######## fetch_sequencer ########
**fetch_sequencer: track usage over the die**

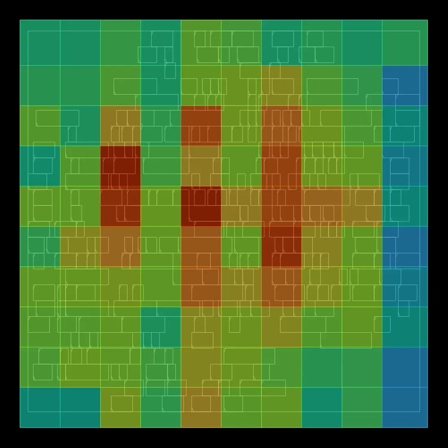

<file path="src/rtl/fetch_sequencer.sv">
// Multi-cycle fetch controller: owns PC and IR, addresses a 1-cycle-latency ROM and hands
// instructions to execute over a valid/done handshake. Optional macro: FETCH_SEQ_PERF_EN.
module fetch_sequencer #(
   parameter logic [9:0] RESET_PC    = 10'd0,
   parameter logic [3:0] HALT_OPCODE = 4'hF
) (
   input  logic        clk,
   input  logic        reset,
   input  logic        start,
   output logic [9:0]  rom_addr,
   input  logic [9:0]  rom_data,
   output logic [9:0]  instr,
   output logic        instr_valid,
   input  logic        exec_done,
   input  logic        branch,
   input  logic [9:0]  branch_addr,
   input  logic        jump,
   input  logic [9:0]  jump_target,
   output logic [9:0]  pc,
`ifdef FETCH_SEQ_PERF_EN
   output logic [15:0] retired,
`endif
   output logic        halted
);

   typedef enum logic [2:0] {
      StIdle,
      StAddr,
      StLatch,
      StExec,
      StHalt
   } state_e;

   state_e      state_q, state_d;
   logic [9:0]  pc_q, pc_d;
   logic [9:0]  ir_q, ir_d;
   logic        instr_valid_q, instr_valid_d;
   logic        halted_q, halted_d;
   logic        retire;

   assign retire = (state_q == StExec) && exec_done;

   always_comb begin
      state_d = state_q;
      pc_d    = pc_q;
      ir_d    = ir_q;
      unique case (state_q)
         StIdle:  if (start) state_d = StAddr;
         StAddr:  state_d = StLatch;
         StLatch: begin
            ir_d    = rom_data;
            state_d = (rom_data[9:6] == HALT_OPCODE) ? StHalt : StExec;
         end
         StExec: begin
            if (exec_done) begin
               state_d = StAddr;
               if (jump)        pc_d = jump_target;
               else if (branch) pc_d = branch_addr;
               else             pc_d = pc_q + 10'd1;
            end
         end
         StHalt:  state_d = StHalt;
         default: state_d = StIdle;
      endcase
      // Outputs are registered from the next state so they line up with state_q.
      instr_valid_d = (state_d == StExec);
      halted_d      = (state_d == StHalt);
   end

`ifdef FETCH_SEQ_PERF_EN
   logic [15:0] retired_q, retired_d;

   always_comb begin
      retired_d = retired_q;
      if (retire) retired_d = retired_q + 16'd1;
   end

   always_ff @(posedge clk) begin
      if (reset) retired_q <= 16'd0;
      else       retired_q <= retired_d;
   end

   assign retired = retired_q;
`else
   logic unused_retire;
   assign unused_retire = retire;
`endif

   always_ff @(posedge clk) begin
      if (reset) begin
         state_q       <= StIdle;
         pc_q          <= RESET_PC;
         ir_q          <= 10'd0;
         instr_valid_q <= 1'b0;
         halted_q      <= 1'b0;
      end else begin
         state_q       <= state_d;
         pc_q          <= pc_d;
         ir_q          <= ir_d;
         instr_valid_q <= instr_valid_d;
         halted_q      <= halted_d;
      end
   end

   assign rom_addr    = pc_q;
   assign pc          = pc_q;
   assign instr       = ir_q;
   assign instr_valid = instr_valid_q;
   assign halted      = halted_q;

endmodule

</file>
<file path="config.mk">
export PLATFORM = sky130hd
export DESIGN_NAME = fetch_sequencer
export DESIGN_NICKNAME = d
export VERILOG_FILES = /design/src/rtl/fetch_sequencer.sv
export SDC_FILE = /design/constraint.sdc
export NUM_CORES = 1
export LEC_CHECK = 0
export ABC_AREA = 1
export ABC_CLOCK_PERIOD_IN_PS = 1250
export CAP_MARGIN = 20
export CORE_UTILIZATION = 30
export CTS_CLUSTER_DIAMETER = 80
export CTS_CLUSTER_SIZE = 25
export DETAILED_ROUTE_END_ITERATION = 10
export GPL_ROUTABILITY_DRIVEN = 0
export GPL_TIMING_DRIVEN = 0
export PLACE_DENSITY = 0.64
export SYNTH_ARGS = -nofsm -noshare
export SYNTH_HDL_FRONTEND = slang
export SYNTH_SLANG_ARGS = --single-unit
</file>
<file path="constraint.sdc">
create_clock -name clk -period 1.25 [get_ports clk]
set_input_delay 0.1875 -clock clk [delete_from_list [all_inputs] [get_ports clk]]
set_output_delay 0.1875 -clock clk [all_outputs]
set_load 0.02 [all_outputs]
</file>
######## bcd_display_sequencer ########
===== src/rtl/display_pkg.sv =====
// Shared constants and state type for the HEX display sequencing path.
// Latency: n/a (declarations only).
// Backpressure: n/a (declarations only).
package display_pkg;

  localparam int DIGIT_W = 4;
  localparam int SEG_W   = 7;

  // Active-low segment patterns, bit order {g,f,e,d,c,b,a}.
  localparam logic [SEG_W-1:0] SEG_BLANK = 7'h7F;
  localparam logic [SEG_W-1:0] SEG_DASH  = 7'b0111111;

  typedef enum logic [1:0] {
    IDLE,
    DECODE,
    COMMIT
  } seq_state_t;

  // True when a nibble is a legal decimal digit.
  function automatic logic is_bcd(input logic [DIGIT_W-1:0] nib);
    return (nib <= 4'd9);
  endfunction

endpackage


===== src/rtl/bcd_to_seven_seg.sv =====
// Purpose: decode one BCD digit to an active-low seven-segment pattern.
// Latency: purely combinational, zero cycles.
// Backpressure: none; output follows input; non-decimal codes show blank.
module bcd_to_seven_seg
  import display_pkg::*;
(
  input  logic [DIGIT_W-1:0] bcd_val,
  output logic [SEG_W-1:0]   seven_seg_val
);

  // Digit lookup; the caller decides how to present codes above 9.
  always_comb begin
    seven_seg_val = SEG_BLANK;
    case (bcd_val)
      4'd0:    seven_seg_val = 7'b1000000;
      4'd1:    seven_seg_val = 7'b1111001;
      4'd2:    seven_seg_val = 7'b0100100;
      4'd3:    seven_seg_val = 7'b0110000;
      4'd4:    seven_seg_val = 7'b0011001;
      4'd5:    seven_seg_val = 7'b0010010;
      4'd6:    seven_seg_val = 7'b0000010;
      4'd7:    seven_seg_val = 7'b1111000;
      4'd8:    seven_seg_val = 7'b0000000;
      4'd9:    seven_seg_val = 7'b0010000;
      default: seven_seg_val = SEG_BLANK;
    endcase
  end

endmodule


===== src/rtl/bcd_display_sequencer.sv =====
// Purpose: time-share one BCD decoder over NUM_DIGITS displays via a shadow bank,
//   committed atomically (optional LEADING_ZERO_BLANK_EN blanks leading zeros).
// Latency: accept at edge T -> HEX updates at edge T+NUM_DIGITS+1; ready drops while busy.
module bcd_display_sequencer
  import display_pkg::*;
#(
  parameter int NUM_DIGITS = 6
) (
  input  logic                          clk,
  input  logic                          rst_n,
  input  logic                          load_valid,
  output logic                          load_ready,
  input  logic [DIGIT_W*NUM_DIGITS-1:0] load_bcd,
  output logic [SEG_W*NUM_DIGITS-1:0]   HEX,
  output logic                          busy,
  output logic                          bcd_err
);

  // Index width kept at least one bit so NUM_DIGITS = 1 still elaborates.
  localparam int IDX_W = (NUM_DIGITS > 1) ? $clog2(NUM_DIGITS) : 1;
  localparam logic [IDX_W-1:0] LAST_IDX = IDX_W'(NUM_DIGITS - 1);

  seq_state_t                           state_q;
  seq_state_t                           state_nxt;
  logic [IDX_W-1:0]                     idx_q;
  logic [DIGIT_W*NUM_DIGITS-1:0]        word_q;
  logic [NUM_DIGITS-1:0][SEG_W-1:0]     shadow_q;
  logic                                 err_pend_q;
  logic                                 accept;
  logic [DIGIT_W-1:0]                   cur_nib;
  logic [SEG_W-1:0]                     dec_seg;
  logic [SEG_W-1:0]                     seg_sel;
  logic                                 blank_digit;

  assign accept = load_valid && load_ready;

  // State register.
  always_ff @(posedge clk or negedge rst_n) begin
    if (!rst_n) begin
      state_q <= IDLE;
    end else begin
      state_q <= state_nxt;
    end
  end

  // Next-state and handshake outputs; busy covers DECODE and COMMIT.
  always_comb begin
    state_nxt  = state_q;
    load_ready = 1'b0;
    busy       = 1'b0;
    case (state_q)
      IDLE: begin
        load_ready = 1'b1;
        if (load_valid) state_nxt = DECODE;
      end
      DECODE: begin
        busy = 1'b1;
        if (idx_q == LAST_IDX) state_nxt = COMMIT;
      end
      COMMIT: begin
        busy      = 1'b1;
        state_nxt = IDLE;
      end
      default: state_nxt = IDLE;
    endcase
  end

  // Select the nibble currently being decoded from the captured word.
  always_comb begin
    cur_nib = '0;
    for (int i = 0; i < NUM_DIGITS; i++) begin
      if (idx_q == IDX_W'(i)) cur_nib = word_q[DIGIT_W*i +: DIGIT_W];
    end
  end

  bcd_to_seven_seg u_dec (
    .bcd_val       (cur_nib),
    .seven_seg_val (dec_seg)
  );

`ifdef LEADING_ZERO_BLANK_EN
  logic upper_zero;

  // Current digit is a leading zero when it and every higher digit are zero.
  always_comb begin
    upper_zero = 1'b1;
    for (int i = 0; i < NUM_DIGITS; i++) begin
      if ((IDX_W'(i) >= idx_q) && (word_q[DIGIT_W*i +: DIGIT_W] != '0)) upper_zero = 1'b0;
    end
  end

  // Digit 0 always shows, so an all-zero word displays a single "0".
  assign blank_digit = upper_zero && (idx_q != '0);
`else
  assign blank_digit = 1'b0;
`endif

  // Pattern written into the shadow bank for the current digit.
  always_comb begin
    if (blank_digit) begin
      seg_sel = SEG_BLANK;
    end else if (!is_bcd(cur_nib)) begin
      seg_sel = SEG_DASH;
    end else begin
      seg_sel = dec_seg;
    end
  end

  // Datapath: capture, per-digit shadow writes, and the single-cycle commit.
  always_ff @(posedge clk or negedge rst_n) begin
    if (!rst_n) begin
      idx_q      <= '0;
      word_q     <= '0;
      shadow_q   <= {NUM_DIGITS{SEG_BLANK}};
      err_pend_q <= 1'b0;
      HEX        <= {NUM_DIGITS{SEG_BLANK}};
      bcd_err    <= 1'b0;
    end else begin
      case (state_q)
        IDLE: begin
          if (accept) begin
            word_q <= load_bcd;
            idx_q  <= '0;
          end
        end
        DECODE: begin
          for (int i = 0; i < NUM_DIGITS; i++) begin
            if (idx_q == IDX_W'(i)) shadow_q[i] <= seg_sel;
          end
          if (!is_bcd(cur_nib)) err_pend_q <= 1'b1;
          // Index saturates at the last digit rather than wrapping.
          if (idx_q != LAST_IDX) idx_q <= idx_q + IDX_W'(1);
        end
        COMMIT: begin
          HEX        <= shadow_q;
          bcd_err    <= err_pend_q;
          err_pend_q <= 1'b0;
        end
        default: ;
      endcase
    end
  end

endmodule


===== config.mk =====
export PLATFORM = sky130hd
export DESIGN_NAME = bcd_display_sequencer
export DESIGN_NICKNAME = d
export VERILOG_FILES = /design/src/rtl/display_pkg.sv /design/src/rtl/bcd_to_seven_seg.sv /design/src/rtl/bcd_display_sequencer.sv
export SDC_FILE = /design/constraint.sdc
export NUM_CORES = 1
export LEC_CHECK = 0
export CAP_MARGIN = 20
export CORE_UTILIZATION = 25
export CTS_BUF_LIST = sky130_fd_sc_hd__clkbuf_8
export DETAILED_ROUTE_END_ITERATION = 12
export GPL_ROUTABILITY_DRIVEN = 1
export PLACE_DENSITY = 0.49
export RECOVER_POWER = 50
export SLEW_MARGIN = 15
export SYNTH_ARGS = -nofsm -noshare
export SYNTH_HDL_FRONTEND = slang
export SYNTH_SLANG_ARGS = --single-unit

===== constraint.sdc =====
create_clock -name clk -period 3.2 [get_ports clk]
set_input_delay 0.64 -clock clk [delete_from_list [all_inputs] [get_ports clk]]
set_output_delay 0.64 -clock clk [all_outputs]
set_load 0.05 [all_outputs]

######## status_flag_unit ########
$ cat src/rtl/status_flag_unit.sv
// NZCV status register with EX-to-ID flag bypass, saved status for
// exceptions, and a visibility-delay stall path when bypass is off.
module status_flag_unit #(
  parameter bit          FWD_EN  = 1'b1,
  parameter int unsigned VIS_LAT = 1
) (
  input  logic       clk,
  input  logic       rst,
  input  logic       freeze,
  input  logic       ex_valid,
  input  logic       ex_s,
  input  logic       ex_exec,
  input  logic [3:0] ex_flags,
  input  logic       id_valid,
  input  logic [3:0] id_cond,
  input  logic       exc_save,
  input  logic       exc_restore,
  output logic [3:0] status_out,
  output logic [3:0] spsr_out,
  output logic       flag_stall,
  output logic       busy
);

  typedef enum logic {
    S_IDLE = 1'b0,
    S_WAIT = 1'b1
  } state_t;

  localparam logic [2:0] LAT = 3'(VIS_LAT);
  localparam logic [3:0] COND_AL = 4'b1110;

  logic [3:0] status_q, status_d;
  logic [3:0] spsr_q, spsr_d;
  state_t     state_q;
  logic [2:0] cnt_q;
  logic       busy_q;

  logic upd_raw;
  logic upd;
  logic rest;
  logic save;

  assign upd_raw = ex_valid & ex_s & ex_exec;
  assign upd     = upd_raw & ~freeze;
  assign rest    = exc_restore & ~freeze;
  assign save    = exc_save & ~freeze;

  // Next architectural and saved status; restore beats an ALU write
  always_comb begin
    status_d = status_q;
    spsr_d   = spsr_q;
    if (rest) begin
      status_d = spsr_q;
    end else if (upd) begin
      status_d = ex_flags;
    end
    if (save) begin
      spsr_d = status_q;
    end
  end

  // Status and SPSR registers
  always_ff @(posedge clk) begin
    if (rst) begin
      status_q <= 4'd0;
      spsr_q   <= 4'd0;
    end else begin
      status_q <= status_d;
      spsr_q   <= spsr_d;
    end
  end

  // Visibility FSM: counts unfrozen cycles until a flag write is visible
  always_ff @(posedge clk) begin
    if (rst) begin
      state_q <= S_IDLE;
      cnt_q   <= 3'd0;
      busy_q  <= 1'b0;
    end else if (!FWD_EN && !freeze) begin
      if (upd || rest) begin
        state_q <= S_WAIT;
        cnt_q   <= LAT;
        busy_q  <= 1'b1;
      end else if (state_q == S_WAIT) begin
        if (cnt_q <= 3'd1) begin
          state_q <= S_IDLE;
          cnt_q   <= 3'd0;
          busy_q  <= 1'b0;
        end else begin
          cnt_q <= cnt_q - 3'd1;
        end
      end
    end
  end

  // Bypass selects in-flight flags only when no restore overrides them
  always_comb begin
    status_out = status_q;
    if (FWD_EN && upd && !rest) begin
      status_out = ex_flags;
    end
  end

  assign spsr_out = spsr_q;
  assign busy     = busy_q;

  assign flag_stall = !FWD_EN && id_valid &&
                      (id_cond != COND_AL) &&
                      (upd_raw || state_q == S_WAIT);

endmodule

$ cat config.mk
export PLATFORM = sky130hd
export DESIGN_NAME = status_flag_unit
export DESIGN_NICKNAME = d
export VERILOG_FILES = /design/src/rtl/status_flag_unit.sv
export SDC_FILE = /design/constraint.sdc
export NUM_CORES = 1
export LEC_CHECK = 0
export ABC_CLOCK_PERIOD_IN_PS = 2900
export CORE_AREA = 2 2 39 41
export CTS_CLUSTER_SIZE = 14
export DETAILED_ROUTE_END_ITERATION = 6
export DIE_AREA = 0 0 41 43
export GPL_TIMING_DRIVEN = 0
export HOLD_SLACK_MARGIN = 0.12
export PLACE_DENSITY = 0.85
export SLEW_MARGIN = 40
export SYNTH_ARGS = -nofsm -noshare
export SYNTH_HDL_FRONTEND = slang
export SYNTH_SLANG_ARGS = --single-unit
$ cat constraint.sdc
create_clock -name clk -period 2.9 [get_ports clk]
set_clock_uncertainty 0.1 [all_clocks]
set_input_delay 0.435 -clock clk [delete_from_list [all_inputs] [get_ports clk]]
set_output_delay 0.435 -clock clk [all_outputs]
set_load 0.01 [all_outputs]
**bcd_display_sequencer: track usage over the die**

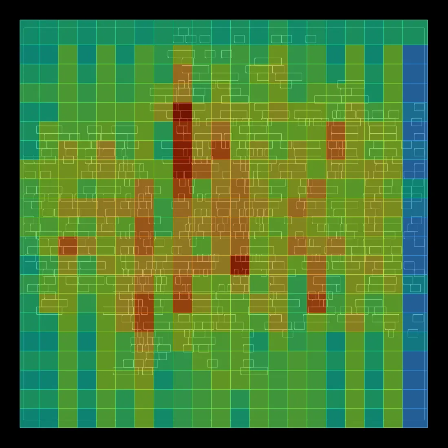
met1 usage: 0.1630
busiest grt layer: met2

==> deck_impl_summary.md, bcd_display_sequencer <==
Flow Results at a Glance

Outcome
  – Status: complete, no violations

Final layout
  – Largest cell class: flip-flops and latches
  – Filler Cell Count: 2,080
  – Flip-flops: about 120
  – # nets final: roughly 540
  – Fraction of area in multi-input gates: 0.3119

Final timing
  – Min Tclk post-route: about 2900 ps
  – Final worst slack: roughly 320 ps
  – Hold_ws: about 470 ps
  – Worst rel slew slack: 0.04479
  – Final Setup Violations: 0

Route
  – Top Metal Used: met4
  – DRT iter0 DRCs: between 100 and 150
  – Vias/cell: roughly 4.5
  – Wire length on met2: around 5700 um
  – Post-detailed-route count of antenna-violating nets: 0

Global routing
  – Vias in the first global route: 3,606

Clock network
  – CTS Sinks: 115
  – CTS Hold Buffers Added: 0
  – CTS H-Tree Depth: 4
  – Setup bufs post-CTS: 0
  – Clk slew on worst S/H paths: ~70 ps

Worst setup path
  – Cell count along the critical path: 8
  – Max stage delay cell, worst path: or3_4
  – Worst reg2reg path startpoint: idx_q[0]$_DFFE_PN0P_
  – WP buf/inv: 2
  – WS Path Type: reg -> reg

Placement
  – # port buffers: 71

Synth
  – Mux area share: 0.1455
  – Yosys top cell by area: dfstp_2
  – Syn_area_per_cell: roughly 12 sq um
  – Syn Inst Count: between 400 and 500
  – Synth unique cells: 45
  – Number of flops mapped to enable cells by yosys: 0
  – Top FF cell, synth: dfstp_2
  – Top cells, area: dfstp_2 (42%), dfrtp_1 (15%), mux2_2 (14%), nand2_1 (3.4%), ha_1 (2.6%)

Floorplanning
  – DIE AREA: approximately 22,000 sq um

Run
  – MaxCap Viol Count: 0

Hold path
  – Hold EP: shadow_q[27]$_DFFE_PN1P_
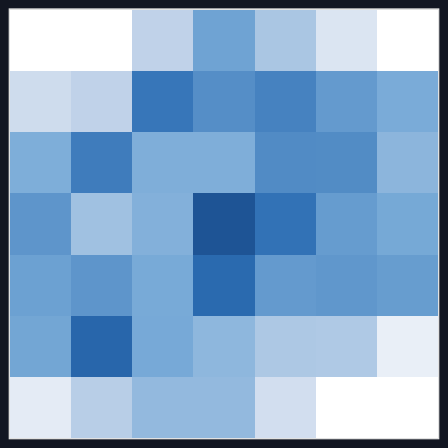
**Above:** fetch_sequencer (cell area per tile).
The die is cut into 7 by 7 equal tiles; white is low, dark blue is high, 0 to 100% covered.
tiles over 75% full: 6.1%
nearly empty tiles: 10%
fullest tile: 86%
densest ninth of the die: middle
emptiest ninth of the die: bottom right
mean over tiles: 44%
Pre-Place Util: 0.3154
final core utilization: 0.4994

About 'track usage over the die' of fetch_sequencer:
WL/cell: 11.42 um
busiest grt layer: met2
met3 usage: 0.04040

==> deck_impl_summary.md, fetch_sequencer <==
Flow Results at a Glance

Global routing
  – Met2 GRT Util: 0.2628
  – Initial antenna violation count: 0

Outcome
  – Status: complete, no violations

Final layout
  – Clock buf count: 4
  – Layout area overhead: 58.37%
  – Flip-flops: 25

Final timing
  – Final worst slack: 41.39 ps
  – Min Tclk post-route: 1209 ps

Synth
  – Mux area share: 0

Worst setup path
  – Crit path from: pc[0]$_SDFFE_PP0P_

Floorplanning
  – DIE AREA: about 4900 sq um

Run
  – Tool Warnings: 28
  – MaxCap Viol Count: 0
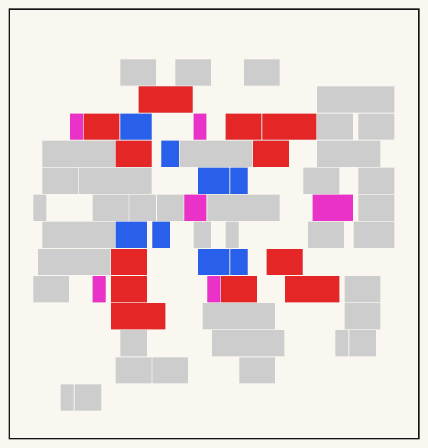
**Above:** status_flag_unit (gate-type map).
| family | colour | cells |
|---|---|---|
| aoi and oai cells | blue | 8 |
| nor cells | magenta | 6 |
| mux cells | red | 12 |

==> deck_impl_summary.md, status_flag_unit <==
Flow Results at a Glance

Outcome
  – Status: complete, no violations

Global routing
  – Global-route wire length before repair: 1331 um
  – Vias in the first global route: 327

Worst setup path
  – Startpoint Class: input pin
  – Cell count along the critical path: 5
  – WS Path Type: in -> out
  – Worst path max stage delay: about 480 ps

Run
  – Tool Warnings: 31

Floorplanning
  – DIE AREA: roughly 1800 sq um
  – Core Box Area: roughly 1400 sq um

Final layout
  – FF/Latch Area: 160.2 sq um
  – Final core utilization: 0.4955
  – Finished Cell Area: between 600 and 700 sq um
  – Fraction of area in multi-input gates: 0.3996
  – Layout area overhead: 46.13%
  – Final-layout clock-cell area share: 0.03285

Route
  – Final wirelength: between 900 and 1000 um

Clock network
  – Clk slew on worst S/H paths: 50 ps

Synth
  – Yosys top cell by area: dfxtp_1
  – Syn_area_per_cell: roughly 11 sq um

Placement
  – Cells after DPL: a little under 80

######## retire_ctrl ########
==> src/rtl/retire_ctrl_pkg.sv <==
// Shared retire/commit configuration: ROB geometry, ROB entry layout, retire FSM states
// and the count_one popcount helper.
package retire_ctrl_pkg;

    localparam int COMMIT_WIDTH     = 2;
    localparam int ROB_SIZE         = 8;
    localparam int ROB_ID_WIDTH     = $clog2(ROB_SIZE);
    localparam int PHY_REG_ID_WIDTH = 6;
    localparam int POP_CNT_WIDTH    = $clog2(COMMIT_WIDTH + 1);

    typedef struct packed {
        logic                        finish;
        logic                        has_exception;
        logic [31:0]                 pc;
        logic [4:0]                  rd;
        logic                        rd_valid;
        logic [PHY_REG_ID_WIDTH-1:0] new_phy_id;
        logic [PHY_REG_ID_WIDTH-1:0] old_phy_id;
    } rob_item_t;

    typedef enum logic [1:0] {
        NORMAL = 2'd0,
        WALK   = 2'd1,
        FLUSH  = 2'd2
    } retire_state_t;

    function automatic logic [POP_CNT_WIDTH-1:0] count_one(input logic [COMMIT_WIDTH-1:0] v);
        logic [POP_CNT_WIDTH-1:0] n;
        n = '0;
        for (int i = 0; i < COMMIT_WIDTH; i++) n = n + POP_CNT_WIDTH'(v[i]);
        return n;
    endfunction

endpackage

==> src/rtl/retire_ctrl.sv <==
// In-order retire control: retires up to COMMIT_WIDTH finished ROB entries per cycle, and on an
// exception walks the ROB youngest-first undoing renames before flushing and redirecting.
// Optional retired-instruction counter enabled by defining RETIRE_PERF_COUNTER_EN.
module retire_ctrl
    import retire_ctrl_pkg::*;
(
    input  logic                        clk,
    input  logic                        rst,

    input  logic [ROB_ID_WIDTH-1:0]     rob_commit_retire_head_id,
    input  logic                        rob_commit_retire_head_id_valid,
    output logic [ROB_ID_WIDTH-1:0]     commit_rob_retire_id [0:COMMIT_WIDTH-1],
    input  rob_item_t                   rob_commit_retire_data [0:COMMIT_WIDTH-1],
    input  logic [COMMIT_WIDTH-1:0]     rob_commit_retire_id_valid,
    output logic [COMMIT_WIDTH-1:0]     commit_rob_retire_pop,

    input  logic [ROB_ID_WIDTH-1:0]     rob_commit_flush_tail_id,
    input  logic                        rob_commit_flush_tail_id_valid,
    output logic [ROB_ID_WIDTH-1:0]     commit_rob_flush_id,
    input  rob_item_t                   rob_commit_flush_data,
    output logic                        commit_rob_flush,

    output logic [PHY_REG_ID_WIDTH-1:0] commit_free_phy_id [0:COMMIT_WIDTH-1],
    output logic [COMMIT_WIDTH-1:0]     commit_free_phy_valid,

    output logic [4:0]                  commit_rat_restore_arch_id,
    output logic [PHY_REG_ID_WIDTH-1:0] commit_rat_restore_phy_id,
    output logic                        commit_rat_restore_valid,
    output logic [PHY_REG_ID_WIDTH-1:0] commit_phy_release_id,
    output logic                        commit_phy_release_valid,

    output logic [31:0]                 commit_redirect_pc,
    output logic                        commit_redirect_valid
`ifdef RETIRE_PERF_COUNTER_EN
    ,
    output logic [63:0]                 commit_retired_count
`endif
);

    retire_state_t               state, state_nxt;
    logic [ROB_ID_WIDTH-1:0]     walk_ptr, walk_ptr_nxt;
    logic [31:0]                 redirect_pc_q, redirect_pc_nxt;

    logic [ROB_ID_WIDTH-1:0]     slot_id [0:COMMIT_WIDTH-1];
    logic [COMMIT_WIDTH-1:0]     slot_ok;
    logic [COMMIT_WIDTH-1:0]     eligible;
    logic [COMMIT_WIDTH-1:0]     unused_lane;
    logic                        head_exc;
    logic                        unused_flush;

    for (genvar i = 0; i < COMMIT_WIDTH; i++) begin : g_lane
        assign slot_id[i]     = ROB_ID_WIDTH'((int'(rob_commit_retire_head_id) + i) % ROB_SIZE);
        assign slot_ok[i]     = rob_commit_retire_id_valid[i] && rob_commit_retire_data[i].finish
                                && !rob_commit_retire_data[i].has_exception;
        assign unused_lane[i] = ^{rob_commit_retire_data[i].rd, rob_commit_retire_data[i].new_phy_id,
                                  rob_commit_retire_data[i].pc};
    end

    assign unused_flush = ^{rob_commit_flush_tail_id_valid, rob_commit_flush_data.finish,
                            rob_commit_flush_data.has_exception, rob_commit_flush_data.pc};

    // In-order retire: a slot may only go if every older slot goes too.
    always_comb begin
        logic run;
        eligible = '0;
        run      = rob_commit_retire_head_id_valid;
        for (int i = 0; i < COMMIT_WIDTH; i++) begin
            run         = run && slot_ok[i];
            eligible[i] = run;
        end
    end

    assign head_exc = rob_commit_retire_head_id_valid && rob_commit_retire_id_valid[0]
                      && rob_commit_retire_data[0].finish && rob_commit_retire_data[0].has_exception;

    always_comb begin
        state_nxt                  = state;
        walk_ptr_nxt               = walk_ptr;
        redirect_pc_nxt            = redirect_pc_q;
        commit_rob_retire_pop      = '0;
        commit_free_phy_valid      = '0;
        for (int i = 0; i < COMMIT_WIDTH; i++) begin
            commit_rob_retire_id[i] = '0;
            commit_free_phy_id[i]   = '0;
        end
        commit_rob_flush_id        = '0;
        commit_rob_flush           = 1'b0;
        commit_rat_restore_arch_id = '0;
        commit_rat_restore_phy_id  = '0;
        commit_rat_restore_valid   = 1'b0;
        commit_phy_release_id      = '0;
        commit_phy_release_valid   = 1'b0;
        commit_redirect_pc         = '0;
        commit_redirect_valid      = 1'b0;

        case (state)
            NORMAL: begin
                commit_rob_retire_pop = eligible;
                for (int i = 0; i < COMMIT_WIDTH; i++) begin
                    commit_rob_retire_id[i] = slot_id[i];
                    if (eligible[i] && rob_commit_retire_data[i].rd_valid) begin
                        commit_free_phy_valid[i] = 1'b1;
                        commit_free_phy_id[i]    = rob_commit_retire_data[i].old_phy_id;
                    end
                end
                if (head_exc) begin
                    state_nxt       = WALK;
                    walk_ptr_nxt    = rob_commit_flush_tail_id;
                    redirect_pc_nxt = rob_commit_retire_data[0].pc;
                end
            end
            WALK: begin
                commit_rob_flush_id = walk_ptr;
                if (rob_commit_flush_data.rd_valid) begin
                    commit_rat_restore_valid   = 1'b1;
                    commit_rat_restore_arch_id = rob_commit_flush_data.rd;
                    commit_rat_restore_phy_id  = rob_commit_flush_data.old_phy_id;
                    commit_phy_release_valid   = 1'b1;
                    commit_phy_release_id      = rob_commit_flush_data.new_phy_id;
                end
                // The excepting entry sits at the head; undoing it ends the walk.
                if (walk_ptr == rob_commit_retire_head_id) begin
                    state_nxt = FLUSH;
                end else begin
                    walk_ptr_nxt = (walk_ptr == '0) ? ROB_ID_WIDTH'(ROB_SIZE - 1)
                                                    : walk_ptr - ROB_ID_WIDTH'(1);
                end
            end
            FLUSH: begin
                commit_rob_flush      = 1'b1;
                commit_redirect_valid = 1'b1;
                commit_redirect_pc    = redirect_pc_q;
                state_nxt             = NORMAL;
            end
            default: state_nxt = NORMAL;
        endcase
    end

    always_ff @(posedge clk) begin
        if (!rst) begin
            state         <= NORMAL;
            walk_ptr      <= '0;
            redirect_pc_q <= '0;
        end else begin
            state         <= state_nxt;
            walk_ptr      <= walk_ptr_nxt;
            redirect_pc_q <= redirect_pc_nxt;
        end
    end

`ifdef RETIRE_PERF_COUNTER_EN
    logic [63:0] retired_cnt;

    always_ff @(posedge clk) begin
        if (!rst) retired_cnt <= '0;
        else      retired_cnt <= retired_cnt + 64'(count_one(commit_rob_retire_pop));
    end

    assign commit_retired_count = retired_cnt;
`endif

endmodule

==> config.mk <==
export PLATFORM = sky130hd
export DESIGN_NAME = retire_ctrl
export DESIGN_NICKNAME = d
export VERILOG_FILES = /design/src/rtl/retire_ctrl_pkg.sv /design/src/rtl/retire_ctrl.sv
export SDC_FILE = /design/constraint.sdc
export NUM_CORES = 1
export LEC_CHECK = 0
export CAP_MARGIN = 20
export CORE_AREA = 2 2 96 98
export CTS_BUF_LIST = sky130_fd_sc_hd__clkbuf_8
export CTS_CLUSTER_SIZE = 24
export DETAILED_ROUTE_END_ITERATION = 12
export DIE_AREA = 0 0 98 100
export PLACE_DENSITY = 0.83
export SYNTH_ARGS = -nofsm -noshare
export SYNTH_HDL_FRONTEND = slang
export SYNTH_SLANG_ARGS = --single-unit
==> constraint.sdc <==
create_clock -name clk -period 2.87 [get_ports clk]
set_clock_uncertainty 0.1 [all_clocks]
set_input_delay 0.861 -clock clk [delete_from_list [all_inputs] [get_ports clk]]
set_output_delay 0.861 -clock clk [all_outputs]
set_load 0.01 [all_outputs]
######## wptr_full_flat ########
$ cat config.mk
export PLATFORM = sky130hd
export DESIGN_NAME = wptr_full_flat
export DESIGN_NICKNAME = d
export VERILOG_FILES = /design/src/rtl/fifo_pkg.sv /design/src/rtl/wptr_full_if.sv /design/src/rtl/wptr_full.sv /design/src/flat_wrapper.sv
export SDC_FILE = /design/constraint.sdc
export NUM_CORES = 1
export LEC_CHECK = 0
export ABC_CLOCK_PERIOD_IN_PS = 2200
export CAP_MARGIN = 10
export CELL_PAD_IN_SITES_DETAIL_PLACEMENT = 1
export CELL_PAD_IN_SITES_GLOBAL_PLACEMENT = 1
export CORE_MARGIN = 5
export CORE_UTILIZATION = 36
export CTS_BUF_LIST = sky130_fd_sc_hd__clkbuf_8
export DETAILED_ROUTE_END_ITERATION = 10
export GPL_TIMING_DRIVEN = 0
export HOLD_SLACK_MARGIN = 0.12
export PLACE_DENSITY_LB_ADDON = 0.1
export SLEW_MARGIN = 20
export SYNTH_ARGS = -nofsm -noshare
export SYNTH_HDL_FRONTEND = slang
export SYNTH_SLANG_ARGS = --single-unit
$ cat constraint.sdc
create_clock -name clk -period 2.2 [get_ports clk]
set_input_delay 0.66 -clock clk [delete_from_list [all_inputs] [get_ports clk]]
set_output_delay 0.66 -clock clk [all_outputs]
set_load 0.01 [all_outputs]
$ cat src/rtl/fifo_pkg.sv
// Shared async-FIFO helpers: default sizing, pointer type, Gray/binary conversion.
// No logic of its own; functions are purely combinational.
// Used by both the write-side (wptr_full) and read-side (rptr_empty) pointer blocks.
package fifo_pkg;

    localparam int DEF_ADDR_WIDTH = 6;

    // Pointer at the default size: one extra MSB distinguishes full from empty
    typedef logic [DEF_ADDR_WIDTH:0] ptr_t;

    // Conversions work on a wide word. Callers zero-extend narrower pointers into it
    // and cast the result back. Leading zeros map to leading zeros in both directions,
    // so this holds for any pointer width up to MAX_PTR_W.
    localparam int MAX_PTR_W = 32;
    typedef logic [MAX_PTR_W-1:0] word_t;

    function automatic word_t bin2gray(input word_t b);
        return b ^ (b >> 1);
    endfunction

    function automatic word_t gray2bin(input word_t g);
        word_t b;
        b[MAX_PTR_W-1] = g[MAX_PTR_W-1];
        for (int i = MAX_PTR_W - 2; i >= 0; i--) begin
            b[i] = b[i+1] ^ g[i];
        end
        return b;
    endfunction

endpackage

$ cat src/rtl/wptr_full_if.sv
// Write-side bus of the async FIFO: push request and synced read pointer in; RAM write and flags out.
// Latency is set by the block driving the slave modport (registered flags, combinational wen).
// No handshake inside the bus: the pusher must watch wfull; pushes made while full are dropped.
interface wptr_full_if #(
    parameter int ADDR_WIDTH = fifo_pkg::DEF_ADDR_WIDTH
);
    logic                  winc;
    logic [ADDR_WIDTH:0]   wq2_rptr;
    logic                  wen;
    logic [ADDR_WIDTH-1:0] waddr;
    logic [ADDR_WIDTH:0]   wptr;
    logic                  wfull;
    logic                  wafull;
    logic [ADDR_WIDTH:0]   wcount;
    logic                  wovf;

    // Pointer/flag block side: consumes pushes, produces RAM write and status
    modport slave (
        input  winc, wq2_rptr,
        output wen, waddr, wptr, wfull, wafull, wcount, wovf
    );

    // Producer side: issues pushes and feeds back the synchronized read pointer
    modport master (
        output winc, wq2_rptr,
        input  wen, waddr, wptr, wfull, wafull, wcount, wovf
    );
endinterface

$ cat src/rtl/wptr_full.sv
// Write-domain pointer, RAM write strobe, and full/almost-full/occupancy/overflow flags for the async FIFO.
// wen is combinational in the push cycle; pointers and flags are registered and show the post-push state one edge later.
// A push while wfull is high is dropped and sets the sticky wovf; flags lean toward full because wq2_rptr lags.
module wptr_full
    import fifo_pkg::*;
#(
    parameter int ADDR_WIDTH   = DEF_ADDR_WIDTH,
    parameter int AFULL_MARGIN = 4
) (
    input  logic       clk,
    input  logic       rst_n,
    wptr_full_if.slave bus
);

    localparam int PW    = ADDR_WIDTH + 1;
    localparam int DEPTH = 1 << ADDR_WIDTH;

    logic [ADDR_WIDTH:0] wbin_q,   wbin_d;
    logic [ADDR_WIDTH:0] wgray_q,  wgray_d;
    logic [ADDR_WIDTH:0] wcount_q, wcount_d;
    logic                wfull_q,  wfull_d;
    logic                wafull_q, wafull_d;
    logic                wovf_q,   wovf_d;

    logic                push;
    logic [ADDR_WIDTH:0] rbin;
    logic [ADDR_WIDTH:0] full_gray;

    // Next pointer and flags. They use the post-push pointer and the freshly sampled read pointer together.
    always_comb begin
        push      = 1'b0;
        wbin_d    = wbin_q;
        wgray_d   = wgray_q;
        rbin      = '0;
        full_gray = '0;
        wcount_d  = wcount_q;
        wfull_d   = wfull_q;
        wafull_d  = wafull_q;
        wovf_d    = wovf_q;

        push    = bus.winc & ~wfull_q;
        wbin_d  = wbin_q + PW'(push);
        wgray_d = PW'(bin2gray(word_t'(wbin_d)));

        // Full in Gray terms: the write pointer is one lap ahead, so the top two bits are inverted
        full_gray = {~bus.wq2_rptr[ADDR_WIDTH:ADDR_WIDTH-1], bus.wq2_rptr[ADDR_WIDTH-2:0]};
        wfull_d   = (wgray_d == full_gray);

        // Modulo subtraction in PW bits gives 0..DEPTH as long as the pointers are legal
        rbin     = PW'(gray2bin(word_t'(bus.wq2_rptr)));
        wcount_d = wbin_d - rbin;
        wafull_d = (wcount_d >= PW'(DEPTH - AFULL_MARGIN));

        wovf_d = wovf_q | (bus.winc & wfull_q);
    end

    // State registers, cleared asynchronously so every output drops as soon as reset is asserted
    always_ff @(posedge clk or negedge rst_n) begin
        if (!rst_n) begin
            wbin_q   <= '0;
            wgray_q  <= '0;
            wcount_q <= '0;
            wfull_q  <= 1'b0;
            wafull_q <= 1'b0;
            wovf_q   <= 1'b0;
        end else begin
            wbin_q   <= wbin_d;
            wgray_q  <= wgray_d;
            wcount_q <= wcount_d;
            wfull_q  <= wfull_d;
            wafull_q <= wafull_d;
            wovf_q   <= wovf_d;
        end
    end

    assign bus.wen    = push;
    assign bus.waddr  = wbin_q[ADDR_WIDTH-1:0];
    assign bus.wptr   = wgray_q;
    assign bus.wfull  = wfull_q;
    assign bus.wafull = wafull_q;
    assign bus.wcount = wcount_q;
    assign bus.wovf   = wovf_q;

endmodule

$ cat src/flat_wrapper.sv
// flat-port wrapper written by rule: the top's interface ports become plain ports
module wptr_full_flat import fifo_pkg::*;
#(
    parameter int ADDR_WIDTH   = DEF_ADDR_WIDTH,
    parameter int AFULL_MARGIN = 4
)
  (clk, rst_n, bus_winc, bus_wq2_rptr, bus_wen, bus_waddr, bus_wptr, bus_wfull, bus_wafull, bus_wcount, bus_wovf);
  wptr_full_if #(.ADDR_WIDTH(ADDR_WIDTH)) bus_i ();
  input  logic clk;
  input  logic rst_n;
  input wire logic [$bits(bus_i.winc)-1:0] bus_winc;
  input wire logic [$bits(bus_i.wq2_rptr)-1:0] bus_wq2_rptr;
  output wire logic [$bits(bus_i.wen)-1:0] bus_wen;
  output wire logic [$bits(bus_i.waddr)-1:0] bus_waddr;
  output wire logic [$bits(bus_i.wptr)-1:0] bus_wptr;
  output wire logic [$bits(bus_i.wfull)-1:0] bus_wfull;
  output wire logic [$bits(bus_i.wafull)-1:0] bus_wafull;
  output wire logic [$bits(bus_i.wcount)-1:0] bus_wcount;
  output wire logic [$bits(bus_i.wovf)-1:0] bus_wovf;
  assign bus_i.winc = bus_winc;
  assign bus_i.wq2_rptr = bus_wq2_rptr;
  assign bus_wen = bus_i.wen;
  assign bus_waddr = bus_i.waddr;
  assign bus_wptr = bus_i.wptr;
  assign bus_wfull = bus_i.wfull;
  assign bus_wafull = bus_i.wafull;
  assign bus_wcount = bus_i.wcount;
  assign bus_wovf = bus_i.wovf;
  wptr_full #(.ADDR_WIDTH(ADDR_WIDTH), .AFULL_MARGIN(AFULL_MARGIN)) u_core (.clk(clk), .rst_n(rst_n), .bus(bus_i));
endmodule
######## mm_sequencer_flat ########
### src/rtl/mm_sequencer_if.sv
// mm_sequencer_if
//   Groups the operand-memory port and the PE handshake used by mm_sequencer.
//   master : the sequencer side (drives address/strobes/operands)
//   slave  : the memory + PE side (drives read data, ready and accumulator)
// Signals:
//   mem_addr  [ADDR_W] word address         mem_rd_en  read strobe (data next cycle)
//   mem_rdata [DATA_W] read data            mem_wr_en  write strobe
//   mem_wdata [DATA_W] write data           pe_clr     clear PE accumulator
//   pe_valid           operand pair valid   pe_a/pe_b  [DATA_W] operand pair
//   pe_ready           PE accepts the pair  pe_acc     [DATA_W] PE accumulator
interface mm_sequencer_if #(
  parameter int DATA_W = 32,
  parameter int ADDR_W = 7
);
  logic [ADDR_W-1:0] mem_addr;
  logic              mem_rd_en;
  logic [DATA_W-1:0] mem_rdata;
  logic              mem_wr_en;
  logic [DATA_W-1:0] mem_wdata;
  logic              pe_clr;
  logic              pe_valid;
  logic [DATA_W-1:0] pe_a;
  logic [DATA_W-1:0] pe_b;
  logic              pe_ready;
  logic [DATA_W-1:0] pe_acc;

  modport master (
    output mem_addr, mem_rd_en, mem_wr_en, mem_wdata,
    output pe_clr, pe_valid, pe_a, pe_b,
    input  mem_rdata, pe_ready, pe_acc
  );

  modport slave (
    input  mem_addr, mem_rd_en, mem_wr_en, mem_wdata,
    input  pe_clr, pe_valid, pe_a, pe_b,
    output mem_rdata, pe_ready, pe_acc
  );
endinterface

### src/rtl/mm_sequencer.sv
// mm_sequencer
//   Sequences C = A*B (N x N, row-major) over a shared word memory using a
//   single multiply-accumulate PE. For each C[i][j] it clears the PE, then for
//   every k reads A[i][k] and B[k][j], hands the pair to the PE, waits one
//   drain cycle and writes the accumulator back to C[i][j].
// Ports:
//   clk, rst_n                 clock, asynchronous active-low reset
//   start                      start request (only looked at in IDLE)
//   n [DIM_W]                  matrix dimension, captured on start
//   a_base/b_base/c_base       base word addresses, captured on start
//   busy                       high from the cycle after start through DONE
//   done                       one-cycle pulse when C is complete
//   bus (mm_sequencer_if.master) memory port and PE handshake
module mm_sequencer #(
  parameter int DATA_W = 32,
  parameter int ADDR_W = 7,
  parameter int DIM_W  = 3
) (
  input  logic              clk,
  input  logic              rst_n,
  input  logic              start,
  input  logic [DIM_W-1:0]  n,
  input  logic [ADDR_W-1:0] a_base,
  input  logic [ADDR_W-1:0] b_base,
  input  logic [ADDR_W-1:0] c_base,
  output logic              busy,
  output logic              done,
  mm_sequencer_if.master    bus
);

  localparam logic [2:0] S_IDLE  = 3'd0;
  localparam logic [2:0] S_RD_A  = 3'd1;
  localparam logic [2:0] S_RD_B  = 3'd2;
  localparam logic [2:0] S_ISSUE = 3'd3;
  localparam logic [2:0] S_DRAIN = 3'd4;
  localparam logic [2:0] S_WRITE = 3'd5;
  localparam logic [2:0] S_DONE  = 3'd6;

  localparam logic [DIM_W-1:0] ONE = DIM_W'(1);

  logic [2:0]        state;
  logic [DIM_W-1:0]  n_q, i_q, j_q, k_q;
  logic [DIM_W-1:0]  n_m1;
  logic [ADDR_W-1:0] a_q, b_q, c_q;
  logic [ADDR_W-1:0] addr_q;
  logic [DATA_W-1:0] wdata_q;
  logic [DATA_W-1:0] pe_a_q, pe_b_q;
  logic              iss_first;

  logic [ADDR_W-1:0] row_i, row_k;
  logic [ADDR_W-1:0] addr_a, addr_b, addr_c;
  logic [ADDR_W-1:0] mem_addr_c;
  logic [DATA_W-1:0] mem_wdata_c;
  logic [DATA_W-1:0] pe_b_c;

  assign n_m1 = n_q - ONE;

  // Row offsets are at most 6*7 = 42, so the products never need more than
  // ADDR_W bits; the base additions wrap modulo 2^ADDR_W by design.
  assign row_i  = ADDR_W'(i_q) * ADDR_W'(n_q);
  assign row_k  = ADDR_W'(k_q) * ADDR_W'(n_q);
  assign addr_a = a_q + row_i + ADDR_W'(k_q);
  assign addr_b = b_q + row_k + ADDR_W'(j_q);
  assign addr_c = c_q + row_i + ADDR_W'(j_q);

  // Address only changes in access states; otherwise it holds the last value.
  always_comb begin
    mem_addr_c = addr_q;
    case (state)
      S_RD_A:  mem_addr_c = addr_a;
      S_RD_B:  mem_addr_c = addr_b;
      S_WRITE: mem_addr_c = addr_c;
      default: mem_addr_c = addr_q;
    endcase
  end

  assign mem_wdata_c = (state == S_WRITE) ? bus.pe_acc : wdata_q;

  // B arrives on mem_rdata during the first ISSUE cycle; it is passed straight
  // through then and held in pe_b_q for any following stall cycles.
  assign pe_b_c = iss_first ? bus.mem_rdata : pe_b_q;

  assign busy          = (state != S_IDLE);
  assign done          = (state == S_DONE);
  assign bus.mem_addr  = mem_addr_c;
  assign bus.mem_rd_en = (state == S_RD_A) || (state == S_RD_B);
  assign bus.mem_wr_en = (state == S_WRITE);
  assign bus.mem_wdata = mem_wdata_c;
  assign bus.pe_clr    = (state == S_RD_A) && (k_q == '0);
  assign bus.pe_valid  = (state == S_ISSUE);
  assign bus.pe_a      = pe_a_q;
  assign bus.pe_b      = pe_b_c;

  always_ff @(posedge clk or negedge rst_n) begin
    if (!rst_n) begin
      state     <= S_IDLE;
      n_q       <= '0;
      i_q       <= '0;
      j_q       <= '0;
      k_q       <= '0;
      a_q       <= '0;
      b_q       <= '0;
      c_q       <= '0;
      addr_q    <= '0;
      wdata_q   <= '0;
      pe_a_q    <= '0;
      pe_b_q    <= '0;
      iss_first <= 1'b0;
    end else begin
      addr_q    <= mem_addr_c;
      wdata_q   <= mem_wdata_c;
      pe_b_q    <= pe_b_c;
      iss_first <= (state == S_RD_B);
      case (state)
        S_IDLE: begin
          if (start) begin
            n_q   <= n;
            a_q   <= a_base;
            b_q   <= b_base;
            c_q   <= c_base;
            i_q   <= '0;
            j_q   <= '0;
            k_q   <= '0;
            state <= (n == '0) ? S_DONE : S_RD_A;
          end
        end
        S_RD_A: state <= S_RD_B;
        S_RD_B: begin
          pe_a_q <= bus.mem_rdata;
          state  <= S_ISSUE;
        end
        S_ISSUE: begin
          if (bus.pe_ready) begin
            k_q   <= k_q + ONE;
            state <= (k_q == n_m1) ? S_DRAIN : S_RD_A;
          end
        end
        S_DRAIN: state <= S_WRITE;
        S_WRITE: begin
          k_q <= '0;
          if (j_q == n_m1) begin
            j_q <= '0;
            if (i_q == n_m1) begin
              state <= S_DONE;
            end else begin
              i_q   <= i_q + ONE;
              state <= S_RD_A;
            end
          end else begin
            j_q   <= j_q + ONE;
            state <= S_RD_A;
          end
        end
        S_DONE:  state <= S_IDLE;
        default: state <= S_IDLE;
      endcase
    end
  end

endmodule

### src/flat_wrapper.sv
// flat-port wrapper written by rule: the top's interface ports become plain ports
module mm_sequencer_flat 
#(
  parameter int DATA_W = 32,
  parameter int ADDR_W = 7,
  parameter int DIM_W  = 3
)
  (clk, rst_n, start, n, a_base, b_base, c_base, busy, done, bus_mem_addr, bus_mem_rd_en, bus_mem_wr_en, bus_mem_wdata, bus_pe_clr, bus_pe_valid, bus_pe_a, bus_pe_b, bus_mem_rdata, bus_pe_ready, bus_pe_acc);
  mm_sequencer_if #(.DATA_W(DATA_W), .ADDR_W(ADDR_W)) bus_i ();
  input  logic clk;
  input  logic rst_n;
  input  logic start;
  input  logic [DIM_W-1:0] n;
  input  logic [ADDR_W-1:0] a_base;
  input  logic [ADDR_W-1:0] b_base;
  input  logic [ADDR_W-1:0] c_base;
  output logic busy;
  output logic done;
  output wire logic [$bits(bus_i.mem_addr)-1:0] bus_mem_addr;
  output wire logic [$bits(bus_i.mem_rd_en)-1:0] bus_mem_rd_en;
  output wire logic [$bits(bus_i.mem_wr_en)-1:0] bus_mem_wr_en;
  output wire logic [$bits(bus_i.mem_wdata)-1:0] bus_mem_wdata;
  output wire logic [$bits(bus_i.pe_clr)-1:0] bus_pe_clr;
  output wire logic [$bits(bus_i.pe_valid)-1:0] bus_pe_valid;
  output wire logic [$bits(bus_i.pe_a)-1:0] bus_pe_a;
  output wire logic [$bits(bus_i.pe_b)-1:0] bus_pe_b;
  input wire logic [$bits(bus_i.mem_rdata)-1:0] bus_mem_rdata;
  input wire logic [$bits(bus_i.pe_ready)-1:0] bus_pe_ready;
  input wire logic [$bits(bus_i.pe_acc)-1:0] bus_pe_acc;
  assign bus_mem_addr = bus_i.mem_addr;
  assign bus_mem_rd_en = bus_i.mem_rd_en;
  assign bus_mem_wr_en = bus_i.mem_wr_en;
  assign bus_mem_wdata = bus_i.mem_wdata;
  assign bus_pe_clr = bus_i.pe_clr;
  assign bus_pe_valid = bus_i.pe_valid;
  assign bus_pe_a = bus_i.pe_a;
  assign bus_pe_b = bus_i.pe_b;
  assign bus_i.mem_rdata = bus_mem_rdata;
  assign bus_i.pe_ready = bus_pe_ready;
  assign bus_i.pe_acc = bus_pe_acc;
  mm_sequencer #(.DATA_W(DATA_W), .ADDR_W(ADDR_W), .DIM_W(DIM_W)) u_core (.clk(clk), .rst_n(rst_n), .start(start), .n(n), .a_base(a_base), .b_base(b_base), .c_base(c_base), .busy(busy), .done(done), .bus(bus_i));
endmodule
### config.mk
export PLATFORM = sky130hd
export DESIGN_NAME = mm_sequencer_flat
export DESIGN_NICKNAME = d
export VERILOG_FILES = /design/src/rtl/mm_sequencer_if.sv /design/src/rtl/mm_sequencer.sv /design/src/flat_wrapper.sv
export SDC_FILE = /design/constraint.sdc
export NUM_CORES = 1
export LEC_CHECK = 0
export CAP_MARGIN = 40
export CELL_PAD_IN_SITES_DETAIL_PLACEMENT = 1
export CELL_PAD_IN_SITES_GLOBAL_PLACEMENT = 2
export CORE_MARGIN = 5
export CORE_UTILIZATION = 29
export CTS_BUF_LIST = sky130_fd_sc_hd__clkbuf_16
export DETAILED_ROUTE_END_ITERATION = 16
export GPL_TIMING_DRIVEN = 1
export PLACE_DENSITY_LB_ADDON = 0.1
export REMOVE_ABC_BUFFERS = 1
export SLEW_MARGIN = 15
export SYNTH_ARGS = -nofsm -noshare
export SYNTH_HDL_FRONTEND = slang
export SYNTH_SLANG_ARGS = --single-unit
### constraint.sdc
create_clock -name clk -period 5.05 [get_ports clk]
set_clock_uncertainty 0.1 [all_clocks]
set_input_delay 0.7575 -clock clk [delete_from_list [all_inputs] [get_ports clk]]
set_output_delay 0.7575 -clock clk [all_outputs]
set_load 0.02 [all_outputs]
######## uart_prog_loader ########
## src/rtl/uart_prog_loader.sv

```systemverilog
// Receives a Brainfuck program byte stream, stores opcodes sequentially into program memory,
// zero-pads the remainder and flags capacity overflow and unbalanced brackets.
module uart_prog_loader #(
  parameter int          PROG_ADDR_WIDTH = 14,
  parameter int          PROG_LEN        = 16383,
  parameter logic [7:0]  TERMINATOR      = 8'h21
) (
  input  logic                       clk,
  input  logic                       rst,
  input  logic                       load_req,
  input  logic                       rx_valid,
  input  logic [7:0]                 rx_byte,
  output logic                       prog_we,
  output logic [PROG_ADDR_WIDTH-1:0] prog_addr,
  output logic [7:0]                 prog_wr,
  output logic                       loading,
  output logic                       loaded,
  output logic [PROG_ADDR_WIDTH-1:0] prog_count,
  output logic                       overflow,
  output logic                       bracket_err
);

  localparam int                AW        = PROG_ADDR_WIDTH;
  localparam logic [AW-1:0]     LEN_C     = AW'(PROG_LEN);
  localparam logic [AW-1:0]     ADDR_ONE  = {{(AW-1){1'b0}}, 1'b1};
  localparam logic [AW:0]       DEPTH_ONE = {{AW{1'b0}}, 1'b1};

  typedef enum logic [1:0] {
    S_IDLE = 2'd0,
    S_RECV = 2'd1,
    S_PAD  = 2'd2,
    S_DONE = 2'd3
  } state_t;

  state_t          state_q, state_d;
  logic            we_q, we_d;
  logic [AW-1:0]   addr_q, addr_d;
  logic [7:0]      wr_q, wr_d;
  logic            loading_q, loading_d;
  logic            loaded_q, loaded_d;
  logic [AW-1:0]   count_q, count_d;
  logic            ovf_q, ovf_d;
  logic            berr_q, berr_d;
  logic [AW:0]     depth_q, depth_d;
  logic [AW-1:0]   pad_q, pad_d;

  function automatic logic is_opcode(input logic [7:0] b);
    case (b)
      8'h3E, 8'h3C, 8'h2B, 8'h2D, 8'h2E, 8'h2C, 8'h5B, 8'h5D: is_opcode = 1'b1;
      default:                                                 is_opcode = 1'b0;
    endcase
  endfunction

  // Next-state and write-port logic
  always_comb begin
    state_d = state_q;
    we_d    = 1'b0;
    addr_d  = addr_q;
    wr_d    = wr_q;
    count_d = count_q;
    ovf_d   = ovf_q;
    berr_d  = berr_q;
    depth_d = depth_q;
    pad_d   = pad_q;
    case (state_q)
      S_IDLE, S_DONE: begin
        if (load_req) begin
          count_d = {AW{1'b0}};
          ovf_d   = 1'b0;
          berr_d  = 1'b0;
          depth_d = {(AW+1){1'b0}};
          state_d = S_RECV;
        end else begin
          state_d = state_q;
        end
      end
      S_RECV: begin
        if (rx_valid && (rx_byte == TERMINATOR)) begin
          berr_d  = berr_q | (depth_q != {(AW+1){1'b0}});
          pad_d   = count_q;
          state_d = S_PAD;
        end else if (rx_valid && is_opcode(rx_byte)) begin
          if (count_q < LEN_C) begin
            we_d    = 1'b1;
            addr_d  = count_q;
            wr_d    = rx_byte;
            count_d = count_q + ADDR_ONE;
          end else begin
            ovf_d = 1'b1;
          end
          // Depth follows every opcode, stored or dropped.
          if (rx_byte == 8'h5B) begin
            depth_d = depth_q + DEPTH_ONE;
          end else if (rx_byte == 8'h5D) begin
            if (depth_q != {(AW+1){1'b0}}) begin
              depth_d = depth_q - DEPTH_ONE;
            end else begin
              berr_d = 1'b1;
            end
          end else begin
            depth_d = depth_q;
          end
        end else begin
          state_d = S_RECV;
        end
      end
      S_PAD: begin
        we_d   = 1'b1;
        addr_d = pad_q;
        wr_d   = 8'h00;
        pad_d  = pad_q + ADDR_ONE;
        // Equality compare: with PROG_LEN = 2^AW-1 the counter wraps right after.
        if (pad_q == LEN_C) begin
          state_d = S_DONE;
        end else begin
          state_d = S_PAD;
        end
      end
      default: state_d = S_IDLE;
    endcase
    // Status flags line up with the registered write port, which lags state by a cycle.
    loading_d = (state_d == S_RECV) || (state_d == S_PAD) || (state_q == S_PAD);
    loaded_d  = (state_q == S_DONE) && (state_d == S_DONE);
  end

  // State and output registers
  always_ff @(posedge clk or posedge rst) begin
    if (rst) begin
      state_q   <= S_IDLE;
      we_q      <= 1'b0;
      addr_q    <= {AW{1'b0}};
      wr_q      <= 8'h00;
      loading_q <= 1'b0;
      loaded_q  <= 1'b0;
      count_q   <= {AW{1'b0}};
      ovf_q     <= 1'b0;
      berr_q    <= 1'b0;
      depth_q   <= {(AW+1){1'b0}};
      pad_q     <= {AW{1'b0}};
    end else begin
      state_q   <= state_d;
      we_q      <= we_d;
      addr_q    <= addr_d;
      wr_q      <= wr_d;
      loading_q <= loading_d;
      loaded_q  <= loaded_d;
      count_q   <= count_d;
      ovf_q     <= ovf_d;
      berr_q    <= berr_d;
      depth_q   <= depth_d;
      pad_q     <= pad_d;
    end
  end

  assign prog_we     = we_q;
  assign prog_addr   = addr_q;
  assign prog_wr     = wr_q;
  assign loading     = loading_q;
  assign loaded      = loaded_q;
  assign prog_count  = count_q;
  assign overflow    = ovf_q;
  assign bracket_err = berr_q;

endmodule

```

## config.mk

```make
export PLATFORM = sky130hd
export DESIGN_NAME = uart_prog_loader
export DESIGN_NICKNAME = d
export VERILOG_FILES = /design/src/rtl/uart_prog_loader.sv
export SDC_FILE = /design/constraint.sdc
export NUM_CORES = 1
export LEC_CHECK = 0
export CAP_MARGIN = 20
export CORE_MARGIN = 4
export CORE_UTILIZATION = 26
export CTS_BUF_LIST = sky130_fd_sc_hd__clkbuf_4 sky130_fd_sc_hd__clkbuf_8 sky130_fd_sc_hd__clkbuf_16
export DETAILED_ROUTE_END_ITERATION = 6
export PLACE_DENSITY = 0.48
export SYNTH_ARGS = -nofsm -noshare
export SYNTH_HDL_FRONTEND = slang
export SYNTH_SLANG_ARGS = --single-unit
```

## constraint.sdc

```tcl
create_clock -name clk -period 2.8 [get_ports clk]
set_input_delay 0.7 -clock clk [delete_from_list [all_inputs] [get_ports clk]]
set_output_delay 0.7 -clock clk [all_outputs]
set_load 0.02 [all_outputs]
```


==> gallery <==
The metal 2 layer.
image #1
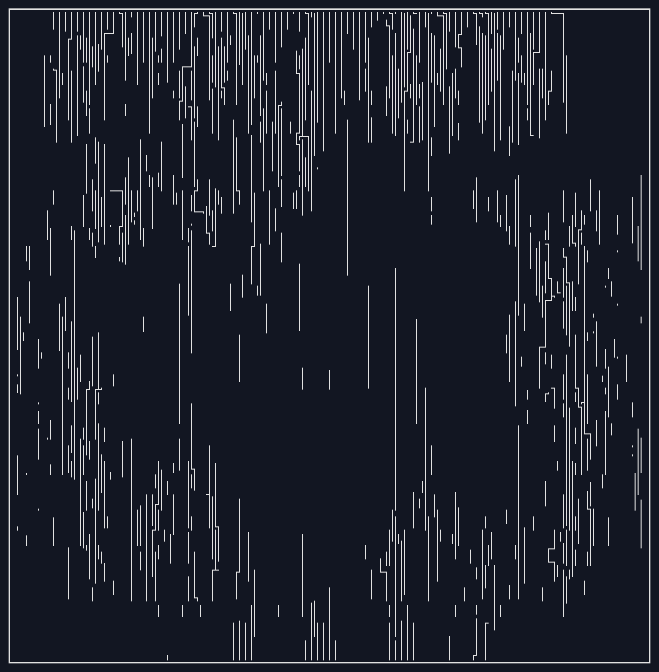
image #2
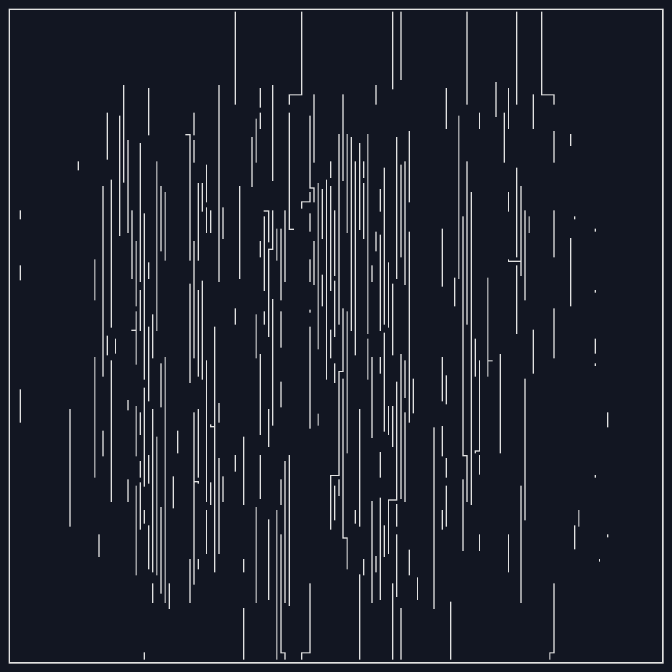
image #3
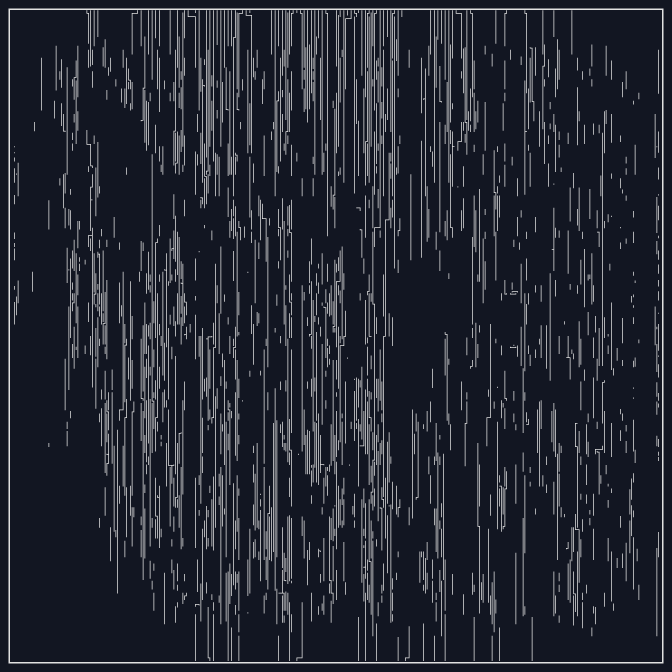
image #4
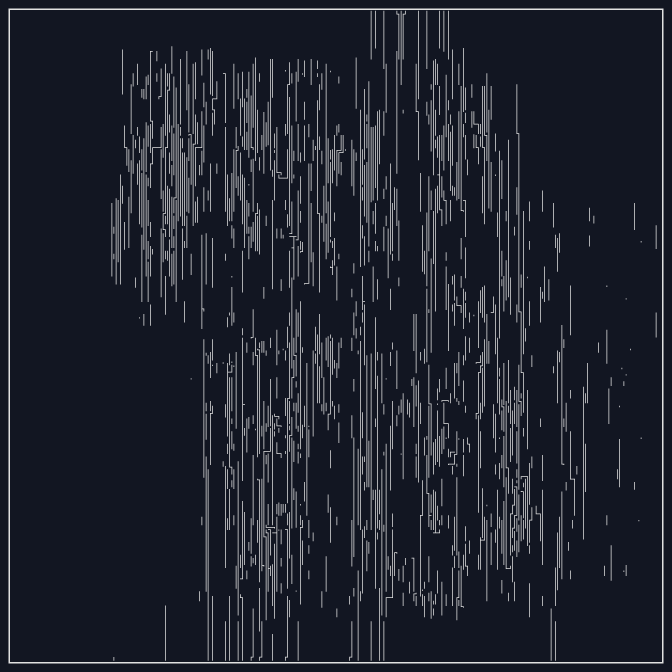
image #4: uart_prog_loader
image #2: wptr_full_flat
image #3: mm_sequencer_flat
image #1: retire_ctrl

**mm_sequencer_flat: track usage over the die**

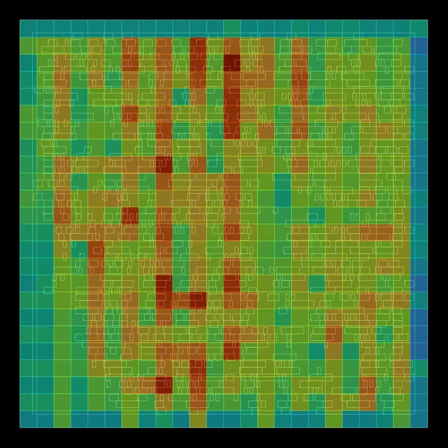
WL/cell: 17.46 um
busiest grt layer: met2
met1 usage: 0.2106
Total GRT Usage: 0.1645
met3 usage: 0.03690

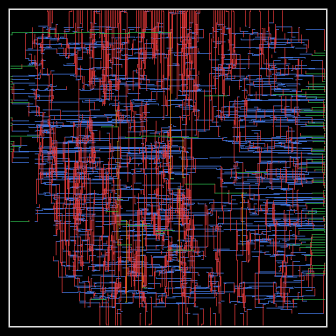
**Above:** mm_sequencer_flat (metal layers overlaid).
| layer | colour | wire length |
|---|---|---|
| metal 3 | green | 817 um |
| metal 4 | orange | 308 um |
| metal 2 | red | 11,100 um |
| metal 1 | blue | 9,970 um |

==> deck_impl_summary.md, mm_sequencer_flat <==
Flow Results at a Glance

Route
  – Detailed Routing Iterations Pass 1: 4
  – Post-detailed-route count of antenna-violating nets: 0
  – Wire length on met3: between 800 and 900 um
  – Final wirelength: about 22,000 um
  – Wire length on met2: 11,100 um

Outcome
  – Status: complete, no violations

Final timing
  – Final Setup Violations: 0
  – Final Hold Viols: 0
  – Worst rel slew slack: 0.4322

Floorplanning
  – Die Ht: between 150 and 200 um

Worst setup path
  – CP Capture Type: output port
  – Reg2Reg Setup Slack: 1390 ps
  – Worst reg2reg path startpoint: u_core.n_q[1]$_DFFE_PN0P_

Synth
  – Yosys simple share: 0.1903
  – Top-area cell share: 0.4980
  – Sequential element share of the synthesized area: 0.4980

Power and ir drop
  – Net Switching: ~3.1 mW
  – Int Pwr: 4.333 mW

Run
  – MaxCap Viol Count: 0

Global routing
  – Global-route wire length before repair: ~36,000 um
  – Vias in the first global route: 6,380
  – Met2 GRT Util: 0.2825
  – Largest net degree at the start of global routing: around 70

Final layout
  – Finished Cell Area: 10,310 sq um
  – Comb. cell area: between 3000 and 4000 sq um
  – Flip-flops: ~140
  – Final cell count without fillers: between 1,000 and 1,500
  – Fraction of area in multi-input gates: 0.3312
  – Clock buf count: 17
  – Signal buffers: roughly 230

Clock network
  – CTS tree: built
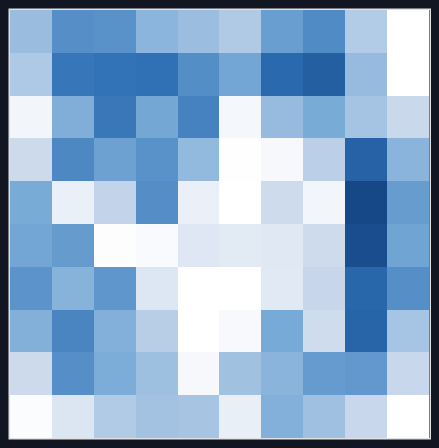
**Above:** retire_ctrl (cell area per tile).
The die is cut into 10 by 10 equal tiles; white is low, dark blue is high, 0 to 100% covered.
tiles over 75% full: 7.0%
emptiest ninth of the die: middle
mean over tiles: 38%
fullest tile: 90%
nearly empty tiles: 10%

==> deck_impl_summary.md, retire_ctrl <==
Flow Results at a Glance

Power and ir drop
  – Int Pwr: ~950 uW
  – Main power group: sequential cells
  – P_comb: 218 uW
  – Sequential power share: 0.442
  – Clock power frac: 0.377

Outcome
  – Status: finished with violations
  – Failing checks: negative setup slack

Clock network
  – CTS H-Tree Depth: 2
  – CTS Sinks: 37
  – TritonCTS Buffers: 5

Route
  – M1 WL: about 3000 um
  – Top Metal Used: met4

Global routing
  – Grt ovf: 0
  – Vias in the first global route: around 2,300

Synth
  – Fraction of registers with async set/reset: 0
  – Syn_area_per_cell: 7.929 sq um
  – Yosys simple share: 0.4025

Worst setup path
  – Max stage delay cell, worst path: and3b_2
  – WP data arrival: between 1500 and 2000 ps
  – Cell count along the critical path: 7

Final layout
  – Final core utilization: 0.4359
  – Clock buf count: 6
  – Largest cell class: non-clock buffers
  – Sequential share of cell area: 0.1915
  – Fraction of area in multi-input gates: 0.3239
  – Max reg flops: 32
  – Comb_multi_in: approximately 200

Floorplanning
  – Core Box Area: around 8900 sq um

Run
  – Tool Warnings: around 120

Final timing
  – Final worst slack: -50.65 ps
  – Final Setup Violations: 1

Placement
  – Cells after DPL: approximately 530
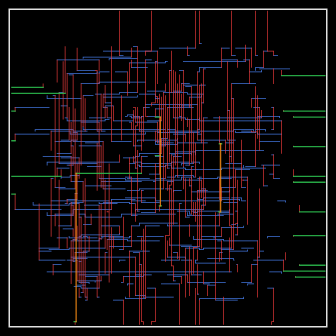
**Above:** wptr_full_flat (metal layers overlaid).
| layer | colour | wire length |
|---|---|---|
| metal 4 | orange | 70.0 um |
| metal 3 | green | 133 um |
| metal 2 | red | 1,870 um |
| metal 1 | blue | 1,460 um |

==> deck_impl_summary.md, wptr_full_flat <==
Flow Results at a Glance

Outcome
  – Status: finished with violations
  – Failing checks: negative setup slack

Final timing
  – F_max: between 300 and 400 MHz
  – Final worst slack: -996.3 ps
  – Setup TNS Final: -5054 ps
  – Final Setup Violations: 8

Synth
  – Area fraction in compound gates: 0.09164
  – Fraction of registers with async set/reset: 1.000
  – Top-area cell share: 0.4093
  – Top FF cell, synth: dfrtp_1

Worst setup path
  – Worst reg2reg path startpoint: u_core.bus.wfull$_DFF_PN0_
  – CP Max Fanout: 3
  – CP cell instances: buf_8 -> xnor3_2 -> xor2_2 -> xor2_2 -> xor2_2 -> xnor2_1 -> ha_2 -> inv_2 -> fa_2 -> a21o_1 -> a21oi_2 -> o21ai_2 -> xor2_2 -> a41o_1
  – Crit path from: bus_wq2_rptr[5]
  – Startpoint Class: input pin
  – Reg-to-Reg End: u_core.bus.wafull$_DFF_PN0_

Final layout
  – Clock buf count: 3
  – Final core utilization: 0.5859
  – Fraction of area in multi-input gates: 0.4184
  – Layout cells sized above 1: 0.3596
  – Final-layout clock-cell area share: 0.02241
  – Finished Cell Area: roughly 2200 sq um
  – Final cell count without fillers: approximately 230

Route
  – Vias/cell: ~4.8

Clock network
  – Setup bufs post-CTS: 20
  – TritonCTS Buffers: 3

Hold path
  – Hold crit path type: in -> async

Placement
  – # port buffers: 33
  – Dpl ws: -1993 ps

Floorplanning
  – DIE AREA: 5256 sq um

Global routing
  – Met3 usage: 0.01939

Run
  – MaxCap Viol Count: 0
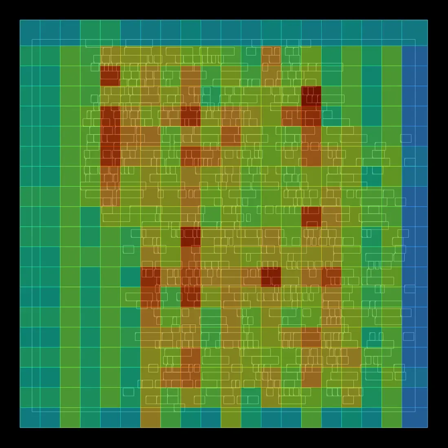
**Above:** uart_prog_loader (track usage over the die).
met2 GRT Util: 0.2322
met3 usage: 0.03170

==> deck_impl_summary.md, uart_prog_loader <==
Flow Results at a Glance

Worst setup path
  – WP data arrival: about 3300 ps
  – Reg-to-Reg End: loading$_DFF_PP0_
  – WS Path Type: in -> reg

Outcome
  – Status: finished with violations
  – Failing checks: negative setup slack

Route
  – Total number of vias: about 4,400
  – WL/cell: 16.55 um
  – Vias/cell: approximately 5.1
  – Detailed Routing Iterations Pass 1: 4
  – Wire length on met3: between 800 and 900 um

Floorplanning
  – Die Ht: 140.0 um

Synth
  – Fraction of registers with async set/reset: 1.000
  – Mux area share: 0.04671
  – Synth unique cells: slightly below 70
  – Floorplan Nets: about 540
  – Yosys top cell by area: dfrtp_1

Clock network
  – CTS H-Tree Depth: 3
  – Setup bufs post-CTS: 9
  – CTS Sinks: ~72
  – Number of gates resized after cts: 61

Final layout
  – Final core utilization: 0.3905
  – Final cell count without fillers: 870

Power and ir drop
  – Sw Share: 0.4140
  – Net Switching: 2.655 mW
  – Clk power: about 1.1 mW

Final timing
  – Final Setup Violations: 8
  – Final worst slack: -219.4 ps

Global routing
  – Busiest grt layer: met2
  – Initial antenna violation count: 0


## Gallery

The metal 2 layer.
panel A
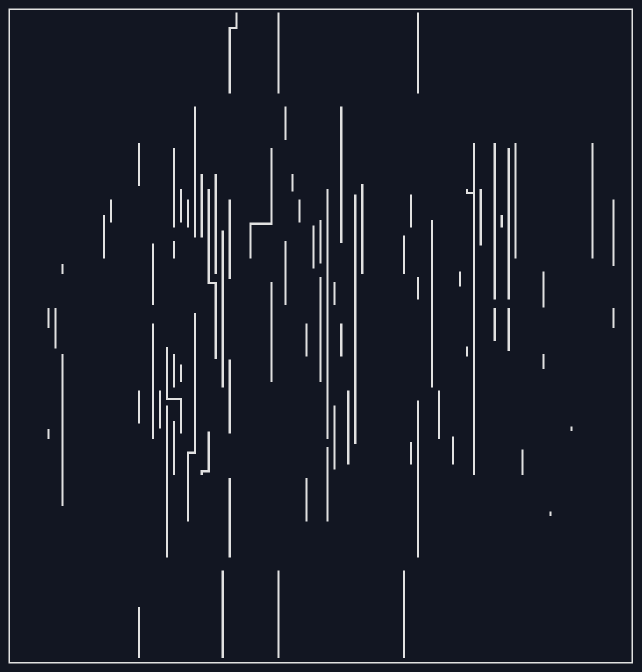
panel B
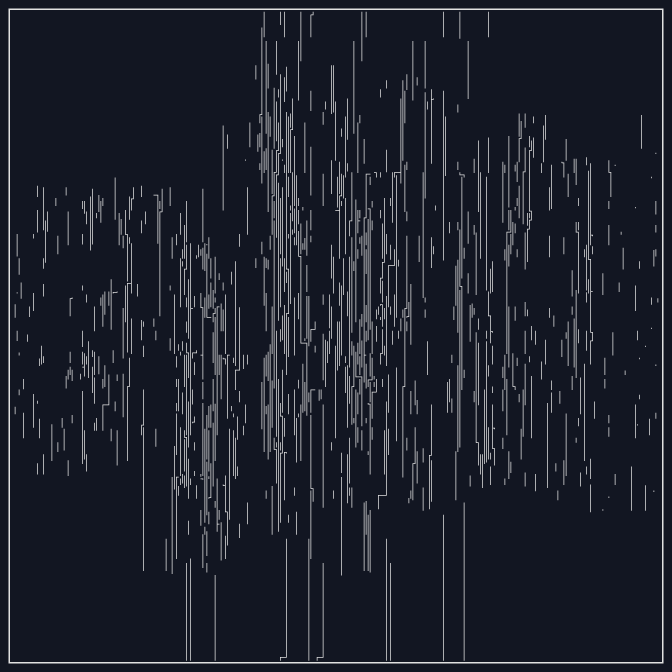
panel C
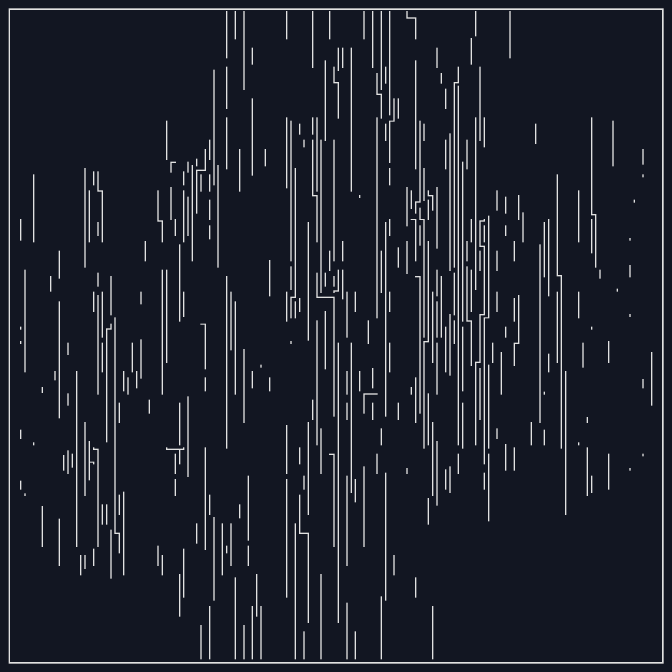
For bcd_display_sequencer, see panel B.
For fetch_sequencer, see panel C.
For status_flag_unit, see panel A.


==> layout pictures side by side <==
Gate-type map.
shot_01.png
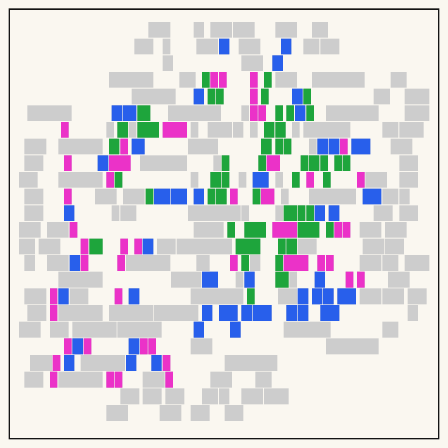
shot_02.png
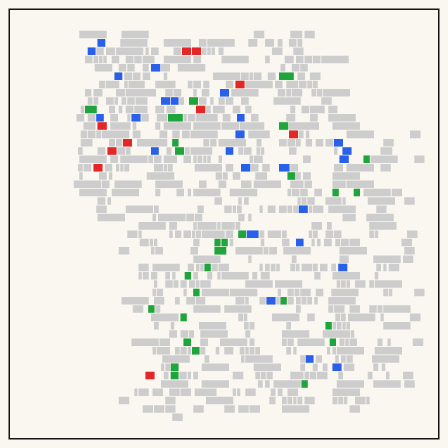
shot_03.png
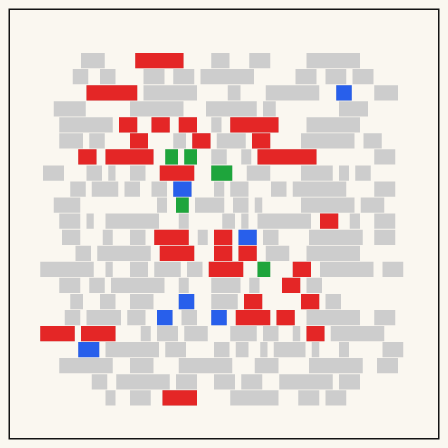
shot_04.png
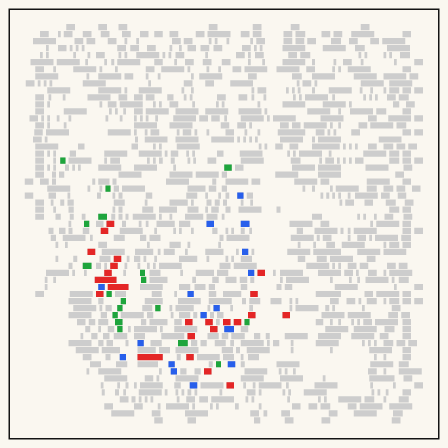
shot_05.png
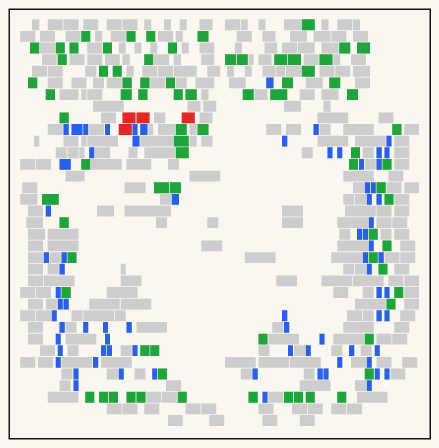
shot_06.png
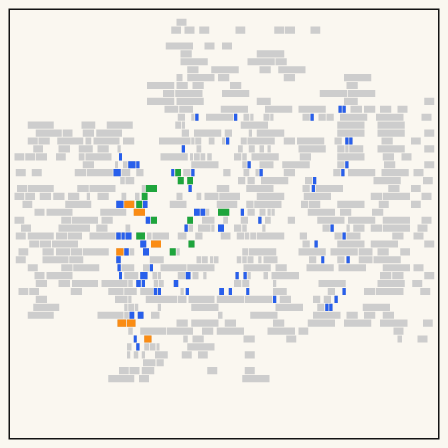
Of these, fewest cells: shot_03.png
| picture | from |
|---|---|
| shot_03.png | wptr_full_flat |
| shot_01.png | fetch_sequencer |
| shot_02.png | uart_prog_loader |
| shot_04.png | mm_sequencer_flat |
| shot_06.png | bcd_display_sequencer |
| shot_05.png | retire_ctrl |

Power and IR drop assume default switching activity.
